# ---- block 1 ----
==> block_1/congestion.png <==
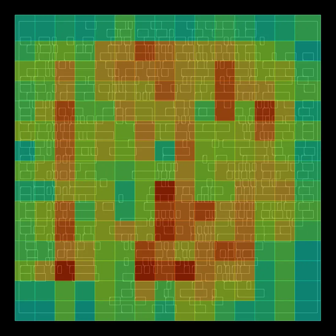

## config.mk

```make
export PLATFORM = sky130hd
export DESIGN_NAME = rf_wport_arbiter
export DESIGN_NICKNAME = d
export VERILOG_FILES = /design/src/rtl/rf_wport_arbiter.sv
export SDC_FILE = /design/constraint.sdc
export NUM_CORES = 1
export LEC_CHECK = 0
export ABC_AREA = 1
export CELL_PAD_IN_SITES_DETAIL_PLACEMENT = 1
export CELL_PAD_IN_SITES_GLOBAL_PLACEMENT = 1
export CORE_UTILIZATION = 26
export CTS_BUF_LIST = sky130_fd_sc_hd__clkbuf_16
export CTS_CLUSTER_DIAMETER = 200
export CTS_CLUSTER_SIZE = 14
export DETAILED_ROUTE_END_ITERATION = 12
export PLACE_DENSITY = 0.78
export SLEW_MARGIN = 20
export SYNTH_ARGS = -nofsm -noshare
export SYNTH_HDL_FRONTEND = slang
export SYNTH_SLANG_ARGS = --single-unit
```

## constraint.sdc

```tcl
create_clock -name clk -period 3.4 [get_ports clk]
set_input_delay 0.34 -clock clk [delete_from_list [all_inputs] [get_ports clk]]
set_output_delay 0.34 -clock clk [all_outputs]
set_load 0.05 [all_outputs]
```

## src/rtl/rf_wport_arbiter.sv

```systemverilog
`default_nettype none
// ============================================================================
//  Module   : rf_wport_arbiter
//  Purpose  : Shares the single register-file write port among NREQ writeback
//             sources (ALU result, load data, CP0/HI-LO move, ...). Grants at
//             most one valid/ready transfer per cycle and registers the write
//             command towards the regfile. Writes to r0 are filtered. A stall
//             flag is raised for the pipeline. Waiting requesters are aged so
//             that none of them starves.
//  Ports    : clk        - clock, state updates on posedge
//             rst        - asynchronous active-high reset
//             req_valid  - [NREQ] requester i holds a write
//             req_addr   - [NREQ*AW] destination register, slice i*AW +: AW
//             req_data   - [NREQ*DW] write data, slice i*DW +: DW
//             req_ready  - [NREQ] one-hot (or zero) grant
//             rf_we      - registered regfile write enable
//             rf_waddr   - registered regfile write address
//             rf_wdata   - registered regfile write data
//             stall      - a valid requester is not granted this cycle
//             starve     - a forced-priority (starvation) grant is active
//  Config   : RF_ARB_RR_EN defined   -> round-robin normal priority
//             RF_ARB_RR_EN undefined -> fixed priority, lowest index wins
//  Revision : 1.0 - initial release
// ============================================================================
module rf_wport_arbiter #(
    parameter int NREQ       = 3,
    parameter int AW         = 5,
    parameter int DW         = 32,
    parameter int STARVE_MAX = 4
) (
    input  logic               clk,
    input  logic               rst,
    input  logic [NREQ-1:0]    req_valid,
    input  logic [NREQ*AW-1:0] req_addr,
    input  logic [NREQ*DW-1:0] req_data,
    output logic [NREQ-1:0]    req_ready,
    output logic               rf_we,
    output logic [AW-1:0]      rf_waddr,
    output logic [DW-1:0]      rf_wdata,
    output logic               stall,
    output logic               starve
);

    // Wait counters only ever need to reach STARVE_MAX (at most 15).
    localparam int              c_CW         = 4;
    localparam logic [c_CW-1:0] c_STARVE_CNT = c_CW'(STARVE_MAX);

    logic [c_CW-1:0] wait_cnt_q [NREQ];
    logic [c_CW-1:0] wait_cnt_d [NREQ];
    logic            rf_we_q, rf_we_d;
    logic [AW-1:0]   rf_waddr_q, rf_waddr_d;
    logic [DW-1:0]   rf_wdata_q, rf_wdata_d;

    logic [NREQ-1:0] w_starve_hit;
    logic [NREQ-1:0] w_starve_gnt;
    logic            w_starve_any;
    logic [NREQ-1:0] w_norm_gnt;
    logic            w_norm_found;
    logic [NREQ-1:0] w_gnt;
    logic            w_gnt_any;
    logic [AW-1:0]   w_sel_addr;
    logic [DW-1:0]   w_sel_data;

    // ------------------------------------------------------------------
    // Starvation override: lowest index whose counter has saturated.
    // Qualified with valid so a withdrawn requester is never granted in
    // the cycle its counter still shows the saturated value.
    // ------------------------------------------------------------------
    always_comb begin
        w_starve_hit = '0;
        w_starve_gnt = '0;
        w_starve_any = 1'b0;
        for (int i = 0; i < NREQ; i++) begin
            w_starve_hit[i] = req_valid[i] && (wait_cnt_q[i] == c_STARVE_CNT);
            if (w_starve_hit[i] && !w_starve_any) begin
                w_starve_gnt[i] = 1'b1;
                w_starve_any    = 1'b1;
            end
        end
    end

`ifdef RF_ARB_RR_EN
    // ------------------------------------------------------------------
    // Round-robin normal priority: search starts just after the last
    // granted index. The pointer follows every grant, starve grants too.
    // ------------------------------------------------------------------
    localparam int c_IW = (NREQ > 1) ? $clog2(NREQ) : 1;

    logic [c_IW-1:0] rr_ptr_q, rr_ptr_d;
    logic [c_IW-1:0] w_gnt_idx;
    int              w_rr_idx;

    always_comb begin
        w_norm_gnt   = '0;
        w_norm_found = 1'b0;
        w_rr_idx     = 0;
        for (int k = 1; k <= NREQ; k++) begin
            w_rr_idx = (int'(rr_ptr_q) + k) % NREQ;
            if (!w_norm_found && req_valid[w_rr_idx]) begin
                w_norm_gnt[w_rr_idx] = 1'b1;
                w_norm_found         = 1'b1;
            end
        end
    end

    always_comb begin
        w_gnt_idx = '0;
        for (int i = 0; i < NREQ; i++) begin
            if (w_gnt[i]) begin
                w_gnt_idx = c_IW'(i);
            end
        end
        rr_ptr_d = w_gnt_any ? w_gnt_idx : rr_ptr_q;
    end

    always_ff @(posedge clk or posedge rst) begin
        if (rst) begin
            rr_ptr_q <= c_IW'(NREQ - 1);
        end else begin
            rr_ptr_q <= rr_ptr_d;
        end
    end
`else
    // ------------------------------------------------------------------
    // Fixed normal priority: lowest valid index wins.
    // ------------------------------------------------------------------
    always_comb begin
        w_norm_gnt   = '0;
        w_norm_found = 1'b0;
        for (int i = 0; i < NREQ; i++) begin
            if (!w_norm_found && req_valid[i]) begin
                w_norm_gnt[i] = 1'b1;
                w_norm_found  = 1'b1;
            end
        end
    end
`endif

    // ------------------------------------------------------------------
    // Final grant. Held at zero while reset is asserted so no transfer can
    // be observed by a requester during reset.
    // ------------------------------------------------------------------
    always_comb begin
        w_gnt     = '0;
        w_gnt_any = 1'b0;
        if (!rst) begin
            w_gnt = w_starve_any ? w_starve_gnt : w_norm_gnt;
        end
        w_gnt_any = |w_gnt;
    end

    // One-hot select of the granted requester's address and data.
    always_comb begin
        w_sel_addr = '0;
        w_sel_data = '0;
        for (int i = 0; i < NREQ; i++) begin
            if (w_gnt[i]) begin
                w_sel_addr = req_addr[i*AW +: AW];
                w_sel_data = req_data[i*DW +: DW];
            end
        end
    end

    // ------------------------------------------------------------------
    // Next-state: wait counters age while valid and not granted, and clear
    // on grant or withdrawal. The write command is rebuilt every cycle; a
    // transfer to r0 still consumes the grant but does not enable a write.
    // ------------------------------------------------------------------
    always_comb begin
        for (int i = 0; i < NREQ; i++) begin
            wait_cnt_d[i] = wait_cnt_q[i];
            if (!req_valid[i] || w_gnt[i]) begin
                wait_cnt_d[i] = '0;
            end else if (wait_cnt_q[i] != c_STARVE_CNT) begin
                wait_cnt_d[i] = wait_cnt_q[i] + c_CW'(1);
            end
        end
        rf_we_d    = w_gnt_any && (w_sel_addr != '0);
        rf_waddr_d = w_gnt_any ? w_sel_addr : rf_waddr_q;
        rf_wdata_d = w_gnt_any ? w_sel_data : rf_wdata_q;
    end

    always_ff @(posedge clk or posedge rst) begin
        if (rst) begin
            for (int i = 0; i < NREQ; i++) begin
                wait_cnt_q[i] <= '0;
            end
            rf_we_q    <= 1'b0;
            rf_waddr_q <= '0;
            rf_wdata_q <= '0;
        end else begin
            for (int i = 0; i < NREQ; i++) begin
                wait_cnt_q[i] <= wait_cnt_d[i];
            end
            rf_we_q    <= rf_we_d;
            rf_waddr_q <= rf_waddr_d;
            rf_wdata_q <= rf_wdata_d;
        end
    end

    assign req_ready = w_gnt;
    assign stall     = !rst && (|(req_valid & ~w_gnt));
    assign starve    = !rst && w_starve_any;
    assign rf_we     = rf_we_q;
    assign rf_waddr  = rf_waddr_q;
    assign rf_wdata  = rf_wdata_q;

endmodule
`default_nettype wire
```

# ---- block 2 ----
## config.mk

```make
export PLATFORM = sky130hd
export DESIGN_NAME = vga_mode_ctrl
export DESIGN_NICKNAME = d
export VERILOG_FILES = /design/src/rtl/vga_pkg.sv /design/src/rtl/vga_lock_filter.sv /design/src/rtl/vga_mode_ctrl.sv
export SDC_FILE = /design/constraint.sdc
export NUM_CORES = 1
export LEC_CHECK = 0
export CORE_ASPECT_RATIO = 0.5
export CORE_UTILIZATION = 40
export CTS_CLUSTER_SIZE = 24
export DETAILED_ROUTE_END_ITERATION = 10
export GPL_TIMING_DRIVEN = 0
export MAX_ROUTING_LAYER = met4
export SLEW_MARGIN = 20
export SYNTH_ARGS = -nofsm -noshare
export SYNTH_HDL_FRONTEND = slang
export SYNTH_SLANG_ARGS = --single-unit
```

## constraint.sdc

```tcl
create_clock -name clk_i -period 4 [get_ports clk_i]
set_input_delay 1 -clock clk_i [delete_from_list [all_inputs] [get_ports clk_i]]
set_output_delay 1 -clock clk_i [all_outputs]
set_load 0.005 [all_outputs]
```

## src/rtl/vga_pkg.sv

```systemverilog
// Shared VGA types: resolution encoding and the mode-change sequencer states.
package vga_pkg;

    localparam int VGA_RES_W = 3;

    typedef enum logic [VGA_RES_W-1:0] {
        VGA_RES_640_480   = 3'd0,
        VGA_RES_800_600   = 3'd1,
        VGA_RES_1024_768  = 3'd2,
        VGA_RES_1280_1024 = 3'd3
    } vga_resolution_e;

    // Number of supported resolutions; encodings at or above this are invalid.
    localparam logic [VGA_RES_W-1:0] VGA_RES_NUM = 3'd4;

    typedef enum logic [2:0] {
        IDLE,
        DRAIN,
        LOAD,
        WAIT_MEM,
        CLK_CFG,
        WAIT_LOCK,
        DONE
    } vga_mode_ctrl_state_e;

    function automatic logic vga_res_valid(input logic [VGA_RES_W-1:0] res);
        return res < VGA_RES_NUM;
    endfunction

endpackage

```

## src/rtl/vga_lock_filter.sv

```systemverilog
// Clock-generator lock qualifier: lock is only trusted after it has been seen
// to drop (the generator actually restarted) and then stayed high for
// LOCK_STABLE consecutive cycles.
module vga_lock_filter #(
    parameter int LOCK_STABLE = 16
) (
    input  logic clk_i,
    input  logic rst_i,
    input  logic clear_i,
    input  logic lock_i,
    output logic stable_o
);

    localparam int CNT_W = $clog2(LOCK_STABLE + 1);
    localparam logic [CNT_W-1:0] CNT_MAX = CNT_W'(LOCK_STABLE);

    logic             unlock_seen;
    logic [CNT_W-1:0] cnt;

    // Track the unlock event and count consecutive high-lock cycles after it, saturating.
    always_ff @(posedge clk_i) begin
        if (rst_i || clear_i) begin
            unlock_seen <= 1'b0;
            cnt         <= '0;
        end else if (!lock_i) begin
            unlock_seen <= 1'b1;
            cnt         <= '0;
        end else if (unlock_seen && (cnt != CNT_MAX)) begin
            cnt <= cnt + CNT_W'(1);
        end
    end

    assign stable_o = (cnt == CNT_MAX);

endmodule

```

## src/rtl/vga_mode_ctrl.sv

```systemverilog
// Resolution-change sequencer: drains the timing generator at a frame
// boundary, fetches the new timing set, reconfigures the pixel clock and
// re-enables the timing generator once the clock is stably locked.
module vga_mode_ctrl
    import vga_pkg::*;
#(
    parameter int LOCK_STABLE  = 16,
    parameter int LOCK_TIMEOUT = 65535,
    parameter int MEM_TIMEOUT  = 15
) (
    input  logic            clk_i,
    input  logic            rst_i,
    input  logic            mode_req_i,
    input  vga_resolution_e mode_i,
    output logic            mode_ack_o,
    output logic            err_o,
    output logic            busy_o,
    output vga_resolution_e cur_mode_o,
    output logic            mem_req_o,
    output vga_resolution_e mem_res_o,
    input  logic            mem_valid_i,
    output logic            clkgen_cfg_o,
    input  logic            clkgen_lock_i,
    output logic            tg_en_o,
    input  logic            tg_frame_end_i
);

    localparam int TMR_MAX = (LOCK_TIMEOUT > MEM_TIMEOUT) ? LOCK_TIMEOUT : MEM_TIMEOUT;
    localparam int TMR_W   = $clog2(TMR_MAX + 1);
    localparam logic [TMR_W-1:0] MEM_LAST  = TMR_W'(MEM_TIMEOUT - 1);
    localparam logic [TMR_W-1:0] LOCK_LAST = TMR_W'(LOCK_TIMEOUT - 1);

    vga_mode_ctrl_state_e state;
    vga_resolution_e      tgt_mode;
    logic [TMR_W-1:0]     tmr;
    logic                 valid_prev;
    logic                 lock_stable;

    vga_lock_filter #(
        .LOCK_STABLE(LOCK_STABLE)
    ) u_lock_filter (
        .clk_i   (clk_i),
        .rst_i   (rst_i),
        .clear_i (state == CLK_CFG),
        .lock_i  (clkgen_lock_i),
        .stable_o(lock_stable)
    );

    // Sequencer FSM; every output is a register updated on the transition into the state that owns it.
    always_ff @(posedge clk_i) begin
        if (rst_i) begin
            state        <= IDLE;
            tgt_mode     <= VGA_RES_800_600;
            tmr          <= '0;
            valid_prev   <= 1'b0;
            mode_ack_o   <= 1'b0;
            err_o        <= 1'b0;
            busy_o       <= 1'b0;
            cur_mode_o   <= VGA_RES_800_600;
            mem_req_o    <= 1'b0;
            mem_res_o    <= VGA_RES_800_600;
            clkgen_cfg_o <= 1'b0;
            tg_en_o      <= 1'b0;
        end else begin
            mode_ack_o   <= 1'b0;
            err_o        <= 1'b0;
            mem_req_o    <= 1'b0;
            clkgen_cfg_o <= 1'b0;
            unique case (state)
                IDLE: begin
                    if (mode_req_i) begin
                        if (!vga_res_valid(mode_i)) begin
                            err_o <= 1'b1;
                        end else if ((mode_i == cur_mode_o) && tg_en_o) begin
                            mode_ack_o <= 1'b1;
                        end else begin
                            tgt_mode <= mode_i;
                            busy_o   <= 1'b1;
                            if (tg_en_o) begin
                                state <= DRAIN;
                            end else begin
                                state     <= LOAD;
                                mem_req_o <= 1'b1;
                                mem_res_o <= mode_i;
                            end
                        end
                    end
                end
                DRAIN: begin
                    // A frame end coinciding with acceptance was seen in IDLE and is not counted here.
                    if (tg_frame_end_i) begin
                        tg_en_o   <= 1'b0;
                        state     <= LOAD;
                        mem_req_o <= 1'b1;
                        mem_res_o <= tgt_mode;
                    end
                end
                LOAD: begin
                    tmr   <= '0;
                    state <= WAIT_MEM;
                end
                WAIT_MEM: begin
                    if (mem_valid_i != valid_prev) begin
                        valid_prev   <= mem_valid_i;
                        clkgen_cfg_o <= 1'b1;
                        state        <= CLK_CFG;
                    end else if (tmr == MEM_LAST) begin
                        err_o   <= 1'b1;
                        busy_o  <= 1'b0;
                        tg_en_o <= 1'b0;
                        state   <= IDLE;
                    end else begin
                        tmr <= tmr + TMR_W'(1);
                    end
                end
                CLK_CFG: begin
                    tmr   <= '0;
                    state <= WAIT_LOCK;
                end
                WAIT_LOCK: begin
                    if (lock_stable) begin
                        state <= DONE;
                    end else if (tmr == LOCK_LAST) begin
                        err_o   <= 1'b1;
                        busy_o  <= 1'b0;
                        tg_en_o <= 1'b0;
                        state   <= IDLE;
                    end else begin
                        tmr <= tmr + TMR_W'(1);
                    end
                end
                DONE: begin
                    tg_en_o    <= 1'b1;
                    cur_mode_o <= tgt_mode;
                    mode_ack_o <= 1'b1;
                    busy_o     <= 1'b0;
                    state      <= IDLE;
                end
                default: begin
                    state <= IDLE;
                end
            endcase
        end
    end

endmodule

```

# ---- block 3 ----
## config.mk

```make
export PLATFORM = sky130hd
export DESIGN_NAME = argmax_sequencer
export DESIGN_NICKNAME = d
export VERILOG_FILES = /design/src/rtl/argmax_pkg.sv /design/src/rtl/argmax_cmp_stage.sv /design/src/rtl/argmax_sequencer.sv
export SDC_FILE = /design/constraint.sdc
export NUM_CORES = 1
export LEC_CHECK = 0
export CAP_MARGIN = 20
export CORE_ASPECT_RATIO = 1.5
export CORE_MARGIN = 3
export CORE_UTILIZATION = 44
export DETAILED_ROUTE_END_ITERATION = 10
export HOLD_SLACK_MARGIN = 0.03
export PLACE_DENSITY = 0.89
export SYNTH_ARGS = -nofsm -noshare
export SYNTH_HDL_FRONTEND = slang
export SYNTH_SLANG_ARGS = --single-unit
```

## constraint.sdc

```tcl
create_clock -name clk -period 2.4 [get_ports clk]
set_input_delay 0.48 -clock clk [delete_from_list [all_inputs] [get_ports clk]]
set_output_delay 0.48 -clock clk [all_outputs]
set_load 0.05 [all_outputs]
```

## src/rtl/argmax_pkg.sv

```systemverilog
// Shared types and defaults for the argmax sequencer.
// Provides the FSM state encoding, default sizing constants and an index-width helper.
// Optional build macro used by the block: ARGMAX_SIGNED_EN (signed score comparison).
package argmax_pkg;

    // Sequencer states: waiting for start, streaming scores, presenting result.
    typedef enum logic [1:0] {
        IDLE    = 2'd0,
        COLLECT = 2'd1,
        DONE    = 2'd2
    } argmax_state_t;

    localparam int ARGMAX_DATA_W      = 32;
    localparam int ARGMAX_NUM_CLASSES = 10;

    // Index width for a given class count; never narrower than one bit.
    function automatic int argmax_idx_w(input int num_classes);
        return (num_classes > 1) ? $clog2(num_classes) : 1;
    endfunction

endpackage

```

## src/rtl/argmax_cmp_stage.sv

```systemverilog
// Combinational compare-and-select of the running (max, idx) against a new (score, index).
// Ports: cur_max/cur_idx = tracked best, cand_data/cand_idx = incoming beat, first = first beat of run;
//        nxt_max/nxt_idx = updated best, take = candidate wins. Zero latency, no flow control.
// ARGMAX_SIGNED_EN selects two's-complement comparison; otherwise scores are unsigned.
module argmax_cmp_stage
    import argmax_pkg::*;
#(
    parameter int DATA_W = ARGMAX_DATA_W,
    parameter int IDX_W  = argmax_idx_w(ARGMAX_NUM_CLASSES)
) (
    input  logic [DATA_W-1:0] cur_max,
    input  logic [IDX_W-1:0]  cur_idx,
    input  logic [DATA_W-1:0] cand_data,
    input  logic [IDX_W-1:0]  cand_idx,
    input  logic              first,
    output logic [DATA_W-1:0] nxt_max,
    output logic [IDX_W-1:0]  nxt_idx,
    output logic              take
);

    logic greater;

    // Strict compare: an equal score never displaces the earlier index.
`ifdef ARGMAX_SIGNED_EN
    assign greater = $signed(cand_data) > $signed(cur_max);
`else
    assign greater = cand_data > cur_max;
`endif

    // The first beat of a run always loads, discarding whatever the previous run left behind.
    assign take    = first | greater;
    assign nxt_max = take ? cand_data : cur_max;
    assign nxt_idx = take ? cand_idx  : cur_idx;

endmodule

```

## src/rtl/argmax_sequencer.sv

```systemverilog
// Sequenced N-way argmax: streams NUM_CLASSES scores over valid/ready and returns the winning index.
// Ports: start/abort control; in_valid/in_ready/in_data score stream; res_valid/res_ready/res_idx/res_max
//        result; busy = not IDLE. Result valid 1 cycle after the last beat; holds until res_ready.
// Build macro ARGMAX_SIGNED_EN switches score comparison to signed (carried by argmax_cmp_stage).
module argmax_sequencer
    import argmax_pkg::*;
#(
    parameter int DATA_W      = ARGMAX_DATA_W,
    parameter int NUM_CLASSES = ARGMAX_NUM_CLASSES,
    parameter int IDX_W       = $clog2(NUM_CLASSES)
) (
    input  logic              clk,
    input  logic              rst_n,
    input  logic              start,
    input  logic              abort,
    input  logic              in_valid,
    output logic              in_ready,
    input  logic [DATA_W-1:0] in_data,
    output logic              res_valid,
    input  logic              res_ready,
    output logic [IDX_W-1:0]  res_idx,
    output logic [DATA_W-1:0] res_max,
    output logic              busy
);

    localparam logic [IDX_W-1:0] LAST_IDX = IDX_W'(NUM_CLASSES - 1);

    argmax_state_t     state;
    logic [IDX_W-1:0]  count;
    logic [DATA_W-1:0] max_q;
    logic [IDX_W-1:0]  idx_q;

    logic              beat;
    logic [DATA_W-1:0] nxt_max;
    logic [IDX_W-1:0]  nxt_idx;
    logic              take;

    // in_ready is a registered copy of (state == COLLECT), so it is a valid handshake term.
    assign beat = in_valid & in_ready;

    argmax_cmp_stage #(
        .DATA_W (DATA_W),
        .IDX_W  (IDX_W)
    ) u_cmp (
        .cur_max   (max_q),
        .cur_idx   (idx_q),
        .cand_data (in_data),
        .cand_idx  (count),
        .first     (count == '0),
        .nxt_max   (nxt_max),
        .nxt_idx   (nxt_idx),
        .take      (take)
    );

    // The tracking registers are the result: they keep the last answer until the next run's first beat.
    assign res_idx = idx_q;
    assign res_max = max_q;

    always_ff @(posedge clk or negedge rst_n) begin
        if (!rst_n) begin
            state     <= IDLE;
            count     <= '0;
            max_q     <= '0;
            idx_q     <= '0;
            in_ready  <= 1'b0;
            res_valid <= 1'b0;
            busy      <= 1'b0;
        end else if (abort) begin
            // Flush wins over start, beats and the result handshake; no result is emitted.
            state     <= IDLE;
            count     <= '0;
            in_ready  <= 1'b0;
            res_valid <= 1'b0;
            busy      <= 1'b0;
        end else begin
            case (state)
                IDLE: begin
                    if (start) begin
                        state    <= COLLECT;
                        count    <= '0;
                        in_ready <= 1'b1;
                        busy     <= 1'b1;
                    end
                end

                COLLECT: begin
                    if (beat) begin
                        if (take) begin
                            max_q <= nxt_max;
                            idx_q <= nxt_idx;
                        end
                        if (count == LAST_IDX) begin
                            // Count parks on the last index so it cannot wrap when
                            // NUM_CLASSES is a power of two.
                            state     <= DONE;
                            in_ready  <= 1'b0;
                            res_valid <= 1'b1;
                        end else begin
                            count <= count + IDX_W'(1);
                        end
                    end
                end

                DONE: begin
                    // start is deliberately not looked at here, even alongside res_ready.
                    if (res_ready) begin
                        state     <= IDLE;
                        res_valid <= 1'b0;
                        busy      <= 1'b0;
                    end
                end

                default: begin
                    state     <= IDLE;
                    count     <= '0;
                    in_ready  <= 1'b0;
                    res_valid <= 1'b0;
                    busy      <= 1'b0;
                end
            endcase
        end
    end

endmodule

```

# ---- block 4 ----
<file path="config.mk">
export PLATFORM = sky130hd
export DESIGN_NAME = spi_regfile
export DESIGN_NICKNAME = d
export VERILOG_FILES = /design/src/rtl/spi_regfile.sv
export SDC_FILE = /design/constraint.sdc
export NUM_CORES = 1
export LEC_CHECK = 0
export CELL_PAD_IN_SITES_DETAIL_PLACEMENT = 0
export CELL_PAD_IN_SITES_GLOBAL_PLACEMENT = 2
export CORE_UTILIZATION = 36
export DETAILED_ROUTE_END_ITERATION = 8
export PLACE_DENSITY = 0.79
export SYNTH_ARGS = -nofsm -noshare
export SYNTH_HDL_FRONTEND = slang
export SYNTH_SLANG_ARGS = --single-unit
</file>
<file path="constraint.sdc">
create_clock -name clk -period 3 [get_ports clk]
set_input_delay 0.45 -clock clk [delete_from_list [all_inputs] [get_ports clk]]
set_output_delay 0.45 -clock clk [all_outputs]
set_load 0.02 [all_outputs]
</file>
<file path="src/rtl/spi_regfile.sv">
// SPI mode-0 register file: synchronises the SPI pins into clk and decodes
// write/read frames into a parameterised bank of registers with read-back on CIPO.
module spi_regfile #(
    parameter int                NUM_REGS  = 8,
    parameter int                DATA_W    = 8,
    parameter int                ADDR_W    = 7,
    parameter logic [DATA_W-1:0] RESET_VAL = '0
) (
    input  logic                       clk,
    input  logic                       rst,
    input  logic                       SCLK,
    input  logic                       nCS,
    input  logic                       COPI,
    output logic                       CIPO,
    output logic                       cipo_oe,
    output logic [NUM_REGS*DATA_W-1:0] regs_out,
    output logic                       wr_valid,
    output logic [ADDR_W-1:0]          wr_addr,
    output logic                       frame_err
);
    localparam int FRAME_W = 1 + ADDR_W + DATA_W;
    localparam int CNT_W   = $clog2(FRAME_W + 2);
    localparam int IDX_W   = (NUM_REGS > 1) ? $clog2(NUM_REGS) : 1;

    localparam logic [CNT_W-1:0] CNT_FULL = CNT_W'(FRAME_W);
    localparam logic [CNT_W-1:0] CNT_SAT  = CNT_W'(FRAME_W + 1);
    localparam logic [CNT_W-1:0] CNT_HDR  = CNT_W'(1 + ADDR_W);
    localparam logic [ADDR_W:0]  ADDR_LIM = (ADDR_W + 1)'(NUM_REGS);

    logic sclk_s1_reg, sclk_s2_reg, sclk_h_reg;
    logic ncs_s1_reg, ncs_s2_reg, ncs_h_reg;
    logic copi_s1_reg, copi_s2_reg;

    logic [FRAME_W-1:0] rx_reg;
    logic [CNT_W-1:0]   cnt_reg;
    logic [DATA_W-1:0]  rd_shift_reg;
    logic [DATA_W-1:0]  regs_reg [NUM_REGS];
    logic               wr_valid_reg, frame_err_reg;
    logic [ADDR_W-1:0]  wr_addr_reg;

    logic sclk_rise, sclk_fall, ncs_rise, ncs_fall;
    assign sclk_rise = sclk_s2_reg & ~sclk_h_reg;
    assign sclk_fall = ~sclk_s2_reg & sclk_h_reg;
    assign ncs_rise  = ncs_s2_reg & ~ncs_h_reg;
    assign ncs_fall  = ~ncs_s2_reg & ncs_h_reg;

    // Full-frame fields (valid at nCS rise) and header fields (valid once
    // R/W plus address have been shifted in, i.e. at the read-load point).
    logic              fr_rw, hdr_rw, fr_in_range, hdr_in_range;
    logic [ADDR_W-1:0] fr_addr, hdr_addr;
    logic [DATA_W-1:0] fr_data;
    assign fr_rw        = rx_reg[FRAME_W-1];
    assign fr_addr      = rx_reg[DATA_W +: ADDR_W];
    assign fr_data      = rx_reg[DATA_W-1:0];
    assign hdr_rw       = rx_reg[ADDR_W];
    assign hdr_addr     = rx_reg[ADDR_W-1:0];
    assign fr_in_range  = {1'b0, fr_addr} < ADDR_LIM;
    assign hdr_in_range = {1'b0, hdr_addr} < ADDR_LIM;

    always_ff @(posedge clk) begin
        if (rst) begin
            sclk_s1_reg   <= 1'b0;
            sclk_s2_reg   <= 1'b0;
            sclk_h_reg    <= 1'b0;
            ncs_s1_reg    <= 1'b1;
            ncs_s2_reg    <= 1'b1;
            ncs_h_reg     <= 1'b1;
            copi_s1_reg   <= 1'b0;
            copi_s2_reg   <= 1'b0;
            rx_reg        <= '0;
            cnt_reg       <= '0;
            rd_shift_reg  <= '0;
            wr_valid_reg  <= 1'b0;
            frame_err_reg <= 1'b0;
            wr_addr_reg   <= '0;
            for (int i = 0; i < NUM_REGS; i++) regs_reg[i] <= RESET_VAL;
        end else begin
            sclk_s1_reg   <= SCLK;
            sclk_s2_reg   <= sclk_s1_reg;
            sclk_h_reg    <= sclk_s2_reg;
            ncs_s1_reg    <= nCS;
            ncs_s2_reg    <= ncs_s1_reg;
            ncs_h_reg     <= ncs_s2_reg;
            copi_s1_reg   <= COPI;
            copi_s2_reg   <= copi_s1_reg;
            wr_valid_reg  <= 1'b0;
            frame_err_reg <= 1'b0;

            // nCS edges take priority over any SCLK edge seen in the same cycle.
            if (ncs_rise) begin
                rd_shift_reg <= '0;
                if (cnt_reg == CNT_FULL) begin
                    if (fr_rw && fr_in_range) begin
                        regs_reg[fr_addr[IDX_W-1:0]] <= fr_data;
                        wr_valid_reg                 <= 1'b1;
                        wr_addr_reg                  <= fr_addr;
                    end
                end else if (cnt_reg != '0) begin
                    frame_err_reg <= 1'b1;
                end
            end else if (ncs_fall) begin
                cnt_reg      <= '0;
                rx_reg       <= '0;
                rd_shift_reg <= '0;
            end else if (!ncs_s2_reg) begin
                if (sclk_rise) begin
                    rx_reg <= {rx_reg[FRAME_W-2:0], copi_s2_reg};
                    if (cnt_reg != CNT_SAT) cnt_reg <= cnt_reg + 1'b1;
                end else if (sclk_fall) begin
                    if (cnt_reg == CNT_HDR && !hdr_rw)
                        rd_shift_reg <= hdr_in_range ? regs_reg[hdr_addr[IDX_W-1:0]] : '0;
                    else
                        rd_shift_reg <= {rd_shift_reg[DATA_W-2:0], 1'b0};
                end
            end
        end
    end

    genvar gi;
    generate
        for (gi = 0; gi < NUM_REGS; gi++) begin : g_flat
            assign regs_out[gi*DATA_W +: DATA_W] = regs_reg[gi];
        end
    endgenerate

    assign cipo_oe   = ~ncs_s2_reg;
    assign CIPO      = ~ncs_s2_reg & rd_shift_reg[DATA_W-1];
    assign wr_valid  = wr_valid_reg;
    assign wr_addr   = wr_addr_reg;
    assign frame_err = frame_err_reg;

endmodule

</file>

==> notes/layouts.md <==
Pictures saved along the way, in no particular order.

M3 wires.
image #1
(6 px per um)
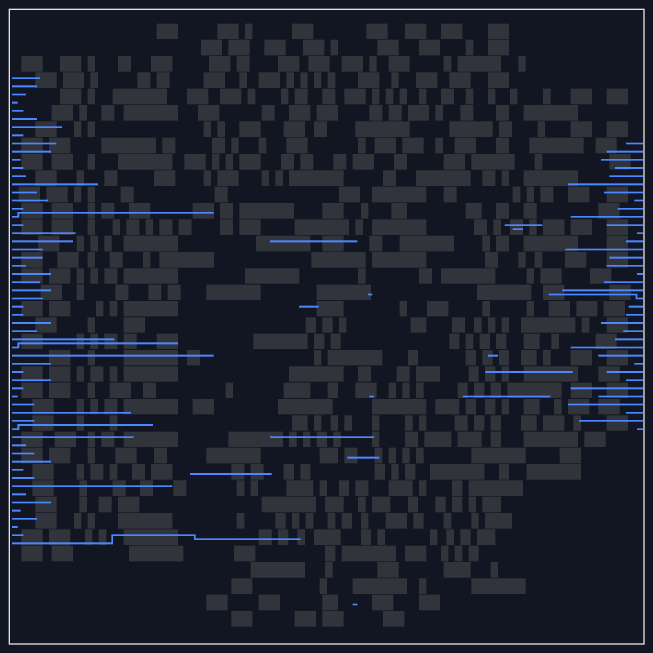
image #2
(8 px per um)
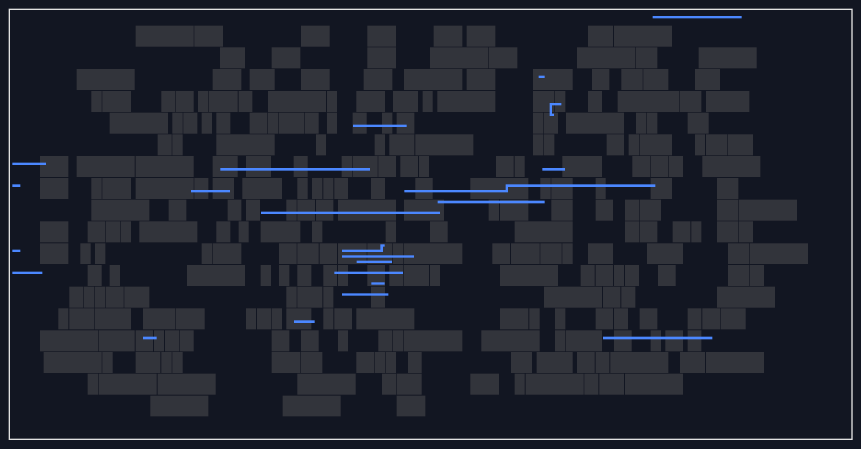
image #3
(6 px per um)
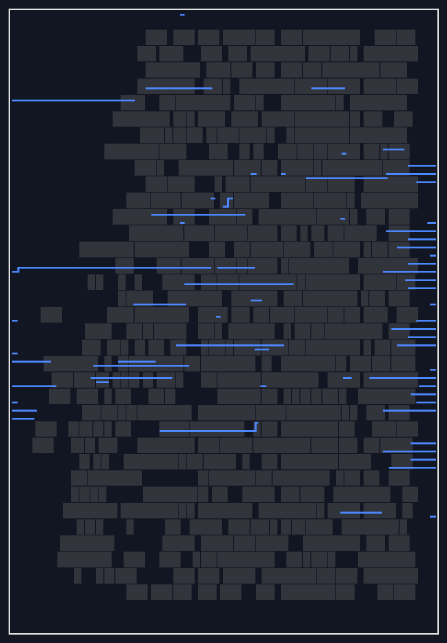
image #4
(4 px per um)
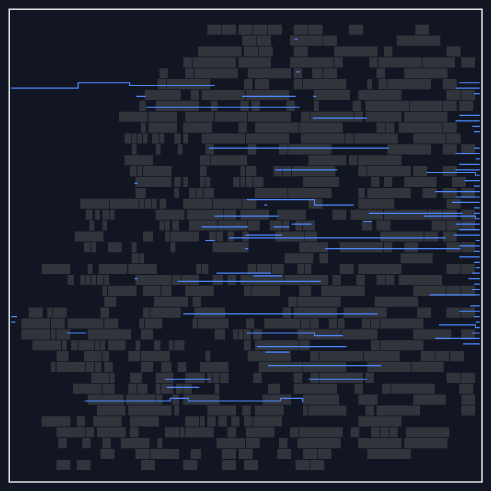
Block 2 is image #2.
Block 3 is image #3.
Block 1 is image #1.
Block 4 is image #4.

Key to image #2:
longest straight run: 22.1 um
share of all routed wire: 3.6%
main direction: horizontal
wire length on this layer: 172 um

==> block_4/congestion.png <==
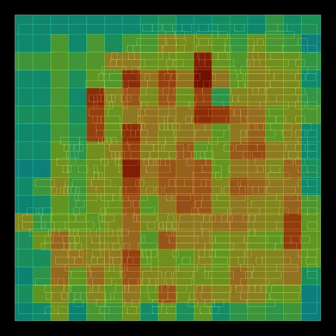
Wirelength per Cell: 18.8 um
GR Util All Layers: 0.188
post-layout util: 0.501

==> flow_summary.json, block 4 <==
{
  "fin_cells": 650,
  "largest_register_ffs": 64,
  "synth_area_leader_cell": "edfxtp_1",
  "powerClk_mw": 2.07,
  "clk_latency_ps": 420,
  "max_slew_margin": 0.212,
  "rsz0062_at_grt": "false",
  "clk_pin_slew_ps": 50,
  "status": "completed",
  "yosys.area_share.simple": 0.201,
  "antenna_found_initial": 0,
  "drtIter0Drc": 228,
  "reg2reg_from": "cnt_reg[0]",
  "synth-seq-cells": 113,
  "lay_top_count": "clkdlybuf4s50_1",
  "numCtsBuffers": 17,
  "top_area_frac": 0.398,
  "syn_area_sq_um": 4830,
  "clock_power_share": 0.515,
  "cp.depth": 5,
  "hold_depth": 1,
  "grt_max_degree": 23,
  "logic_family": "simple AND/OR/NAND/NOR gates",
  "synth_adder_area_share": 0.00777,
  "cts_setup_buffers": 0,
  "switching_share": 0.206,
  "ys_sh_aoi": 0.0565,
  "setup_ws_ps": 552,
  "cts_hold_buf": 0,
  "cp_max_fo": 8,
  "maxCapViolCount": 0,
  "h-tree-depth": 4,
  "syn_avg_cell_area_sq_um": 12.9,
  "cts.repair.resized": 0,
  "dp_slack_ps": 536,
  "comb_power_share": 0.058,
  "rows": 41,
  "place.gp.congestion": 0.777,
  "min_period_ps": 2450,
  "antenna_cells": 0,
  "yosys_cells": 375,
  "ys_top_cells_by_area": "edfxtp_1 40%, dfxtp_1 20%, and2_1 8.3%",
  "io_pins": 80,
  "holdWs_ps": 402,
  "power_leakage_nw": 2.30
}
## block 4: layer usage
metal	vias up	share of wire	global-route usage
li1	1532	-	-
met1	1568	0.42	0.244
met2	110	0.49	0.294
met3	21	0.068	0.0581
met4	0	0.020	0.0729
met5	-	0	0
## block 4: area by class of cell
| type | count | area (sq um) |
|---|---|---|
| Timing Repair Buffer | 92 | 888 |
| Clock inverter | 12 | 165 |
| Tap cell | 172 | 215 |
| Inverter | 5 | 18.8 |
| Fill cell | 1111 | 6400 |
| Multi-Input combinational cell | 236 | 1790 |
| Clock buffer | 20 | 447 |
| Sequential cell | 113 | 2900 |
==> block_1/layer_met1.png <==
(4 px per um) Supply wires on this layer in gray.
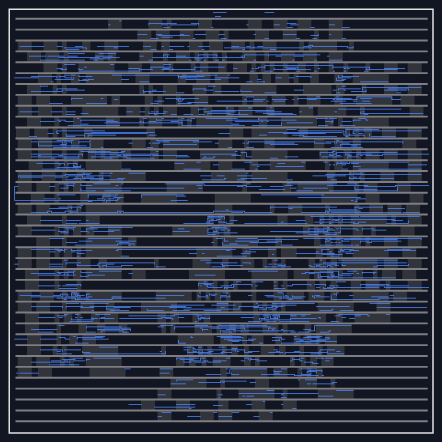
main direction: horizontal
nets with wire on the layer: 523
longest straight run: 34.0 um
wire length on this layer: 4190 um
share of all routed wire: 41%
grt met1 use: 0.217
vias: 3114
total wire length: 10300 um

About block_1/congestion.png:
M3 GR Usage: 0.0482
M2 GR Usage: 0.350
post-layout util: 0.446
grt peak-use layer: met2
Wirelength per Cell: 16.1 um

==> flow_summary.json, block 1 <==
{
  "status": "completed",
  "layout.cells.most_common_list": "154 x clkdlybuf4s50_1, 112 x nand2_1, 67 x nand4_1",
  "cp_top_family": "simple AND/OR/NAND/NOR gates",
  "rr_endpoint": "rf_wdata[4]",
  "maxSlewViolCount": 0,
  "synth_seq_share": 0.449,
  "hp-class": "in -> async",
  "final_area_sq_um": 4620,
  "maxCapViolCount": 0,
  "dp_slack_ps": 608,
  "setup_viol": 0,
  "cp.depth": 10,
  "rrSetupSlack_ps": 920,
  "vias_per_cell": 4.88,
  "io_buffers": 158,
  "synthMuxAreaShare": 0,
  "numClockSinks": 50,
  "finClkSkew_ps": 4.30,
  "grt_max_degree": 38,
  "seq_area_frac": 0.271,
  "dpl_cell_area_sq_um": 4500,
  "cts_setup_buffers": 0,
  "r2r_cells": 10,
  "reg2reg_from": "wait_cnt_q[4]",
  "cp_max_fo": 35,
  "top_layer_used": "met4",
  "rows": 37,
  "required_ps": 3060,
  "synth_area_leader_cell": "dfrtp_1",
  "cts_hold_buf": 0,
  "signal_buffer_area_fraction": 0.353,
  "register_area_sq_um": 1250,
  "buffers": 161,
  "edf_count": 0,
  "ir_drop_v": 0.000232,
  "lay_top_count": "clkdlybuf4s50_1",
  "final-comb-area_sq_um": 1340
}
-- block 1: routing by layer --
layer | GRT usage | vias to the layer above
li1 | - | 1507
met1 | 0.217 | 1486
met2 | 0.350 | 115
met3 | 0.0482 | 6
met4 | 0.0407 | 0
met5 | 0 | -
-- block 1: registers in the layout, summed over array words and instances (netlist names) --
signal,flops
rf_we,1
rf_wdata,32
rf_waddr,5
wait_cnt_q,12
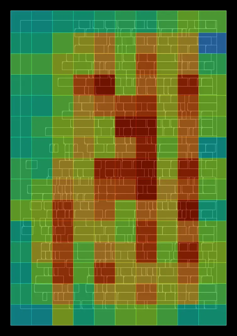
(block_3/congestion.png)
grt met1 use: 0.261
GR Util All Layers: 0.233
Wirelength per Cell: 18.1 um

==> flow_summary.json, block 3 <==
{
  "clk_pin_slew_ps": 90,
  "cp_max_fo": 7,
  "top_layer_used": "met4",
  "r2r_cells": 11,
  "ys_sh_aoi": 0.0922,
  "numCtsBuffers": 5,
  "holdWs_ps": 318,
  "status": "finished, violations left",
  "violations": "negative setup slack",
  "syn_inst": 251,
  "vias_per_cell": 5.30,
  "max_slew_margin": 0.376,
  "layout.cells.most_common_list": "45 x clkdlybuf4s50_1, 40 x buf_4, 30 x inv_1",
  "antenna_found_initial": 0,
  "setup_viol": 36,
  "final-comb-area_sq_um": 1820,
  "required_ps": 2580,
  "layout.nets": 450,
  "vias": 2396,
  "min_period_ps": 2690,
  "grt_busiest_layer": "met2",
  "slowest_stage": "dfrtp_2",
  "edf_count": 0,
  "buffers": 123,
  "register_area_sq_um": 1160,
  "chip_area_sq_um": 7400,
  "met1Wirelength_um": 3020,
  "nClkBuffers": 7,
  "die_w_um": 71.2,
  "n_all_inverters": 39,
  "crit_path_end": "res_max[18]",
  "final_area_sq_um": 4490,
  "use_met3": 0.0359,
  "grt_max_degree": 41,
  "power_leakage_nw": 2.02,
  "setup_ws_ps": -287
}
[block 3: power breakdown]
group	internal [mW]	switching [mW]
registers	0.940	0.124
logic	1.04	1.23
clock network	0.261	0.255
total	2.24	1.61
[block 3: what timing repair did]
action | in CTS | in global routing
buffers inserted | 13 | 1
pin swaps | 46 | 2
gates resized | 83 | 2
gates cloned | 3 | 0
endpoints found under the setup margin | 36 | 36
[block 3: cells by family after synthesis]
| family | Yosys count |
|---|---|
| and+or+nand+nor | 52 |
| DFF | 45 |
| AOI/OAI and AO/OA | 41 |
| buffers and inverters | 43 |
| muxes | 35 |
| adders and majority gates | 35 |
==> block_2/layer_met2.png <==
(6 px per um)
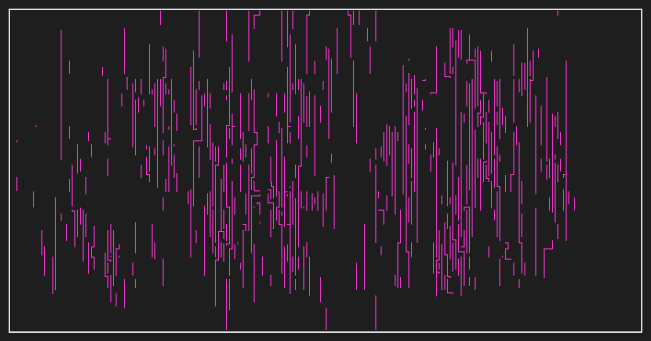
nets with wire on the layer: 232
wire length on this layer: 2160 um

==> flow_summary.json, block 2 <==
{
  "r2r_cells": 8,
  "syn_area_sq_um": 2130,
  "rr_endpoint": "tmr[6]",
  "gr-total-overflow": 0,
  "critPathArrivalTime_ps": 3030,
  "postRouteAntennaNets": 0,
  "die_w_um": 105,
  "signal_buffer_area_fraction": 0.105,
  "die_h_um": 53.6,
  "slowest_stage": "clkdlybuf4s50_1",
  "synth_adder_area_share": 0.0235,
  "dr_wl_met2_um": 2160,
  "status": "completed",
  "dp_slack_ps": 896,
  "cts_setup_buffers": 0,
  "yosys_warnings": 0,
  "hpwlAfterDp_um": 3540,
  "ir_drop_v": 0.000151,
  "antenna_found_initial": 0,
  "crit_path_max_incr_delay_ps": 430,
  "place.gp.congestion": 0.860,
  "required_ps": 4220,
  "dpl.cell_count": 341,
  "finClkSkew_ps": 7.87,
  "setup_viol": 0,
  "cts_hold_buf": 0,
  "synth-seq-cells": 41,
  "hp-class": "reg -> reg",
  "postLayoutCoreUtil": 0.497,
  "h-tree-depth": 2,
  "comb_area_frac": 0.487
}
==> block 2: kinds of logic after synthesis <==
kind of cell | Yosys count
adder cells (fa/ha/maj) | 4
buffers and inverters | 17
AND/OR/NAND/NOR | 125
AND-OR/OR-AND | 52
XOR/XNOR | 7
multiplexers | 5
flip-flops | 41
==> block 2: where the power goes <==
| part | leakage (nW) | switching, mW | total [mW] | internal (mW) |
|---|---|---|---|---|
| clock network | 0.0395 | 0.137 | 0.261 | 0.124 |
| registers | 0.333 | 0.0102 | 0.431 | 0.421 |
| logic | 0.482 | 0.0715 | 0.128 | 0.0560 |
| total | 0.854 | 0.219 | 0.819 | 0.601 |

# ---- block 5 ----
==> block_5/layer_met1.png <==
(4 px per um) Supply wires on this layer in gray.
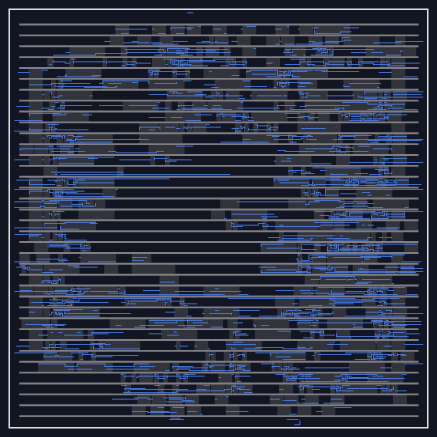

$ cat src/rtl/data_mem_master_pkg.sv
// Shared types for the data-memory initiator.
//   ADDR_W     : width of request and memory word address
//   MEM_DEPTH  : number of implemented words; addresses >= MEM_DEPTH are out of range
//   bus_type   : 32-bit data bus word
//   mem_addr_t : word address type
//   dm_state_t : initiator FSM state (IDLE -> ISSUE -> RESP -> IDLE)
package data_mem_master_pkg;

  localparam int ADDR_W    = 6;
  localparam int MEM_DEPTH = 32;

  typedef logic [31:0]       bus_type;
  typedef logic [ADDR_W-1:0] mem_addr_t;

  typedef enum logic [1:0] {
    IDLE  = 2'd0,
    ISSUE = 2'd1,
    RESP  = 2'd2
  } dm_state_t;

  // Unsigned compare with one extra bit so MEM_DEPTH == 2**ADDR_W still works.
  // No wrap-around: every address at or above MEM_DEPTH is rejected.
  function automatic logic addr_in_range(input mem_addr_t addr);
    return {1'b0, addr} < (ADDR_W + 1)'(MEM_DEPTH);
  endfunction

endpackage

$ cat src/rtl/data_mem_master.sv
// Initiator side of the data-memory port.
// Takes one load/store at a time from the core, drives the memory for exactly
// one cycle (ISSUE), then holds the response until the core takes it (RESP).
//
// Handshakes: a transfer happens on a rising clk edge where valid and ready are
// both 1. valid, once raised, is not required to be held by the core (req side);
// the block holds rsp_valid/rsp_rdata/rsp_err stable until rsp_ready is seen.
//
// Ports
//   clk, rst_n        clock, asynchronous active-low reset
//   req_valid/ready   request handshake; req_write 1=store 0=load
//   req_addr          word address
//   req_wdata         store data
//   rsp_valid/ready   response handshake
//   rsp_rdata         load data (0 for stores and errors)
//   rsp_err           address out of range, no memory access performed
//   busy              state != IDLE
//   mem_*             data memory address/data/enables; mem_read_data is a
//                     combinational read of mem_address
//   state_dbg         current FSM state
module data_mem_master
  import data_mem_master_pkg::*;
(
  input  logic      clk,
  input  logic      rst_n,
  input  logic      req_valid,
  output logic      req_ready,
  input  logic      req_write,
  input  mem_addr_t req_addr,
  input  bus_type   req_wdata,
  output logic      rsp_valid,
  input  logic      rsp_ready,
  output bus_type   rsp_rdata,
  output logic      rsp_err,
  output logic      busy,
  output mem_addr_t mem_address,
  output bus_type   mem_input_data,
  output logic      mem_enable_read,
  output logic      mem_enable_write,
  input  bus_type   mem_read_data,
  output dm_state_t state_dbg
);

  dm_state_t state;
  dm_state_t state_next;

  logic      req_write_q;
  mem_addr_t req_addr_q;
  bus_type   req_wdata_q;
  logic      in_range;
  logic      accept;

  assign in_range = addr_in_range(req_addr_q);
  assign accept   = req_valid && (state == IDLE);

  // State register. Enables are decoded from this, so an asynchronous reset
  // during ISSUE drops them at once and the memory never sees the write edge.
  always_ff @(posedge clk or negedge rst_n) begin
    if (!rst_n) state <= IDLE;
    else        state <= state_next;
  end

  always_comb begin
    state_next       = state;
    req_ready        = 1'b0;
    rsp_valid        = 1'b0;
    mem_enable_read  = 1'b0;
    mem_enable_write = 1'b0;
    case (state)
      IDLE: begin
        req_ready = 1'b1;
        if (req_valid) state_next = ISSUE;
      end
      ISSUE: begin
        mem_enable_read  = in_range && !req_write_q;
        mem_enable_write = in_range &&  req_write_q;
        state_next       = RESP;
      end
      RESP: begin
        rsp_valid = 1'b1;
        if (rsp_ready) state_next = IDLE;
      end
      default: state_next = IDLE;
    endcase
  end

  // Request register: only loaded on an accepted request, so inputs seen while
  // req_ready is low have no effect.
  always_ff @(posedge clk or negedge rst_n) begin
    if (!rst_n) begin
      req_write_q <= 1'b0;
      req_addr_q  <= '0;
      req_wdata_q <= '0;
    end else if (accept) begin
      req_write_q <= req_write;
      req_addr_q  <= req_addr;
      req_wdata_q <= req_wdata;
    end
  end

  // Response register: captured at the edge ending ISSUE and held through RESP.
  always_ff @(posedge clk or negedge rst_n) begin
    if (!rst_n) begin
      rsp_rdata <= '0;
      rsp_err   <= 1'b0;
    end else if (state == ISSUE) begin
      rsp_err   <= !in_range;
      rsp_rdata <= (in_range && !req_write_q) ? mem_read_data : '0;
    end
  end

  assign busy           = (state != IDLE);
  assign mem_address    = req_addr_q;
  assign mem_input_data = req_wdata_q;
  assign state_dbg      = state;

endmodule

$ cat config.mk
export PLATFORM = sky130hd
export DESIGN_NAME = data_mem_master
export DESIGN_NICKNAME = d
export VERILOG_FILES = /design/src/rtl/data_mem_master_pkg.sv /design/src/rtl/data_mem_master.sv
export SDC_FILE = /design/constraint.sdc
export NUM_CORES = 1
export LEC_CHECK = 0
export ABC_AREA = 1
export CORE_MARGIN = 2
export CORE_UTILIZATION = 30
export DETAILED_ROUTE_END_ITERATION = 10
export PLACE_DENSITY = 0.63
export SETUP_SLACK_MARGIN = 0.5
export SLEW_MARGIN = 0
export SYNTH_ARGS = -nofsm -noshare
export SYNTH_HDL_FRONTEND = slang
export SYNTH_SLANG_ARGS = --single-unit
$ cat constraint.sdc
create_clock -name clk -period 3 [get_ports clk]
set_clock_uncertainty 0.1 [all_clocks]
set_input_delay 0.75 -clock clk [delete_from_list [all_inputs] [get_ports clk]]
set_output_delay 0.75 -clock clk [all_outputs]
set_load 0.05 [all_outputs]
# ---- block 6 ----
<file path="config.mk">
export PLATFORM = sky130hd
export DESIGN_NAME = computational_unit_seq
export DESIGN_NICKNAME = d
export VERILOG_FILES = /design/src/rtl/computational_unit_seq.sv
export SDC_FILE = /design/constraint.sdc
export NUM_CORES = 1
export LEC_CHECK = 0
export ABC_AREA = 1
export CORE_ASPECT_RATIO = 1.5
export CORE_UTILIZATION = 45
export DETAILED_ROUTE_END_ITERATION = 12
export GPL_TIMING_DRIVEN = 0
export PLACE_DENSITY = 0.76
export SLEW_MARGIN = 0
export SYNTH_ARGS = -nofsm -noshare
export SYNTH_HDL_FRONTEND = slang
export SYNTH_SLANG_ARGS = --single-unit
</file>
<file path="constraint.sdc">
create_clock -name clk -period 3 [get_ports clk]
set_clock_uncertainty 0.15 [all_clocks]
set_input_delay 0.3 -clock clk [delete_from_list [all_inputs] [get_ports clk]]
set_output_delay 0.3 -clock clk [all_outputs]
set_load 0.02 [all_outputs]
</file>
<file path="src/rtl/computational_unit_seq.sv">
// rtl/computational_unit_seq.sv - register file, bus mux, single-cycle ALU and shift-add multiplier
// Multiply runs W cycles in MUL; the product lands in {r_hi, r} on the last step.
module computational_unit_seq #(
  parameter int WIDTH = 8
) (
  input  logic             clk,
  input  logic             reset_n,
  input  logic [3:0]       source_sel,
  input  logic [8:0]       reg_en,
  input  logic             i_sel,
  input  logic             x_sel,
  input  logic             y_sel,
  input  logic [3:0]       nibble_ir,
  input  logic [WIDTH-1:0] pm_data,
  input  logic [WIDTH-1:0] dm,
  input  logic [WIDTH-1:0] i_pins,
  output logic [WIDTH-1:0] data_bus,
  output logic [WIDTH-1:0] o_reg,
  output logic [WIDTH-1:0] i,
  output logic [WIDTH-1:0] r,
  output logic [WIDTH-1:0] r_hi,
  output logic             zero_flag,
  output logic             carry_flag,
  output logic             busy,
  output logic             done
);

  localparam int CW = $clog2(WIDTH) + 1;

  typedef enum logic [1:0] {IDLE, MUL, DONE} state_t;
  state_t state;

  logic [WIDTH-1:0]   x0, x1, y0, y1, m;
  logic [WIDTH-1:0]   alu_x, alu_y, alu_res;
  logic               alu_carry, alu_cy_en, alu_nop;
  logic [2:0]         func;
  logic               mode, accept, start;
  logic [2*WIDTH-1:0] mul_cand, mul_acc, mul_sum;
  logic [WIDTH-1:0]   mul_plier;
  logic [CW-1:0]      mul_cnt;
  logic               unused_bits;

  assign unused_bits = reg_en[7];
  assign func   = nibble_ir[2:0];
  assign mode   = nibble_ir[3];
  assign alu_x  = x_sel ? x1 : x0;
  assign alu_y  = y_sel ? y1 : y0;
  assign accept = reg_en[4] && (state != MUL);
  assign start  = accept && (func == 3'd3);
  assign mul_sum = mul_acc + (mul_plier[0] ? mul_cand : '0);

  always_comb begin
    data_bus = '0;
    case (source_sel)
      4'd0:  data_bus = x0;
      4'd1:  data_bus = x1;
      4'd2:  data_bus = y0;
      4'd3:  data_bus = y1;
      4'd4:  data_bus = r;
      4'd5:  data_bus = m;
      4'd6:  data_bus = i;
      4'd7:  data_bus = dm;
      4'd8:  data_bus = pm_data;
      4'd9:  data_bus = i_pins;
      4'd10: data_bus = r_hi;
      default: data_bus = '0;
    endcase
  end

  always_comb begin
    alu_res   = '0;
    alu_carry = 1'b0;
    alu_cy_en = 1'b0;
    alu_nop   = 1'b0;
    case (func)
      3'd0: begin alu_res = '0 - alu_x; alu_nop = mode; end
      3'd1: begin {alu_carry, alu_res} = {1'b0, alu_x} - {1'b0, alu_y}; alu_cy_en = 1'b1; end
      3'd2: begin {alu_carry, alu_res} = {1'b0, alu_x} + {1'b0, alu_y}; alu_cy_en = 1'b1; end
      3'd4: alu_res = alu_x ^ alu_y;
      3'd5: alu_res = alu_x & alu_y;
      3'd6: alu_res = alu_x | alu_y;
      3'd7: begin alu_res = ~alu_x; alu_nop = mode; end
      default: alu_res = '0;
    endcase
  end

  always_ff @(posedge clk or negedge reset_n) begin
    if (!reset_n) begin
      x0 <= '0; x1 <= '0; y0 <= '0; y1 <= '0; m <= '0;
      o_reg <= '0; i <= '0; r <= '0; r_hi <= '0;
      zero_flag <= 1'b1; carry_flag <= 1'b0;
      busy <= 1'b0; done <= 1'b0; state <= IDLE;
      mul_cand <= '0; mul_acc <= '0; mul_plier <= '0; mul_cnt <= '0;
    end else begin
      if (reg_en[0]) x0 <= data_bus;
      if (reg_en[1]) x1 <= data_bus;
      if (reg_en[2]) y0 <= data_bus;
      if (reg_en[3]) y1 <= data_bus;
      if (reg_en[5]) m <= data_bus;
      if (reg_en[8]) o_reg <= data_bus;
      if (reg_en[6]) i <= i_sel ? i + m : data_bus;

      case (state)
        IDLE, DONE: begin
          done  <= 1'b0;
          state <= IDLE;
          if (start) begin
            // Operands are captured here so later x/y writes cannot disturb the product.
            mul_cand  <= {{WIDTH{1'b0}}, alu_x};
            mul_plier <= alu_y;
            mul_acc   <= '0;
            mul_cnt   <= '0;
            busy      <= 1'b1;
            state     <= MUL;
          end else if (accept && !alu_nop) begin
            r         <= alu_res;
            zero_flag <= (alu_res == '0);
            if (alu_cy_en) carry_flag <= alu_carry;
          end
        end
        MUL: begin
          mul_acc   <= mul_sum;
          mul_cand  <= mul_cand << 1;
          mul_plier <= mul_plier >> 1;
          mul_cnt   <= mul_cnt + CW'(1);
          if (mul_cnt == CW'(WIDTH - 1)) begin
            r          <= mul_sum[WIDTH-1:0];
            r_hi       <= mul_sum[2*WIDTH-1:WIDTH];
            zero_flag  <= (mul_sum[WIDTH-1:0] == '0);
            carry_flag <= (mul_sum[2*WIDTH-1:WIDTH] != '0);
            busy       <= 1'b0;
            done       <= 1'b1;
            state      <= DONE;
          end
        end
        default: state <= IDLE;
      endcase
    end
  end

endmodule
</file>
# ---- block 7 ----
File: src/rtl/amber48_pkg.sv
// Shared amber48 constants and request payloads for the register file with scoreboard.
package amber48_pkg;

  localparam int unsigned AMBER48_XLEN      = 48;
  localparam int unsigned AMBER48_REG_COUNT = 16;
  localparam int unsigned AMBER48_AW        = $clog2(AMBER48_REG_COUNT);
  localparam int unsigned AMBER48_NUM_READ  = 2;

  typedef struct packed {
    logic                  valid;
    logic [AMBER48_AW-1:0] addr;
  } amber48_rsv_req_s;

  typedef struct packed {
    logic                    valid;
    logic [AMBER48_AW-1:0]   addr;
    logic [AMBER48_XLEN-1:0] data;
  } amber48_wb_req_s;

  // Regfile request sized by the default read-port count.
  typedef struct packed {
    logic [AMBER48_NUM_READ-1:0][AMBER48_AW-1:0] rd_addr;
    amber48_rsv_req_s                            rsv;
    amber48_wb_req_s                             wb;
    logic                                        flush;
  } amber48_rf_req_s;

endpackage

File: src/rtl/amber48_scoreboard.sv
// Per-register in-flight destination tracking: busy vector, reservation
// acceptance, flush and spurious-writeback detection.
module amber48_scoreboard
  import amber48_pkg::*;
#(
  parameter int unsigned REG_COUNT = AMBER48_REG_COUNT,
  parameter int unsigned ZERO_REG  = 1,
  localparam int unsigned AW       = $clog2(REG_COUNT)
) (
  input  logic                 clk_i,
  input  logic                 rst_ni,
  input  logic                 rsv_valid_i,
  input  logic [AW-1:0]        rsv_addr_i,
  input  logic                 wb_valid_i,
  input  logic [AW-1:0]        wb_addr_i,
  input  logic                 flush_i,
  output logic                 rsv_ready_o,
  output logic [REG_COUNT-1:0] busy_o,
  output logic                 wb_spurious_o
);

  localparam bit LP_ZERO = (ZERO_REG != 0);

  logic [REG_COUNT-1:0] r_busy;
  logic [REG_COUNT-1:0] w_busy_nxt;
  logic                 r_wb_spurious;
  logic                 w_spurious_nxt;
  logic                 w_rsv_zero;
  logic                 w_wb_zero;

  assign w_rsv_zero = LP_ZERO && (rsv_addr_i == '0);
  assign w_wb_zero  = LP_ZERO && (wb_addr_i == '0);

  assign rsv_ready_o = ~r_busy[rsv_addr_i]
                     | (wb_valid_i && (wb_addr_i == rsv_addr_i))
                     | w_rsv_zero;

  // Writeback clears first so a same-cycle reservation of that register wins.
  always_comb begin
    w_busy_nxt     = r_busy;
    w_spurious_nxt = wb_valid_i && !r_busy[wb_addr_i] && !w_wb_zero;
    if (wb_valid_i) begin
      w_busy_nxt[wb_addr_i] = 1'b0;
    end
    if (rsv_valid_i && rsv_ready_o && !w_rsv_zero) begin
      w_busy_nxt[rsv_addr_i] = 1'b1;
    end
    if (flush_i) begin
      w_busy_nxt = '0;
    end
    if (LP_ZERO) begin
      w_busy_nxt[0] = 1'b0;
    end
  end

  always_ff @(posedge clk_i or negedge rst_ni) begin
    if (!rst_ni) begin
      r_busy        <= '0;
      r_wb_spurious <= 1'b0;
    end else begin
      r_busy        <= w_busy_nxt;
      r_wb_spurious <= w_spurious_nxt;
    end
  end

  assign busy_o        = r_busy;
  assign wb_spurious_o = r_wb_spurious;

endmodule

File: src/rtl/amber48_regfile_sb.sv
// amber48 register file with parametrised read ports, writeback bypass,
// optional hardwired r0 and an integrated destination scoreboard.
module amber48_regfile_sb
  import amber48_pkg::*;
#(
  parameter int unsigned XLEN      = AMBER48_XLEN,
  parameter int unsigned REG_COUNT = AMBER48_REG_COUNT,
  parameter int unsigned NUM_READ  = AMBER48_NUM_READ,
  parameter int unsigned ZERO_REG  = 1,
  parameter int unsigned BYPASS    = 1,
  localparam int unsigned AW       = $clog2(REG_COUNT)
) (
  input  logic                     clk_i,
  input  logic                     rst_ni,
  input  logic [NUM_READ*AW-1:0]   rd_addr_i,
  output logic [NUM_READ*XLEN-1:0] rd_data_o,
  output logic [NUM_READ-1:0]      rd_busy_o,
  input  logic                     rsv_valid_i,
  input  logic [AW-1:0]            rsv_addr_i,
  output logic                     rsv_ready_o,
  input  logic                     wb_valid_i,
  input  logic [AW-1:0]            wb_addr_i,
  input  logic [XLEN-1:0]          wb_data_i,
  input  logic                     flush_i,
  output logic [REG_COUNT-1:0]     busy_o,
  output logic                     wb_spurious_o
);

  localparam bit LP_ZERO   = (ZERO_REG != 0);
  localparam bit LP_BYPASS = (BYPASS != 0);

  logic [REG_COUNT-1:0][XLEN-1:0] r_regs;
  logic [REG_COUNT-1:0]           w_busy;
  logic [AW-1:0]                  w_rd_addr;

  amber48_scoreboard #(
    .REG_COUNT (REG_COUNT),
    .ZERO_REG  (ZERO_REG)
  ) u_scoreboard (
    .clk_i         (clk_i),
    .rst_ni        (rst_ni),
    .rsv_valid_i   (rsv_valid_i),
    .rsv_addr_i    (rsv_addr_i),
    .wb_valid_i    (wb_valid_i),
    .wb_addr_i     (wb_addr_i),
    .flush_i       (flush_i),
    .rsv_ready_o   (rsv_ready_o),
    .busy_o        (w_busy),
    .wb_spurious_o (wb_spurious_o)
  );

  // Storage; flush does not suppress writeback data.
  always_ff @(posedge clk_i or negedge rst_ni) begin
    if (!rst_ni) begin
      r_regs <= '0;
    end else if (wb_valid_i && !(LP_ZERO && (wb_addr_i == '0))) begin
      r_regs[wb_addr_i] <= wb_data_i;
    end
  end

  // Read ports: hardwired zero, then bypass, then stored state.
  always_comb begin
    rd_data_o = '0;
    rd_busy_o = '0;
    w_rd_addr = '0;
    for (int unsigned i = 0; i < NUM_READ; i++) begin
      w_rd_addr = rd_addr_i[i*AW +: AW];
      if (LP_ZERO && (w_rd_addr == '0)) begin
        rd_data_o[i*XLEN +: XLEN] = '0;
        rd_busy_o[i]              = 1'b0;
      end else if (LP_BYPASS && wb_valid_i && (wb_addr_i == w_rd_addr)) begin
        rd_data_o[i*XLEN +: XLEN] = wb_data_i;
        rd_busy_o[i]              = 1'b0;
      end else begin
        rd_data_o[i*XLEN +: XLEN] = r_regs[w_rd_addr];
        rd_busy_o[i]              = w_busy[w_rd_addr];
      end
    end
  end

  assign busy_o = w_busy;

endmodule

File: config.mk
export PLATFORM = sky130hd
export DESIGN_NAME = amber48_regfile_sb
export DESIGN_NICKNAME = d
export VERILOG_FILES = /design/src/rtl/amber48_pkg.sv /design/src/rtl/amber48_scoreboard.sv /design/src/rtl/amber48_regfile_sb.sv
export SDC_FILE = /design/constraint.sdc
export NUM_CORES = 2
export LEC_CHECK = 0
export CAP_MARGIN = 20
export CORE_ASPECT_RATIO = 2
export CORE_MARGIN = 5
export CORE_UTILIZATION = 60
export CTS_CLUSTER_SIZE = 25
export DETAILED_ROUTE_END_ITERATION = 16
export HOLD_SLACK_MARGIN = 0.02
export PLACE_DENSITY = 0.9
export SLEW_MARGIN = 20
export SYNTH_ARGS = -nofsm -noshare
export SYNTH_HDL_FRONTEND = slang
export SYNTH_SLANG_ARGS = --single-unit
File: constraint.sdc
create_clock -name clk_i -period 2.5 [get_ports clk_i]
set_input_delay 0.375 -clock clk_i [delete_from_list [all_inputs] [get_ports clk_i]]
set_output_delay 0.375 -clock clk_i [all_outputs]
set_load 0.01 [all_outputs]
# ---- block 8 ----
--- config.mk ---
export PLATFORM = sky130hd
export DESIGN_NAME = pixel_stream_tx_flat
export DESIGN_NICKNAME = d
export VERILOG_FILES = /design/src/rtl/conv2d_pkg.sv /design/src/rtl/pixel_stream_tx_if.sv /design/src/rtl/pix_skid_buf.sv /design/src/rtl/pixel_stream_tx.sv /design/src/flat_wrapper.sv
export SDC_FILE = /design/constraint.sdc
export NUM_CORES = 1
export LEC_CHECK = 0
export ABC_AREA = 1
export CAP_MARGIN = 20
export CORE_UTILIZATION = 50
export DETAILED_ROUTE_END_ITERATION = 10
export GPL_ROUTABILITY_DRIVEN = 0
export GPL_TIMING_DRIVEN = 0
export PLACE_DENSITY = 0.72
export SYNTH_ARGS = -nofsm -noshare
export SYNTH_HDL_FRONTEND = slang
export SYNTH_SLANG_ARGS = --single-unit
--- constraint.sdc ---
create_clock -name clk -period 7.5 [get_ports clk]
set_input_delay 1.5 -clock clk [delete_from_list [all_inputs] [get_ports clk]]
set_output_delay 1.5 -clock clk [all_outputs]
set_load 0.005 [all_outputs]
--- src/rtl/conv2d_pkg.sv ---
// Shared types and constant helpers for the conv2d pixel source.
package conv2d_pkg;

  typedef enum logic [1:0] {
    ST_IDLE  = 2'd0,
    ST_RUN   = 2'd1,
    ST_DRAIN = 2'd2
  } tx_state_e;

  localparam int unsigned PIXEL_BITS_DEF = 8;

  // Dimension of the frame including the border on both sides.
  function automatic int unsigned padded_dim(input int unsigned dim, input int unsigned pad);
    return dim + 2 * pad;
  endfunction

  // Counter width able to hold every padded position plus one.
  function automatic int unsigned cnt_bits(input int unsigned dim, input int unsigned pad);
    return $clog2(dim + 2 * pad + 1);
  endfunction

endpackage

--- src/rtl/pixel_stream_tx_if.sv ---
// Frame-buffer read port, control handshake and pixel output stream.
interface pixel_stream_tx_if
  import conv2d_pkg::*;
#(
  parameter int unsigned PIXEL_BITS = PIXEL_BITS_DEF,
  parameter int unsigned ADDR_BITS  = 14
);
  logic                  start;
  logic                  busy;
  logic                  done;
  logic                  mem_rd_en;
  logic [ADDR_BITS-1:0]  mem_addr;
  logic [PIXEL_BITS-1:0] mem_rdata;
  logic [PIXEL_BITS-1:0] pixel_out;
  logic                  pixel_valid;
  logic                  out_ready;
  logic                  sof;
  logic                  eol;

  modport master (
    input  start, mem_rdata, out_ready,
    output busy, done, mem_rd_en, mem_addr, pixel_out, pixel_valid, sof, eol
  );

  modport slave (
    output start, mem_rdata, out_ready,
    input  busy, done, mem_rd_en, mem_addr, pixel_out, pixel_valid, sof, eol
  );
endinterface

--- src/rtl/pix_skid_buf.sv ---
// Two-entry valid/ready buffer; head entry drives the output directly.
module pix_skid_buf #(
  parameter int unsigned DW = 10
) (
  input  logic          clk,
  input  logic          rst,
  input  logic          in_valid_i,
  input  logic [DW-1:0] in_data_i,
  output logic          out_valid_o,
  output logic [DW-1:0] out_data_o,
  input  logic          out_ready_i,
  output logic [1:0]    occ_o
);
  logic [DW-1:0] head_q, head_d, tail_q, tail_d;
  logic [1:0]    cnt_q, cnt_d;
  logic          pop;

  assign pop = (cnt_q != 2'd0) && out_ready_i;

  // Push/pop bookkeeping; a drained head is cleared so stale markers never linger.
  always_comb begin
    head_d = head_q;
    tail_d = tail_q;
    cnt_d  = cnt_q;
    case ({pop, in_valid_i})
      2'b01: begin
        if (cnt_q == 2'd0) head_d = in_data_i;
        else               tail_d = in_data_i;
        cnt_d = cnt_q + 2'd1;
      end
      2'b10: begin
        head_d = (cnt_q == 2'd2) ? tail_q : '0;
        tail_d = '0;
        cnt_d  = cnt_q - 2'd1;
      end
      2'b11: begin
        if (cnt_q == 2'd2) begin
          head_d = tail_q;
          tail_d = in_data_i;
        end else begin
          head_d = in_data_i;
        end
      end
      default: ;
    endcase
  end

  // Storage registers.
  always_ff @(posedge clk or posedge rst) begin
    if (rst) begin
      head_q <= '0;
      tail_q <= '0;
      cnt_q  <= 2'd0;
    end else begin
      head_q <= head_d;
      tail_q <= tail_d;
      cnt_q  <= cnt_d;
    end
  end

  assign out_valid_o = (cnt_q != 2'd0);
  assign out_data_o  = head_q;
  assign occ_o       = cnt_q;
endmodule

--- src/rtl/pixel_stream_tx.sv ---
// Raster pixel source: reads a frame from 1-cycle RAM and emits it with a padded border.
module pixel_stream_tx
  import conv2d_pkg::*;
#(
  parameter int unsigned          IMG_W      = 128,
  parameter int unsigned          IMG_H      = 128,
  parameter int unsigned          PIXEL_BITS = PIXEL_BITS_DEF,
  parameter int unsigned          PAD        = 1,
  parameter logic [PIXEL_BITS-1:0] PAD_VALUE = '0,
  parameter int unsigned          ADDR_BITS  = $clog2(IMG_W * IMG_H)
) (
  input  logic               clk,
  input  logic               rst,
  pixel_stream_tx_if.master  bus
);
  localparam int unsigned PW = padded_dim(IMG_W, PAD);
  localparam int unsigned PH = padded_dim(IMG_H, PAD);
  localparam int unsigned CW = cnt_bits(IMG_W, PAD);
  localparam int unsigned RW = cnt_bits(IMG_H, PAD);
  localparam int unsigned DW = PIXEL_BITS + 2;

  tx_state_e            state_q, state_d;
  logic [CW-1:0]        pc_q, pc_d;
  logic [RW-1:0]        pr_q, pr_d;
  logic [ADDR_BITS-1:0] row_base_q, row_base_d;
  logic                 done_q, done_d, busy_q, busy_d;
  logic                 infl_q, infl_pad_q, infl_sof_q, infl_eol_q;

  logic [CW-1:0]        col_off;
  logic [RW-1:0]        row_off;
  logic                 interior, last_col, last_row, issue, pop, sk_valid;
  logic [1:0]           occ, occ_eff;
  logic [DW-1:0]        sk_in, sk_out;

  // Border offsets wrap to large values, so one unsigned compare covers both edges.
  assign col_off  = pc_q - CW'(PAD);
  assign row_off  = pr_q - RW'(PAD);
  assign interior = (col_off < CW'(IMG_W)) && (row_off < RW'(IMG_H));
  assign last_col = (pc_q == CW'(PW - 1));
  assign last_row = (pr_q == RW'(PH - 1));

  // Issue one position when the buffer can absorb it after this cycle's pop.
  always_comb begin
    pop           = sk_valid && bus.out_ready;
    occ_eff       = occ - 2'(pop);
    issue         = (state_q == ST_RUN) && ((occ_eff + 2'(infl_q)) < 2'd2);
    bus.mem_rd_en = issue && interior;
    bus.mem_addr  = bus.mem_rd_en ? (row_base_q + ADDR_BITS'(col_off)) : '0;
  end

  // Next-state, raster counters and running row base.
  always_comb begin
    state_d    = state_q;
    pc_d       = pc_q;
    pr_d       = pr_q;
    row_base_d = row_base_q;
    done_d     = 1'b0;
    case (state_q)
      ST_IDLE: begin
        if (bus.start) begin
          state_d    = ST_RUN;
          pc_d       = '0;
          pr_d       = '0;
          row_base_d = '0;
        end
      end
      ST_RUN: begin
        if (issue) begin
          if (last_col) begin
            pc_d = '0;
            if (row_off < RW'(IMG_H)) row_base_d = row_base_q + ADDR_BITS'(IMG_W);
            if (last_row) begin
              pr_d    = '0;
              state_d = ST_DRAIN;
            end else begin
              pr_d = pr_q + RW'(1);
            end
          end else begin
            pc_d = pc_q + CW'(1);
          end
        end
      end
      ST_DRAIN: begin
        if ((occ == 2'd0) && !infl_q) begin
          state_d = ST_IDLE;
          done_d  = 1'b1;
        end
      end
      default: state_d = ST_IDLE;
    endcase
    busy_d = (state_d != ST_IDLE) || done_d;
  end

  // Control state registers.
  always_ff @(posedge clk or posedge rst) begin
    if (rst) begin
      state_q    <= ST_IDLE;
      pc_q       <= '0;
      pr_q       <= '0;
      row_base_q <= '0;
      done_q     <= 1'b0;
      busy_q     <= 1'b0;
    end else begin
      state_q    <= state_d;
      pc_q       <= pc_d;
      pr_q       <= pr_d;
      row_base_q <= row_base_d;
      done_q     <= done_d;
      busy_q     <= busy_d;
    end
  end

  // In-flight tag for the position whose RAM data arrives next cycle.
  always_ff @(posedge clk or posedge rst) begin
    if (rst) begin
      infl_q     <= 1'b0;
      infl_pad_q <= 1'b0;
      infl_sof_q <= 1'b0;
      infl_eol_q <= 1'b0;
    end else begin
      infl_q <= issue;
      if (issue) begin
        infl_pad_q <= !interior;
        infl_sof_q <= (pc_q == '0) && (pr_q == '0);
        infl_eol_q <= last_col;
      end
    end
  end

  assign sk_in = {(infl_pad_q ? PAD_VALUE : bus.mem_rdata), infl_sof_q, infl_eol_q};

  pix_skid_buf #(.DW(DW)) u_skid (
    .clk         (clk),
    .rst         (rst),
    .in_valid_i  (infl_q),
    .in_data_i   (sk_in),
    .out_valid_o (sk_valid),
    .out_data_o  (sk_out),
    .out_ready_i (bus.out_ready),
    .occ_o       (occ)
  );

  assign bus.pixel_valid = sk_valid;
  assign bus.pixel_out   = sk_out[DW-1:2];
  assign bus.sof         = sk_out[1];
  assign bus.eol         = sk_out[0];
  assign bus.done        = done_q;
  assign bus.busy        = busy_q;
endmodule

--- src/flat_wrapper.sv ---
// flat-port wrapper written by rule: the top's interface ports become plain ports
module pixel_stream_tx_flat import conv2d_pkg::*;
#(
  parameter int unsigned          IMG_W      = 128,
  parameter int unsigned          IMG_H      = 128,
  parameter int unsigned          PIXEL_BITS = PIXEL_BITS_DEF,
  parameter int unsigned          PAD        = 1,
  parameter logic [PIXEL_BITS-1:0] PAD_VALUE = '0,
  parameter int unsigned          ADDR_BITS  = $clog2(IMG_W * IMG_H)
)
  (clk, rst, bus_start, bus_mem_rdata, bus_out_ready, bus_busy, bus_done, bus_mem_rd_en, bus_mem_addr, bus_pixel_out, bus_pixel_valid, bus_sof, bus_eol);
  pixel_stream_tx_if #(.PIXEL_BITS(PIXEL_BITS), .ADDR_BITS(ADDR_BITS)) bus_i ();
  input  logic clk;
  input  logic rst;
  input wire logic [$bits(bus_i.start)-1:0] bus_start;
  input wire logic [$bits(bus_i.mem_rdata)-1:0] bus_mem_rdata;
  input wire logic [$bits(bus_i.out_ready)-1:0] bus_out_ready;
  output wire logic [$bits(bus_i.busy)-1:0] bus_busy;
  output wire logic [$bits(bus_i.done)-1:0] bus_done;
  output wire logic [$bits(bus_i.mem_rd_en)-1:0] bus_mem_rd_en;
  output wire logic [$bits(bus_i.mem_addr)-1:0] bus_mem_addr;
  output wire logic [$bits(bus_i.pixel_out)-1:0] bus_pixel_out;
  output wire logic [$bits(bus_i.pixel_valid)-1:0] bus_pixel_valid;
  output wire logic [$bits(bus_i.sof)-1:0] bus_sof;
  output wire logic [$bits(bus_i.eol)-1:0] bus_eol;
  assign bus_i.start = bus_start;
  assign bus_i.mem_rdata = bus_mem_rdata;
  assign bus_i.out_ready = bus_out_ready;
  assign bus_busy = bus_i.busy;
  assign bus_done = bus_i.done;
  assign bus_mem_rd_en = bus_i.mem_rd_en;
  assign bus_mem_addr = bus_i.mem_addr;
  assign bus_pixel_out = bus_i.pixel_out;
  assign bus_pixel_valid = bus_i.pixel_valid;
  assign bus_sof = bus_i.sof;
  assign bus_eol = bus_i.eol;
  pixel_stream_tx #(.IMG_W(IMG_W), .IMG_H(IMG_H), .PIXEL_BITS(PIXEL_BITS), .PAD(PAD), .PAD_VALUE(PAD_VALUE), .ADDR_BITS(ADDR_BITS)) u_core (.clk(clk), .rst(rst), .bus(bus_i));
endmodule
==> block_5/layer_met3.png <==
(6 px per um)
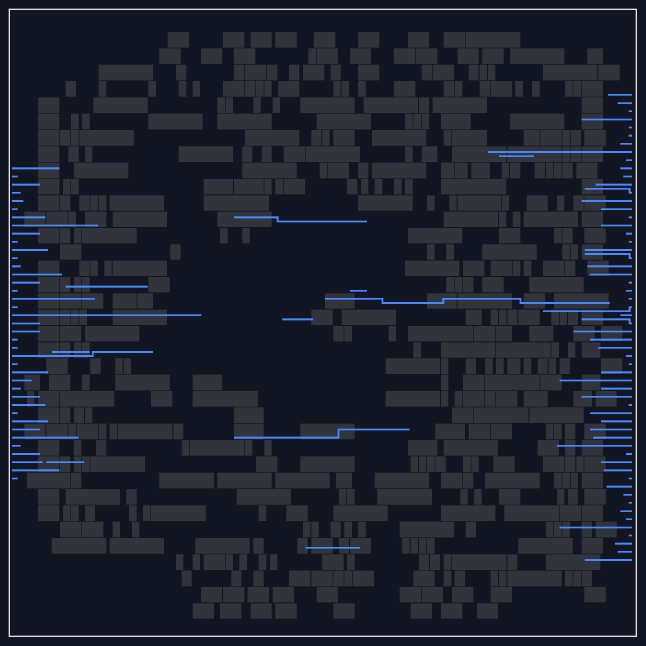
share of all routed wire: 7.3%
longest straight run: 31.3 um
main direction: horizontal
total wire length: 8420 um
M3 GR Usage: 0.0589
vias: 2708

About block_5/layer_met1.png:
share of all routed wire: 47%
main direction: horizontal
longest straight run: 42.3 um
nets with wire on the layer: 477
grt met1 use: 0.209

==> flow_summary.json, block 5 <==
{
  "clock_power_share": 0.159,
  "place.gp.congestion": 0.769,
  "synth_area_leader_cell": "dfrtp_1",
  "yosys_warnings": 0,
  "fin_cells": 611,
  "ir_drop_v": 0.000563,
  "cts_buffer_depth": 2,
  "status": "completed",
  "clk_pin_slew_ps": 70,
  "critPathArrivalTime_ps": 1530,
  "timing.critical_path.to_type": "primary output",
  "top_cell": "nand2_1",
  "finalHoldViolCount": 0,
  "max_slew_margin": 0.387,
  "grt_busiest_layer": "met2",
  "ys_top_cells_by_area": "dfrtp_1 61%, nand2_1 18%, nand3_1 12%",
  "cp.depth": 4,
  "vias_per_cell": 4.43,
  "met1Wirelength_um": 3950,
  "powerDensity_nw_per_um2": 1320,
  "gr-total-overflow": 0,
  "antenna_found_initial": 1,
  "ff_type": "dfrtp_1",
  "rr_endpoint": "mem_input_data[21]",
  "switching_share": 0.497,
  "holdPathEnd": "mem_input_data[3]",
  "synth_adder_area_share": 0,
  "synthesis.nets": 401,
  "cts_tree": "done",
  "yosys-stat-area_sq_um": 3020,
  "crit_path_max_incr_delay_ps": 510,
  "syn_avg_cell_area_sq_um": 9.25,
  "maxCapViolCount": 0,
  "dr.pass1.iters": 4,
  "r2r_cells": 5,
  "hold_depth": 2,
  "fmax_ghz": 0.420,
  "setup-tns-final_ps": 0,
  "logic_family": "simple AND/OR/NAND/NOR gates",
  "postRouteAntennaNets": 0,
  "top_area_frac": 0.614,
  "layout.cells.most_common_list": "147 x nand2_1, 143 x clkdlybuf4s50_1, 74 x dfrtp_1",
  "cts_setup_buffers": 0,
  "startpoint": "state_dbg[0]",
  "cts.repair.resized": 4
}
[block 5: metrics by stage]
stage | area (sq um) | power, mW | setup WS (ps) | hold slack, ps
after floorplan | 3030 | 4.21 | 636 | 354
after global placement | 4590 | 5.42 | 721 | 355
after detailed placement | 4590 | 5.47 | 697 | 361
after CTS | 4850 | 6.49 | 597 | 380
after global routing | 4850 | 6.75 | 550 | 390
final | 4850 | 6.42 | 620 | 374
[block 5: layout make-up]
class                      instances  area share
tap                              133      0.0343
multi-input combinational        226       0.202
sequential                        74       0.382
inverter                           5     0.00387
clock buffer                      11      0.0291
clock inverter                     5      0.0258
timing repair buffer             157       0.323
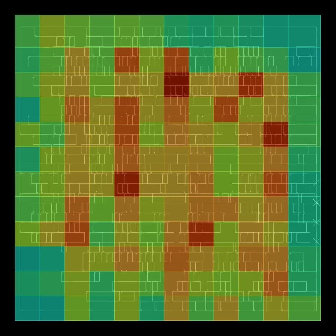
(block_8/congestion.png)
Wirelength per Cell: 12.5 um
post-layout util: 0.621
M3 GR Usage: 0.0282
GR Util All Layers: 0.219
grt met1 use: 0.291

==> flow_summary.json, block 8 <==
{
  "violations": "design-rule violations",
  "layout-drive-gt1-share": 0.115,
  "seq_power_share": 0.303,
  "ys_sh_xor": 0.0328,
  "vias": 2980,
  "holdPathEnd": "u_core.infl_eol_q",
  "buffers": 53,
  "die_w_um": 84.9,
  "wirelength_um": 7280,
  "rrSetupSlack_ps": 5160,
  "synth_adder_area_share": 0.0510,
  "ys_async_sr_fraction": 1.00,
  "met3_length_um": 273,
  "hp-class": "reg -> reg",
  "status": "finished, violations left",
  "finalHoldViolCount": 0,
  "drc": 4,
  "fmax_ghz": 0.185,
  "net-switching-power_mw": 0.718,
  "syn_inst": 457,
  "synth.distinct_cells": 42
}
block 8: tightest hold or removal path, delay by kind of cell, from the launching register on:
family | cells | cell delay, ps
and+or+nand+nor | 2 | 120
DFF | 1 | 380
block 8: state kept, by name, indices dropped and copies added (netlist names), 2 cells and up:
| register | flops |
|---|---|
| u_core.row_base_q | 7 |
| u_core.pr_q | 8 |
| u_core.state_q | 2 |
| u_core.u_skid.out_data_o | 10 |
| u_core.u_skid.tail_q | 10 |
| u_core.pc_q | 8 |
| u_core.u_skid.occ_o | 2 |
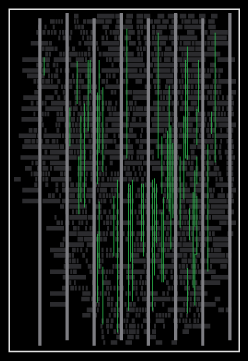
(block_6/layer_met4.png)
(2 px per um) Supply wires on this layer in gray.
wire length on this layer: 1900 um
longest straight run: 76.2 um
main direction: vertical
share of all routed wire: 7.0%
nets with wire on the layer: 42

==> flow_summary.json, block 6 <==
{
  "slowest_stage": "clkdlybuf4s50_1",
  "core_sq_um": 18500,
  "dr.pass1.iters": 6,
  "clock_area_frac": 0.0546,
  "warnings": 45,
  "antenna_found_initial": 0,
  "maxCapViolCount": 0,
  "r2r_cells": 15,
  "ys_async_sr_fraction": 1.00,
  "clk_latency_ps": 430,
  "die_h_um": 170,
  "critical_path_buf_inv_count": 4,
  "finalHoldViolCount": 0,
  "ys_sh_xor": 0.0155,
  "cts_hold_buf": 1,
  "layout.cells.most_common_list": "287 x nand2_1, 145 x inv_1, 120 x dfrtp_1",
  "place.gp.congestion": 0.953,
  "flop-count": 122,
  "max_slew_margin": 0.529,
  "fin_cells": 1550,
  "syn_to_final_growth_pct": 22.4,
  "dpl_cell_area_sq_um": 9710,
  "cp_max_fo": 10,
  "rr_endpoint": "carry_flag",
  "violations": "negative setup slack",
  "top_cells_by_count": "290 x nand2_1, 147 x inv_1, 121 x dfrtp_1",
  "seq_power_share": 0.287,
  "setup-tns-final_ps": -11.9,
  "top_cell": "nand2_1",
  "syn_avg_cell_area_sq_um": 7.23,
  "tap_cells": 252,
  "final_area_sq_um": 10400,
  "min_period_ps": 3010,
  "setup_ws_ps": -11.9,
  "final-comb-area_sq_um": 4760,
  "setup_viol": 1,
  "ys_sh_aoi": 0.151,
  "cts.repair.resized": 22,
  "status": "finished, violations left",
  "hpwlAfterDp_um": 21200,
  "total_power_mw": 9.37,
  "dominant_cells": "combinational gates",
  "cp.depth": 9,
  "n_all_inverters": 159,
  "period_used_share": 1.00,
  "rsz0062_at_grt": "true",
  "nClkBuffers": 18,
  "reg2reg_from": "mul_plier[0]",
  "logic_gate_count": 858,
  "postRouteAntennaNets": 0,
  "net-switching-power_mw": 4.27,
  "grt_max_degree": 93,
  "switching_share": 0.456,
  "synth-seq-cells": 122,
  "top_regs": "mul_acc x16, mul_cand x16",
  "drc": 0,
  "critPathArrivalTime_ps": 2560
}
-- block 6: power by group through the flow --
stage	clock network (mW)	registers [mW]	logic, mW
2_1_floorplan	0	2.77	2.88
3_3_place_gp	0	2.66	4.48
3_5_place_dp	0	2.67	4.57
4_1_cts	2.03	2.67	4.59
5_1_grt	2.10	2.76	5.19
6_report	2.02	2.69	4.66
-- block 6: routing by layer --
metal | global-route usage | part of all wire
met1 | 0.313 | 0.37
met2 | 0.528 | 0.52
met3 | 0.0303 | 0.040
met4 | 0.217 | 0.070
met5 | 0 | 0
==> block_7/layer_met4.png <==
(1 px per um) Supply wires on this layer in gray.
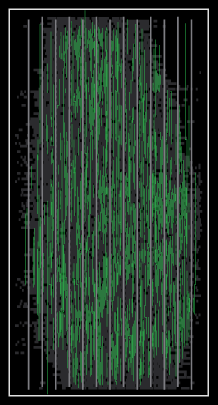
main direction: vertical
wire length on this layer: 19300 um
longest straight run: 193 um
share of all routed wire: 12%
nets with wire on the layer: 434

==> flow_summary.json, block 7 <==
{
  "status": "finished, violations left",
  "violations": "negative setup slack",
  "synth.distinct_cells": 40,
  "fmax_ghz": 0.328,
  "wire_per_inst_um": 40.2,
  "n_all_inverters": 15,
  "holdWs_ps": 243,
  "logic_gate_count": 1622,
  "slowest_stage": "mux4_2",
  "drtIter0Drc": 4791,
  "synthMuxAreaShare": 0.430,
  "critical_path_buf_inv_count": 1,
  "comb_power_share": 0.296,
  "rows": 137,
  "critPathArrivalTime_ps": 2670,
  "max_slew_margin": 0.614,
  "grt_usage": 0.401,
  "synthesis.nets": 2828,
  "grt_pass1_wl_um": 227000,
  "net-switching-power_mw": 13.4,
  "dpl_cell_area_sq_um": 47600,
  "hp-class": "in -> async",
  "synth_area_leader_cell": "dfrtp_1",
  "setup_ws_ps": -547,
  "syn_avg_cell_area_sq_um": 15.3,
  "dpl.cell_count": 3860,
  "rr_endpoint": "u_scoreboard.busy_o[6]",
  "cts_hold_buf": 1,
  "ys_sh_aoi": 0.0543,
  "clock_area_frac": 0.0422,
  "ys_top_cells_by_area": "dfrtp_1 46%, mux4_2 21%, mux2_2 19%",
  "clk_pin_slew_ps": 70,
  "grt_busiest_layer": "met2",
  "rrSetupSlack_ps": 470,
  "io_buffers": 183,
  "dr_wl_met2_um": 74900,
  "comb_area_frac": 0.428,
  "ys_async_sr_fraction": 1.00,
  "synth_adder_area_share": 0,
  "use_met3": 0.126,
  "path_class": "reg -> out",
  "tap_cells": 903,
  "r2r_cells": 6,
  "signal_buffer_area_fraction": 0.129,
  "grt_pass1_vias": 35000,
  "setup_viol": 99,
  "clk_latency_ps": 660
}
==> block 7: cell usage after synthesis, types with 14 or more instances <==
library cell,number
dfrtp_1,784
mux2_2,703
mux4_2,397
clkbuf_1,152
buf_2,131
o21ai_0,105
mux2i_1,101
a22oi_1,97
a22o_1,96
buf_1,20
buf_6,20
mux2_4,18
buf_4,15
inv_1,15
nor2_1,14
==> block 7: stage by stage <==
stage | util | TNS, ps
after floorplan | - | 0
final | 0.744 | -17000
after global placement | 0.682 | -123880
after CTS | 0.734 | -8590
after detailed placement | 0.682 | -152030
after global routing | 0.743 | -19620

==> screenshots <==
Metal 1.
panel A
(1.5 px per um) Supply wires on this layer in gray.
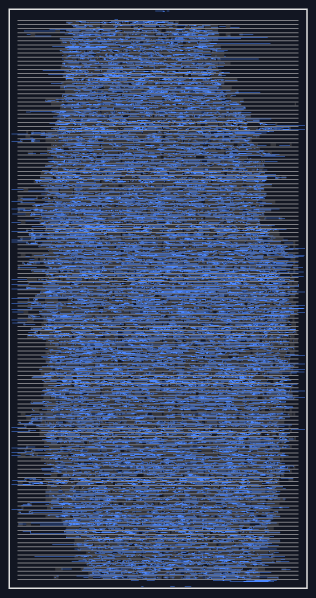
panel B
(3 px per um) Supply wires on this layer in gray.
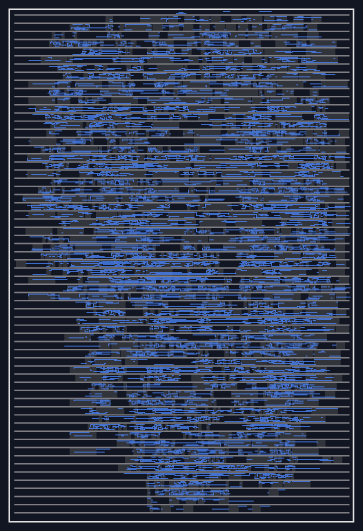
panel C
(6 px per um) Supply wires on this layer in gray.
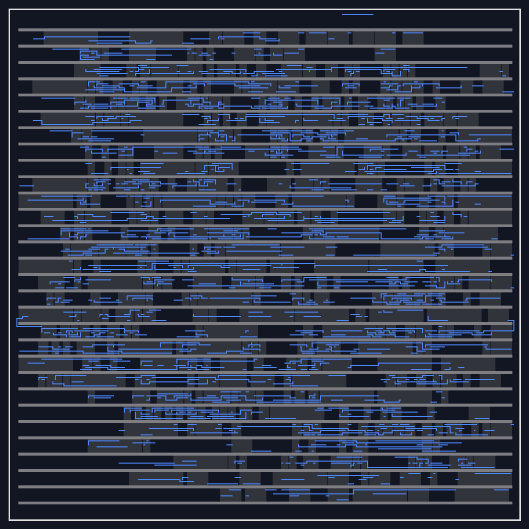
- panel A = block 7
- panel C = block 8
- panel B = block 6
The one with the smallest die is panel C.
The one with the largest die is panel A.


# ---- block 9 ----
==> block_9/layer_met1.png <==
(8 px per um) Supply wires on this layer in gray.
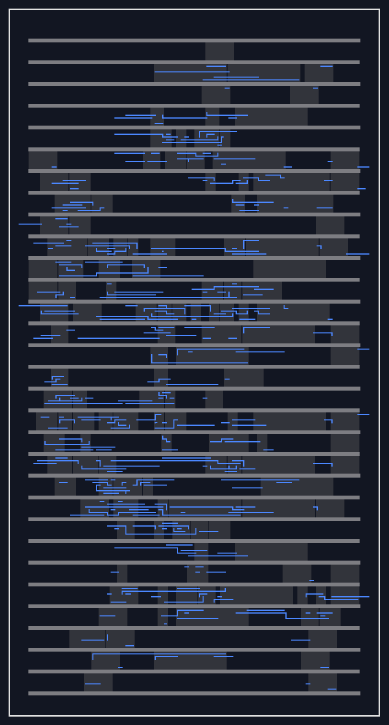

**src/rtl/multicycle_control_pkg.sv**
```systemverilog
// Shared definitions for the multi-cycle RV32I control path: opcodes, FSM state
// encodings, mux-select and ALU op-class codes, and the per-state control decode.
package multicycle_control_pkg;

    localparam logic [6:0] OP_R      = 7'h33;
    localparam logic [6:0] OP_I      = 7'h13;
    localparam logic [6:0] OP_LUI    = 7'h37;
    localparam logic [6:0] OP_LOAD   = 7'h03;
    localparam logic [6:0] OP_STORE  = 7'h23;
    localparam logic [6:0] OP_BRANCH = 7'h63;
    localparam logic [6:0] OP_JAL    = 7'h6F;
    localparam logic [6:0] OP_JALR   = 7'h67;
    localparam logic [6:0] OP_AUIPC  = 7'h17;

    // Encodings 14 and 15 are unused and recover to FETCH.
    typedef enum logic [3:0] {
        S_FETCH    = 4'd0,
        S_DECODE   = 4'd1,
        S_EXEC_R   = 4'd2,
        S_EXEC_I   = 4'd3,
        S_ALU_WB   = 4'd4,
        S_MEM_ADDR = 4'd5,
        S_MEM_RD   = 4'd6,
        S_MEM_WB   = 4'd7,
        S_MEM_WR   = 4'd8,
        S_BRANCH   = 4'd9,
        S_JAL      = 4'd10,
        S_JALR     = 4'd11,
        S_LUI      = 4'd12,
        S_AUIPC    = 4'd13
    } state_t;

    localparam logic [1:0] SRC_A_PC     = 2'b00;
    localparam logic [1:0] SRC_A_OLD_PC = 2'b01;
    localparam logic [1:0] SRC_A_RS1    = 2'b10;

    localparam logic [1:0] SRC_B_RS2    = 2'b00;
    localparam logic [1:0] SRC_B_FOUR   = 2'b01;
    localparam logic [1:0] SRC_B_IMM    = 2'b10;

    localparam logic [1:0] WB_ALUOUT    = 2'b00;
    localparam logic [1:0] WB_MDR       = 2'b01;
    localparam logic [1:0] WB_PC        = 2'b10;

    localparam logic [1:0] PC_SRC_ALU    = 2'b00;
    localparam logic [1:0] PC_SRC_ALUOUT = 2'b01;
    localparam logic [1:0] PC_SRC_JALR   = 2'b10;

    localparam logic [2:0] ALU_ADD   = 3'b000;
    localparam logic [2:0] ALU_R     = 3'b000;
    localparam logic [2:0] ALU_I     = 3'b001;
    localparam logic [2:0] ALU_LUI   = 3'b010;
    localparam logic [2:0] ALU_LW    = 3'b011;
    localparam logic [2:0] ALU_BR    = 3'b100;
    localparam logic [2:0] ALU_SJ    = 3'b101;
    localparam logic [2:0] ALU_JALR  = 3'b110;
    localparam logic [2:0] ALU_AUIPC = 3'b111;

    // Moore part of the control word; the FETCH-time PC/IR writes are added separately.
    typedef struct packed {
        logic       pc_write;
        logic       pc_write_cond;
        logic       iord;
        logic       mem_read;
        logic       mem_write;
        logic       reg_write;
        logic [1:0] mem_to_reg;
        logic [1:0] alu_src_a;
        logic [1:0] alu_src_b;
        logic [2:0] alu_op;
        logic [1:0] pc_src;
    } ctrl_t;

    function automatic logic is_legal(input logic [6:0] op);
        logic legal;
        case (op)
            OP_R, OP_I, OP_LUI, OP_LOAD, OP_STORE,
            OP_BRANCH, OP_JAL, OP_JALR, OP_AUIPC: legal = 1'b1;
            default:                              legal = 1'b0;
        endcase
        return legal;
    endfunction

    function automatic state_t dispatch(input logic [6:0] op);
        state_t s;
        case (op)
            OP_R:               s = S_EXEC_R;
            OP_I:               s = S_EXEC_I;
            OP_LOAD, OP_STORE:  s = S_MEM_ADDR;
            OP_BRANCH:          s = S_BRANCH;
            OP_JAL:             s = S_JAL;
            OP_JALR:            s = S_JALR;
            OP_LUI:             s = S_LUI;
            OP_AUIPC:           s = S_AUIPC;
            default:            s = S_FETCH;
        endcase
        return s;
    endfunction

    function automatic ctrl_t decode_ctrl(input state_t s);
        ctrl_t c;
        c = '0;
        case (s)
            S_FETCH: begin
                c.mem_read  = 1'b1;
                c.iord      = 1'b0;
                c.alu_src_a = SRC_A_PC;
                c.alu_src_b = SRC_B_FOUR;
                c.alu_op    = ALU_ADD;
                c.pc_src    = PC_SRC_ALU;
            end
            S_DECODE: begin
                c.alu_src_a = SRC_A_OLD_PC;
                c.alu_src_b = SRC_B_IMM;
                c.alu_op    = ALU_ADD;
            end
            S_EXEC_R: begin
                c.alu_src_a = SRC_A_RS1;
                c.alu_src_b = SRC_B_RS2;
                c.alu_op    = ALU_R;
            end
            S_EXEC_I: begin
                c.alu_src_a = SRC_A_RS1;
                c.alu_src_b = SRC_B_IMM;
                c.alu_op    = ALU_I;
            end
            S_ALU_WB: begin
                c.reg_write  = 1'b1;
                c.mem_to_reg = WB_ALUOUT;
            end
            S_MEM_ADDR: begin
                c.alu_src_a = SRC_A_RS1;
                c.alu_src_b = SRC_B_IMM;
                c.alu_op    = ALU_LW;
            end
            S_MEM_RD: begin
                c.mem_read = 1'b1;
                c.iord     = 1'b1;
            end
            S_MEM_WB: begin
                c.reg_write  = 1'b1;
                c.mem_to_reg = WB_MDR;
            end
            S_MEM_WR: begin
                c.mem_write = 1'b1;
                c.iord      = 1'b1;
            end
            S_BRANCH: begin
                c.alu_src_a     = SRC_A_RS1;
                c.alu_src_b     = SRC_B_RS2;
                c.alu_op        = ALU_BR;
                c.pc_write_cond = 1'b1;
                c.pc_src        = PC_SRC_ALUOUT;
            end
            S_JAL: begin
                c.pc_write   = 1'b1;
                c.pc_src     = PC_SRC_ALUOUT;
                c.reg_write  = 1'b1;
                c.mem_to_reg = WB_PC;
            end
            S_JALR: begin
                c.alu_src_a  = SRC_A_RS1;
                c.alu_src_b  = SRC_B_IMM;
                c.alu_op     = ALU_JALR;
                c.pc_write   = 1'b1;
                c.pc_src     = PC_SRC_JALR;
                c.reg_write  = 1'b1;
                c.mem_to_reg = WB_PC;
            end
            S_LUI: begin
                c.alu_src_b = SRC_B_IMM;
                c.alu_op    = ALU_LUI;
            end
            S_AUIPC: begin
                c.alu_src_a = SRC_A_OLD_PC;
                c.alu_src_b = SRC_B_IMM;
                c.alu_op    = ALU_AUIPC;
            end
            default: c = '0;
        endcase
        return c;
    endfunction

endpackage

```
**src/rtl/multicycle_control_if.sv**
```systemverilog
// Control/status bundle between the multi-cycle FSM (master) and the datapath (slave).
interface multicycle_control_if #(
    parameter int ALU_OP_WIDTH = 3,
    parameter int STATE_WIDTH  = 4
);
    logic [6:0]              OP_i;
    logic                    Zero_i;
    logic                    Mem_Ready_i;
    logic                    PC_Write_o;
    logic                    PC_Write_Cond_o;
    logic                    IorD_o;
    logic                    IR_Write_o;
    logic                    Mem_Read_o;
    logic                    Mem_Write_o;
    logic                    Reg_Write_o;
    logic [1:0]              Mem_to_Reg_o;
    logic [1:0]              ALU_Src_A_o;
    logic [1:0]              ALU_Src_B_o;
    logic [ALU_OP_WIDTH-1:0] ALU_Op_o;
    logic [1:0]              PC_Src_o;
    logic                    Illegal_o;
    logic [STATE_WIDTH-1:0]  State_o;

    modport master (
        input  OP_i, Zero_i, Mem_Ready_i,
        output PC_Write_o, PC_Write_Cond_o, IorD_o, IR_Write_o, Mem_Read_o,
               Mem_Write_o, Reg_Write_o, Mem_to_Reg_o, ALU_Src_A_o, ALU_Src_B_o,
               ALU_Op_o, PC_Src_o, Illegal_o, State_o
    );

    modport slave (
        output OP_i, Zero_i, Mem_Ready_i,
        input  PC_Write_o, PC_Write_Cond_o, IorD_o, IR_Write_o, Mem_Read_o,
               Mem_Write_o, Reg_Write_o, Mem_to_Reg_o, ALU_Src_A_o, ALU_Src_B_o,
               ALU_Op_o, PC_Src_o, Illegal_o, State_o
    );

endinterface

```
**src/rtl/multicycle_control.sv**
```systemverilog
// Multi-cycle RV32I control FSM: state register, next-state logic and registered
// Moore control word; FETCH PC/IR writes and the illegal flag are qualified live.
module multicycle_control
    import multicycle_control_pkg::*;
#(
    parameter int ALU_OP_WIDTH  = 3,
    parameter int STATE_WIDTH   = 4,
    parameter int MEM_HANDSHAKE = 1
) (
    input  logic                 clk,
    input  logic                 reset,
    multicycle_control_if.master bus
);

    state_t state_reg;
    state_t state_next;
    ctrl_t  ctrl_reg;
    logic   mem_ready;
    logic   fetch_done;

    generate
        if (MEM_HANDSHAKE != 0) begin : g_handshake
            assign mem_ready = bus.Mem_Ready_i;
        end else begin : g_no_handshake
            assign mem_ready = 1'b1;
        end
    endgenerate

    always_comb begin
        state_next = state_reg;
        case (state_reg)
            S_FETCH:    if (mem_ready) state_next = S_DECODE;
            S_DECODE:   state_next = dispatch(bus.OP_i);
            S_EXEC_R,
            S_EXEC_I,
            S_LUI,
            S_AUIPC:    state_next = S_ALU_WB;
            S_MEM_ADDR: state_next = (bus.OP_i == OP_STORE) ? S_MEM_WR : S_MEM_RD;
            S_MEM_RD:   if (mem_ready) state_next = S_MEM_WB;
            S_MEM_WR:   if (mem_ready) state_next = S_FETCH;
            S_ALU_WB,
            S_MEM_WB,
            S_BRANCH,
            S_JAL,
            S_JALR:     state_next = S_FETCH;
            default:    state_next = S_FETCH;
        endcase
    end

    // The control word is decoded from the next state so it lines up with state_reg.
    always_ff @(posedge clk or negedge reset) begin
        if (!reset) begin
            state_reg <= S_FETCH;
            ctrl_reg  <= decode_ctrl(S_FETCH);
        end else begin
            state_reg <= state_next;
            ctrl_reg  <= decode_ctrl(state_next);
        end
    end

    // Gated by reset so no PC/IR write can leak out while reset is held.
    assign fetch_done = (state_reg == S_FETCH) && mem_ready && reset;

    assign bus.PC_Write_o      = ctrl_reg.pc_write | fetch_done;
    assign bus.IR_Write_o      = fetch_done;
    assign bus.PC_Write_Cond_o = ctrl_reg.pc_write_cond;
    assign bus.IorD_o          = ctrl_reg.iord;
    assign bus.Mem_Read_o      = ctrl_reg.mem_read;
    assign bus.Mem_Write_o     = ctrl_reg.mem_write;
    assign bus.Reg_Write_o     = ctrl_reg.reg_write;
    assign bus.Mem_to_Reg_o    = ctrl_reg.mem_to_reg;
    assign bus.ALU_Src_A_o     = ctrl_reg.alu_src_a;
    assign bus.ALU_Src_B_o     = ctrl_reg.alu_src_b;
    assign bus.ALU_Op_o        = ALU_OP_WIDTH'(ctrl_reg.alu_op);
    assign bus.PC_Src_o        = ctrl_reg.pc_src;
    assign bus.Illegal_o       = (state_reg == S_DECODE) && !is_legal(bus.OP_i);
    assign bus.State_o         = STATE_WIDTH'(state_reg);

endmodule

```
**src/flat_wrapper.sv**
```systemverilog
// flat-port wrapper written by rule: the top's interface ports become plain ports
module multicycle_control_flat import multicycle_control_pkg::*;
#(
    parameter int ALU_OP_WIDTH  = 3,
    parameter int STATE_WIDTH   = 4,
    parameter int MEM_HANDSHAKE = 1
)
  (clk, reset, bus_OP_i, bus_Zero_i, bus_Mem_Ready_i, bus_PC_Write_o, bus_PC_Write_Cond_o, bus_IorD_o, bus_IR_Write_o, bus_Mem_Read_o, bus_Mem_Write_o, bus_Reg_Write_o, bus_Mem_to_Reg_o, bus_ALU_Src_A_o, bus_ALU_Src_B_o, bus_ALU_Op_o, bus_PC_Src_o, bus_Illegal_o, bus_State_o);
  multicycle_control_if #(.ALU_OP_WIDTH(ALU_OP_WIDTH), .STATE_WIDTH(STATE_WIDTH)) bus_i ();
  input  logic clk;
  input  logic reset;
  input wire logic [$bits(bus_i.OP_i)-1:0] bus_OP_i;
  input wire logic [$bits(bus_i.Zero_i)-1:0] bus_Zero_i;
  input wire logic [$bits(bus_i.Mem_Ready_i)-1:0] bus_Mem_Ready_i;
  output wire logic [$bits(bus_i.PC_Write_o)-1:0] bus_PC_Write_o;
  output wire logic [$bits(bus_i.PC_Write_Cond_o)-1:0] bus_PC_Write_Cond_o;
  output wire logic [$bits(bus_i.IorD_o)-1:0] bus_IorD_o;
  output wire logic [$bits(bus_i.IR_Write_o)-1:0] bus_IR_Write_o;
  output wire logic [$bits(bus_i.Mem_Read_o)-1:0] bus_Mem_Read_o;
  output wire logic [$bits(bus_i.Mem_Write_o)-1:0] bus_Mem_Write_o;
  output wire logic [$bits(bus_i.Reg_Write_o)-1:0] bus_Reg_Write_o;
  output wire logic [$bits(bus_i.Mem_to_Reg_o)-1:0] bus_Mem_to_Reg_o;
  output wire logic [$bits(bus_i.ALU_Src_A_o)-1:0] bus_ALU_Src_A_o;
  output wire logic [$bits(bus_i.ALU_Src_B_o)-1:0] bus_ALU_Src_B_o;
  output wire logic [$bits(bus_i.ALU_Op_o)-1:0] bus_ALU_Op_o;
  output wire logic [$bits(bus_i.PC_Src_o)-1:0] bus_PC_Src_o;
  output wire logic [$bits(bus_i.Illegal_o)-1:0] bus_Illegal_o;
  output wire logic [$bits(bus_i.State_o)-1:0] bus_State_o;
  assign bus_i.OP_i = bus_OP_i;
  assign bus_i.Zero_i = bus_Zero_i;
  assign bus_i.Mem_Ready_i = bus_Mem_Ready_i;
  assign bus_PC_Write_o = bus_i.PC_Write_o;
  assign bus_PC_Write_Cond_o = bus_i.PC_Write_Cond_o;
  assign bus_IorD_o = bus_i.IorD_o;
  assign bus_IR_Write_o = bus_i.IR_Write_o;
  assign bus_Mem_Read_o = bus_i.Mem_Read_o;
  assign bus_Mem_Write_o = bus_i.Mem_Write_o;
  assign bus_Reg_Write_o = bus_i.Reg_Write_o;
  assign bus_Mem_to_Reg_o = bus_i.Mem_to_Reg_o;
  assign bus_ALU_Src_A_o = bus_i.ALU_Src_A_o;
  assign bus_ALU_Src_B_o = bus_i.ALU_Src_B_o;
  assign bus_ALU_Op_o = bus_i.ALU_Op_o;
  assign bus_PC_Src_o = bus_i.PC_Src_o;
  assign bus_Illegal_o = bus_i.Illegal_o;
  assign bus_State_o = bus_i.State_o;
  multicycle_control #(.ALU_OP_WIDTH(ALU_OP_WIDTH), .STATE_WIDTH(STATE_WIDTH), .MEM_HANDSHAKE(MEM_HANDSHAKE)) u_core (.clk(clk), .reset(reset), .bus(bus_i));
endmodule
```
**config.mk**
```make
export PLATFORM = sky130hd
export DESIGN_NAME = multicycle_control_flat
export DESIGN_NICKNAME = d
export VERILOG_FILES = /design/src/rtl/multicycle_control_pkg.sv /design/src/rtl/multicycle_control_if.sv /design/src/rtl/multicycle_control.sv /design/src/flat_wrapper.sv
export SDC_FILE = /design/constraint.sdc
export NUM_CORES = 1
export LEC_CHECK = 0
export CAP_MARGIN = 20
export CELL_PAD_IN_SITES_DETAIL_PLACEMENT = 0
export CELL_PAD_IN_SITES_GLOBAL_PLACEMENT = 2
export CORE_ASPECT_RATIO = 2
export CORE_MARGIN = 2
export CORE_UTILIZATION = 28
export DETAILED_ROUTE_END_ITERATION = 6
export GPL_ROUTABILITY_DRIVEN = 1
export HOLD_SLACK_MARGIN = 0.06
export PLACE_DENSITY_LB_ADDON = 0.12
export SLEW_MARGIN = 20
export SYNTH_ARGS = -nofsm -noshare
export SYNTH_HDL_FRONTEND = slang
export SYNTH_SLANG_ARGS = --single-unit
```
**constraint.sdc**
```tcl
create_clock -name clk -period 2.6 [get_ports clk]
set_input_delay 0.26 -clock clk [delete_from_list [all_inputs] [get_ports clk]]
set_output_delay 0.26 -clock clk [all_outputs]
set_load 0.02 [all_outputs]
```
# ---- block 10 ----
## config.mk

```make
export PLATFORM = sky130hd
export DESIGN_NAME = rx_ring_ctrl
export DESIGN_NICKNAME = d
export VERILOG_FILES = /design/src/rtl/rx_ring_ctrl.sv
export SDC_FILE = /design/constraint.sdc
export NUM_CORES = 1
export LEC_CHECK = 0
export CAP_MARGIN = 0
export CORE_ASPECT_RATIO = 0.9
export CORE_MARGIN = 2
export CORE_UTILIZATION = 42
export CTS_CLUSTER_SIZE = 20
export DETAILED_ROUTE_END_ITERATION = 10
export HOLD_SLACK_MARGIN = 0.15
export PLACE_DENSITY_LB_ADDON = 0.05
export SETUP_SLACK_MARGIN = 0.4
export SLEW_MARGIN = 10
export SYNTH_ARGS = -nofsm -noshare
export SYNTH_HDL_FRONTEND = slang
export SYNTH_SLANG_ARGS = --single-unit
export TNS_END_PERCENT = 30
```

## constraint.sdc

```tcl
create_clock -name clk -period 7.1 [get_ports clk]
set_input_delay 0.71 -clock clk [delete_from_list [all_inputs] [get_ports clk]]
set_output_delay 0.71 -clock clk [all_outputs]
set_load 0.05 [all_outputs]
```

## src/rtl/rx_ring_ctrl.sv

```systemverilog
// rx_ring_ctrl
//   Frame-aware controller that runs the RX_RING simple dual-port RAM as a
//   packet FIFO. Words from the RX MAC are written as they arrive. A frame
//   only becomes visible to the read side once its last word has arrived
//   without an error. Errored or oversize frames are rewound. Committed words
//   are replayed through a 2-entry output buffer at one word per cycle.
//
// Ports
//   clk, rst_n            single clock (both RAM ports), async active-low reset
//   flush                 sync clear of pointers, output buffer, sideband (not counters)
//   in_*                  input stream from the MAC (valid/ready)
//   out_*                 output stream to CPU/DMA (valid/ready)
//   ram_wr_*              RX_RING write port (byte-lane enables)
//   ram_rd_addr/rd_data   RX_RING read port, data valid one cycle after address
//   level                 committed words not yet read from the RAM
//   drop_cnt, ovf_cnt     saturating counts of errored / oversize frames
//   dbg_state             write FSM state (0 IDLE, 1 FRAME, 2 DROP)
//
// Handshake: a word moves on an interface in every cycle where valid and ready
// are both high at the rising clock edge. valid never depends on ready; in_ready
// may depend on in_valid (an oversize word is taken so it can be discarded).
module rx_ring_ctrl #(
  parameter int ADDR_W = 5,
  parameter int DATA_W = 48,
  parameter int CNT_W  = 16
) (
  input  logic                clk,
  input  logic                rst_n,
  input  logic                flush,
  input  logic                in_valid,
  output logic                in_ready,
  input  logic [DATA_W-1:0]   in_data,
  input  logic                in_last,
  input  logic [2:0]          in_nbytes,
  input  logic                in_err,
  output logic                out_valid,
  input  logic                out_ready,
  output logic [DATA_W-1:0]   out_data,
  output logic                out_last,
  output logic [2:0]          out_nbytes,
  output logic                ram_wr_en,
  output logic [ADDR_W-1:0]   ram_wr_addr,
  output logic [DATA_W-1:0]   ram_wr_data,
  output logic [DATA_W/8-1:0] ram_wr_be,
  output logic [ADDR_W-1:0]   ram_rd_addr,
  input  logic [DATA_W-1:0]   ram_rd_data,
  output logic [ADDR_W:0]     level,
  output logic [CNT_W-1:0]    drop_cnt,
  output logic [CNT_W-1:0]    ovf_cnt,
  output logic [1:0]          dbg_state
);

  localparam int DEPTH = 1 << ADDR_W;
  localparam int BE_W  = DATA_W / 8;
  localparam logic [ADDR_W:0] FULL    = (ADDR_W + 1)'(DEPTH);
  localparam logic [2:0]      NB_FULL = 3'(BE_W);

  typedef enum logic [1:0] {IDLE = 2'd0, FRAME = 2'd1, DROP = 2'd2} state_t;

  state_t            state;
  logic [ADDR_W:0]   wr_ptr, cmt_ptr, rd_ptr;
  logic [ADDR_W:0]   wr_used, frm_used;
  logic              ovf_hit, accept, wr_fire;

  // Sideband per RAM entry: last flag and byte count of that word.
  logic              sb_last [DEPTH];
  logic [2:0]        sb_nb   [DEPTH];

  // Read side.
  logic              rd_pend;
  logic              rd_last_q;
  logic [2:0]        rd_nb_q;
  logic [1:0]        buf_cnt;
  logic              buf_hd;
  logic [DATA_W-1:0] buf_data [2];
  logic              buf_last [2];
  logic [2:0]        buf_nb   [2];
  logic              pop, issue;
  logic [1:0]        occ;

  assign wr_used  = wr_ptr - rd_ptr;
  assign frm_used = wr_ptr - cmt_ptr;

  // The current frame already fills the whole ring and another word arrives:
  // the frame can never be committed. The word is taken and thrown away. A
  // last word in that position ends the frame as well, so the sender is never
  // stalled forever on a frame that cannot fit.
  assign ovf_hit  = (state == FRAME) && (frm_used == FULL) && in_valid;
  assign in_ready = (wr_used != FULL) || (state == DROP) || ovf_hit;
  assign accept   = in_valid && in_ready && !flush;
  assign wr_fire  = accept && (state != DROP) && !ovf_hit;

  assign ram_wr_en   = wr_fire;
  assign ram_wr_addr = wr_ptr[ADDR_W-1:0];
  assign ram_wr_data = in_data;

  always_comb begin
    ram_wr_be = '1;
    if (in_last) begin
      for (int i = 0; i < BE_W; i++) ram_wr_be[i] = (i < int'(in_nbytes));
    end
  end

  assign dbg_state = state;
  assign level     = cmt_ptr - rd_ptr;

  // Write FSM, pointers, commit, counters and sideband.
  always_ff @(posedge clk or negedge rst_n) begin
    if (!rst_n) begin
      state    <= IDLE;
      wr_ptr   <= '0;
      cmt_ptr  <= '0;
      drop_cnt <= '0;
      ovf_cnt  <= '0;
      for (int i = 0; i < DEPTH; i++) begin
        sb_last[i] <= 1'b0;
        sb_nb[i]   <= '0;
      end
    end else if (flush) begin
      state   <= IDLE;
      wr_ptr  <= '0;
      cmt_ptr <= '0;
      for (int i = 0; i < DEPTH; i++) begin
        sb_last[i] <= 1'b0;
        sb_nb[i]   <= '0;
      end
    end else begin
      if (wr_fire) begin
        sb_last[wr_ptr[ADDR_W-1:0]] <= in_last;
        sb_nb[wr_ptr[ADDR_W-1:0]]   <= in_last ? in_nbytes : NB_FULL;
      end
      case (state)
        IDLE, FRAME: begin
          if (ovf_hit) begin
            wr_ptr <= cmt_ptr;
            if (ovf_cnt != {CNT_W{1'b1}}) ovf_cnt <= ovf_cnt + 1'b1;
            state <= in_last ? IDLE : DROP;
          end else if (wr_fire) begin
            if (!in_last) begin
              wr_ptr <= wr_ptr + 1'b1;
              state  <= FRAME;
            end else if (in_err) begin
              wr_ptr <= cmt_ptr;
              if (drop_cnt != {CNT_W{1'b1}}) drop_cnt <= drop_cnt + 1'b1;
              state  <= IDLE;
            end else begin
              wr_ptr  <= wr_ptr + 1'b1;
              cmt_ptr <= wr_ptr + 1'b1;
              state   <= IDLE;
            end
          end
        end
        DROP: begin
          if (accept && in_last) state <= IDLE;
        end
        default: state <= IDLE;
      endcase
    end
  end

  // Read side: keep buffered + in-flight words at most 2.
  assign pop         = out_valid && out_ready;
  assign occ         = buf_cnt + {1'b0, rd_pend} - {1'b0, pop};
  assign issue       = !flush && (cmt_ptr != rd_ptr) && (occ < 2'd2);
  assign ram_rd_addr = rd_ptr[ADDR_W-1:0];

  assign out_valid  = (buf_cnt != 2'd0);
  assign out_data   = buf_data[buf_hd];
  assign out_last   = out_valid && buf_last[buf_hd];
  assign out_nbytes = out_valid ? buf_nb[buf_hd] : 3'd0;

  always_ff @(posedge clk or negedge rst_n) begin
    if (!rst_n) begin
      rd_ptr    <= '0;
      rd_pend   <= 1'b0;
      rd_last_q <= 1'b0;
      rd_nb_q   <= '0;
      buf_cnt   <= '0;
      buf_hd    <= 1'b0;
      for (int i = 0; i < 2; i++) begin
        buf_data[i] <= '0;
        buf_last[i] <= 1'b0;
        buf_nb[i]   <= '0;
      end
    end else if (flush) begin
      rd_ptr  <= '0;
      rd_pend <= 1'b0;
      buf_cnt <= '0;
      buf_hd  <= 1'b0;
    end else begin
      rd_pend <= issue;
      if (issue) begin
        rd_ptr    <= rd_ptr + 1'b1;
        rd_last_q <= sb_last[rd_ptr[ADDR_W-1:0]];
        rd_nb_q   <= sb_nb[rd_ptr[ADDR_W-1:0]];
      end
      // The slot behind the current entries; with at most one entry held
      // when data lands, this never collides with the head.
      if (rd_pend) begin
        buf_data[buf_hd ^ buf_cnt[0]] <= ram_rd_data;
        buf_last[buf_hd ^ buf_cnt[0]] <= rd_last_q;
        buf_nb[buf_hd ^ buf_cnt[0]]   <= rd_nb_q;
      end
      buf_cnt <= buf_cnt + {1'b0, rd_pend} - {1'b0, pop};
      buf_hd  <= buf_hd ^ pop;
    end
  end

endmodule

```

==> block_10/congestion.png <==
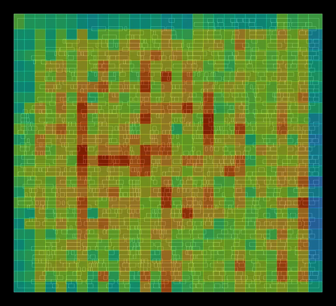
grt met1 use: 0.282
M2 GR Usage: 0.289
GR Util All Layers: 0.192

==> flow_summary.json, block 10 <==
{
  "status": "completed",
  "seq_area_frac": 0.416,
  "synth-seq-cells": 292,
  "top_layer_used": "met4",
  "register_area_sq_um": 7310,
  "rrSetupSlack_ps": 2790,
  "dominant_cells": "registers",
  "cts_setup_buffers": 0,
  "finalHoldViolCount": 0,
  "fillers": 3142,
  "numClockSinks": 292,
  "fmax_ghz": 0.193,
  "signal_buffer_area_fraction": 0.103,
  "period_used_share": 0.731,
  "drtIter0Drc": 643,
  "comb_power_share": 0.384,
  "ir_drop_v": 0.000184,
  "hpwlAfterDp_um": 22700,
  "vias": 9915,
  "use_met3": 0.0421,
  "die_w_um": 202,
  "vias_per_cell": 5.41,
  "setup_viol": 0,
  "clock_area_frac": 0.0613,
  "met3_length_um": 1840,
  "cp_max_fo": 37,
  "warnings": 33,
  "lay_top_count": "dfrtp_1",
  "top_cell": "dfrtp_1",
  "n_all_inverters": 29,
  "power_leakage_nw": 7.81,
  "ys_async_sr_fraction": 1.00,
  "setup_ws_ps": 1910,
  "holdWs_ps": 144,
  "syn_inst": 1267,
  "yosys-stat-area_sq_um": 14900,
  "fin_cells": 1832,
  "postRouteAntennaNets": 0,
  "crit_path_end": "ram_wr_en",
  "wire_per_inst_um": 19.4,
  "ys_top_cells_by_area": "dfrtp_1 49%, mux2_2 12%, mux4_2 6.1%",
  "edf_count": 0,
  "synth.distinct_cells": 51,
  "maxSlewViolCount": 0,
  "top_cells_by_count": "292 x dfrtp_1, 154 x mux2_2, 137 x nor2_1",
  "io_pins": 265,
  "met1Wirelength_um": 17300,
  "finClkSkew_ps": 17.0,
  "dr.pass1.iters": 5,
  "power.group.top": "combinational cells",
  "logic_family": "multiplexers",
  "switching_share": 0.365
}
[block 10: registers in the layout, summed over array words and instances (netlist names), 2 cells and up]
register and count:
buf_cnt 2, buf_data 96, buf_last 2, buf_nb 6, cmt_ptr 6, dbg_state 2, drop_cnt 16, ovf_cnt 16
rd_nb_q 3, rd_ptr 6, sb_last 32, sb_nb 96, wr_ptr 6
[block 10: worst max-delay path, cell delays in order, from the launching register on]
cell	delay [ps]
dfrtp_2	1040
inv_1	210
ha_1	340
and3_1	170
nand3_1	80
a221o_1	670
nand3_1	150
nor3b_1	390
clkdlybuf4s50_1	890
==> block_9/layer_met3.png <==
(8 px per um)
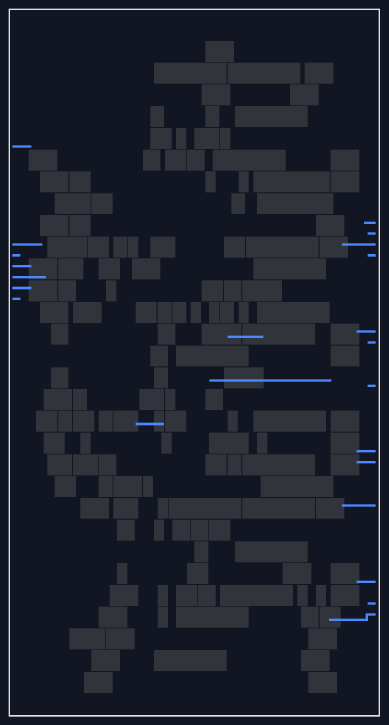
share of all routed wire: 2.5%
main direction: horizontal
longest straight run: 14.9 um
vias: 906
M3 GR Usage: 0.0186
total wire length: 2610 um

==> block_9/congestion.png <==
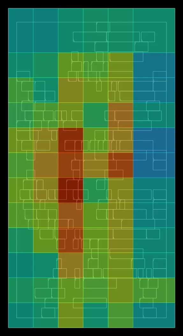
Wirelength per Cell: 14.9 um
grt met1 use: 0.151
M2 GR Usage: 0.279

About block_9/layer_met1.png:
share of all routed wire: 35%
main direction: horizontal
nets with wire on the layer: 137
wire length on this layer: 915 um

==> flow_summary.json, block 9 <==
{
  "startpoint": "u_core.bus.State_o[3]",
  "ir_drop_v": 0.000177,
  "chip_area_sq_um": 4060,
  "flop-count": 20,
  "layout.cells.most_common_list": "31 x clkdlybuf4s50_1, 18 x dfrtp_1, 10 x buf_4",
  "hp-class": "in -> async",
  "grt_busiest_layer": "met2",
  "rrSetupSlack_ps": 600,
  "worstPathCellList": "nor2_1 -> nand3_1 -> nor2_1 -> or2_2 -> clkdlybuf4s50_1",
  "cts.repair.resized": 0,
  "rsz0062_at_grt": "false",
  "min_period_ps": 2410,
  "io_pins": 34,
  "lay_top_count": "clkdlybuf4s50_1",
  "io_buffers": 32,
  "clock_power_share": 0.259,
  "clock_area_frac": 0.0375,
  "numClockSinks": 20,
  "die_h_um": 88.1,
  "status": "completed",
  "clk_pin_slew_ps": 70,
  "grt_pass1_vias": 897,
  "syn_area_sq_um": 991,
  "cp_max_fo": 6,
  "finClkSkew_ps": 1.31,
  "syn_avg_cell_area_sq_um": 10.0,
  "synth-seq-cells": 20,
  "top_cells_by_count": "18 x dfrtp_1, 9 x nor2_1, 7 x inv_1, 7 x nand2_1, 6 x o21ai_0",
  "top_layer_used": "met4",
  "postRouteAntennaNets": 0,
  "required_ps": 2340,
  "tightest_slew_ps": 492,
  "synthesis.nets": 110,
  "net-switching-power_mw": 0.248,
  "buffers": 42,
  "met1Wirelength_um": 914,
  "numCtsBuffers": 3,
  "crit_path_max_incr_delay_ps": 580,
  "synth.distinct_cells": 38,
  "grt_usage": 0.147,
  "drtIter0Drc": 24,
  "yosys.area_share.simple": 0.258,
  "holdWs_ps": 375,
  "yosys-stat-area_sq_um": 991,
  "largest_register_ffs": 4,
  "signal_buffer_area_fraction": 0.271,
  "drc": 0,
  "timing.critical_path.to_type": "primary output",
  "place.gp.congestion": 0.809,
  "grt_pass1_wl_um": 4270,
  "powerDensity_nw_per_um2": 585,
  "dp_slack_ps": -45.0,
  "top_cell": "dfrtp_1",
  "cts_tree": "done",
  "antenna_cells": 0,
  "cp_top_family": "simple AND/OR/NAND/NOR gates",
  "comb_power_share": 0.315,
  "p_int_mw": 0.610,
  "seq_power_share": 0.425,
  "dr.pass1.iters": 4,
  "postLayoutCoreUtil": 0.434,
  "fp_util": 0.293,
  "clk_latency_ps": 250
}
[block 9: path summary, 6_finish.rpt]
kind                                               to  depth (start not counted)
setup / recovery                       bus_PC_Write_o                          5
hold / removal             u_core.bus.Mem_to_Reg_o[0]                          2
setup reg to reg               u_core.bus.PC_Src_o[0]                          5
hold reg to reg                u_core.bus.ALU_Op_o[1]                          3
max in group asynchronous   u_core.bus.ALU_Src_B_o[0]                          2
min in group clk           u_core.bus.Mem_to_Reg_o[0]                          3

==> layout pictures side by side <==
The metal 2 layer.
(a)
(2 px per um)
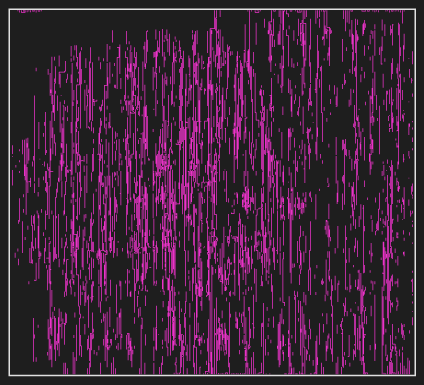
(b)
(8 px per um)
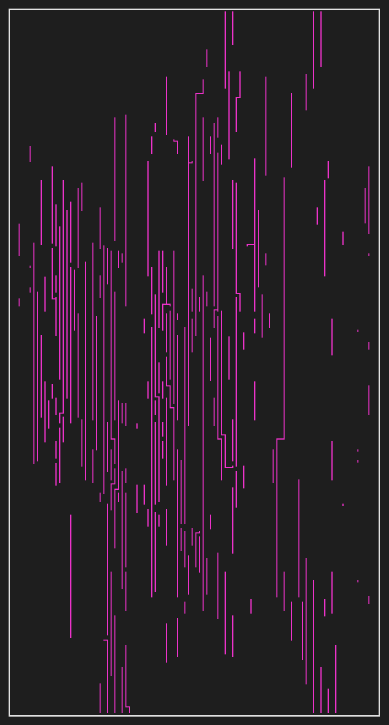
Block 9 is (b).
Block 10 is (a).
The one with the largest die is (a).

Key to (b):
nets with wire on the layer: 133
wire length on this layer: 1600 um
share of all routed wire: 61%



==> notes/layouts.md <==
Pictures saved along the way, in no particular order.

M3 wires.
shot_01.png
(3 px per um)
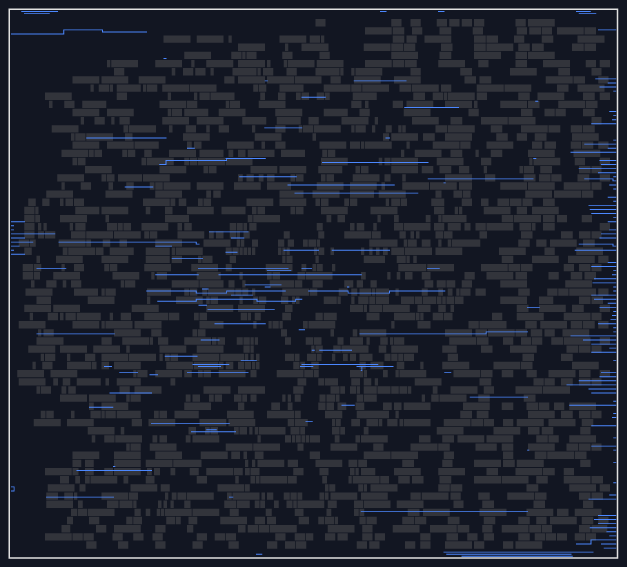
shot_02.png
(6 px per um)
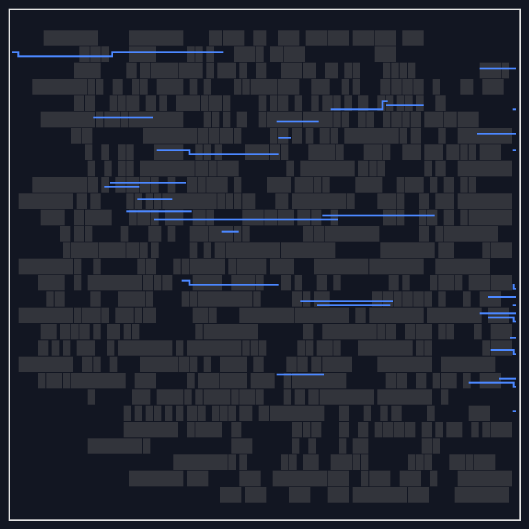
shot_03.png
(3 px per um)
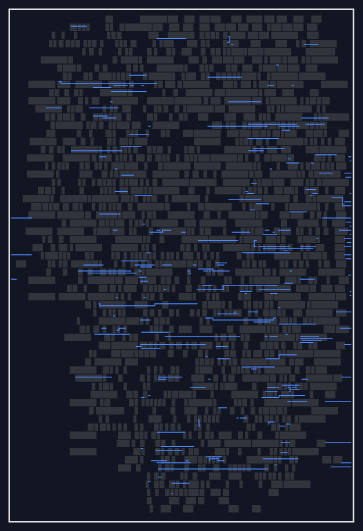
shot_04.png
(2 px per um)
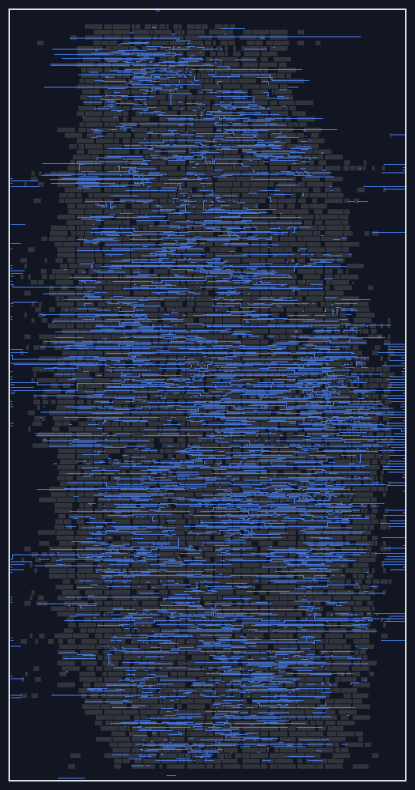
Of these, smallest die: shot_02.png
Of these, largest die: shot_04.png
shot_03.png -> block 6
shot_04.png -> block 7
shot_01.png -> block 10
shot_02.png -> block 8

Key to shot_03.png:
wire length on this layer: 1080 um
nets with wire on the layer: 139


==> screenshots <==
Metal 1.
Plate I
(2 px per um) Supply wires on this layer in gray.
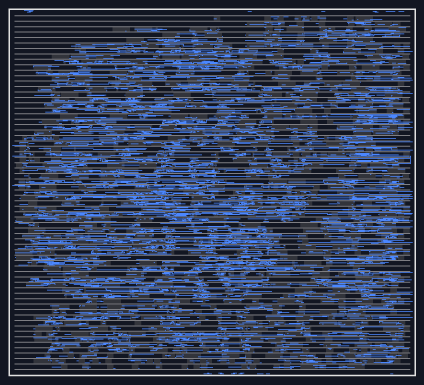
Plate II
(4 px per um) Supply wires on this layer in gray.
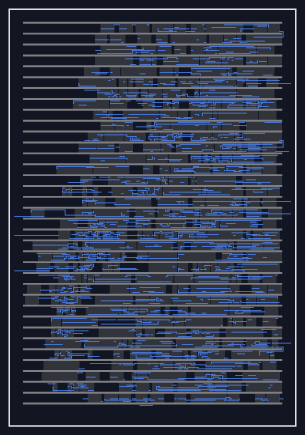
Plate III
(4 px per um) Supply wires on this layer in gray.
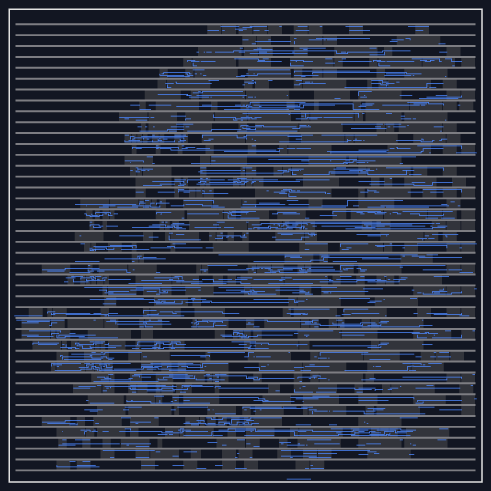
Plate IV
(6 px per um) Supply wires on this layer in gray.
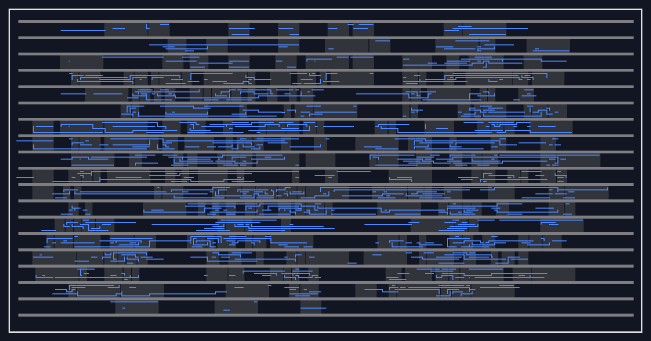
| from | picture |
|---|---|
| block 4 | Plate III |
| block 2 | Plate IV |
| block 10 | Plate I |
| block 3 | Plate II |
- smallest die: Plate IV

Power is estimated from default activity; no workload was simulated.
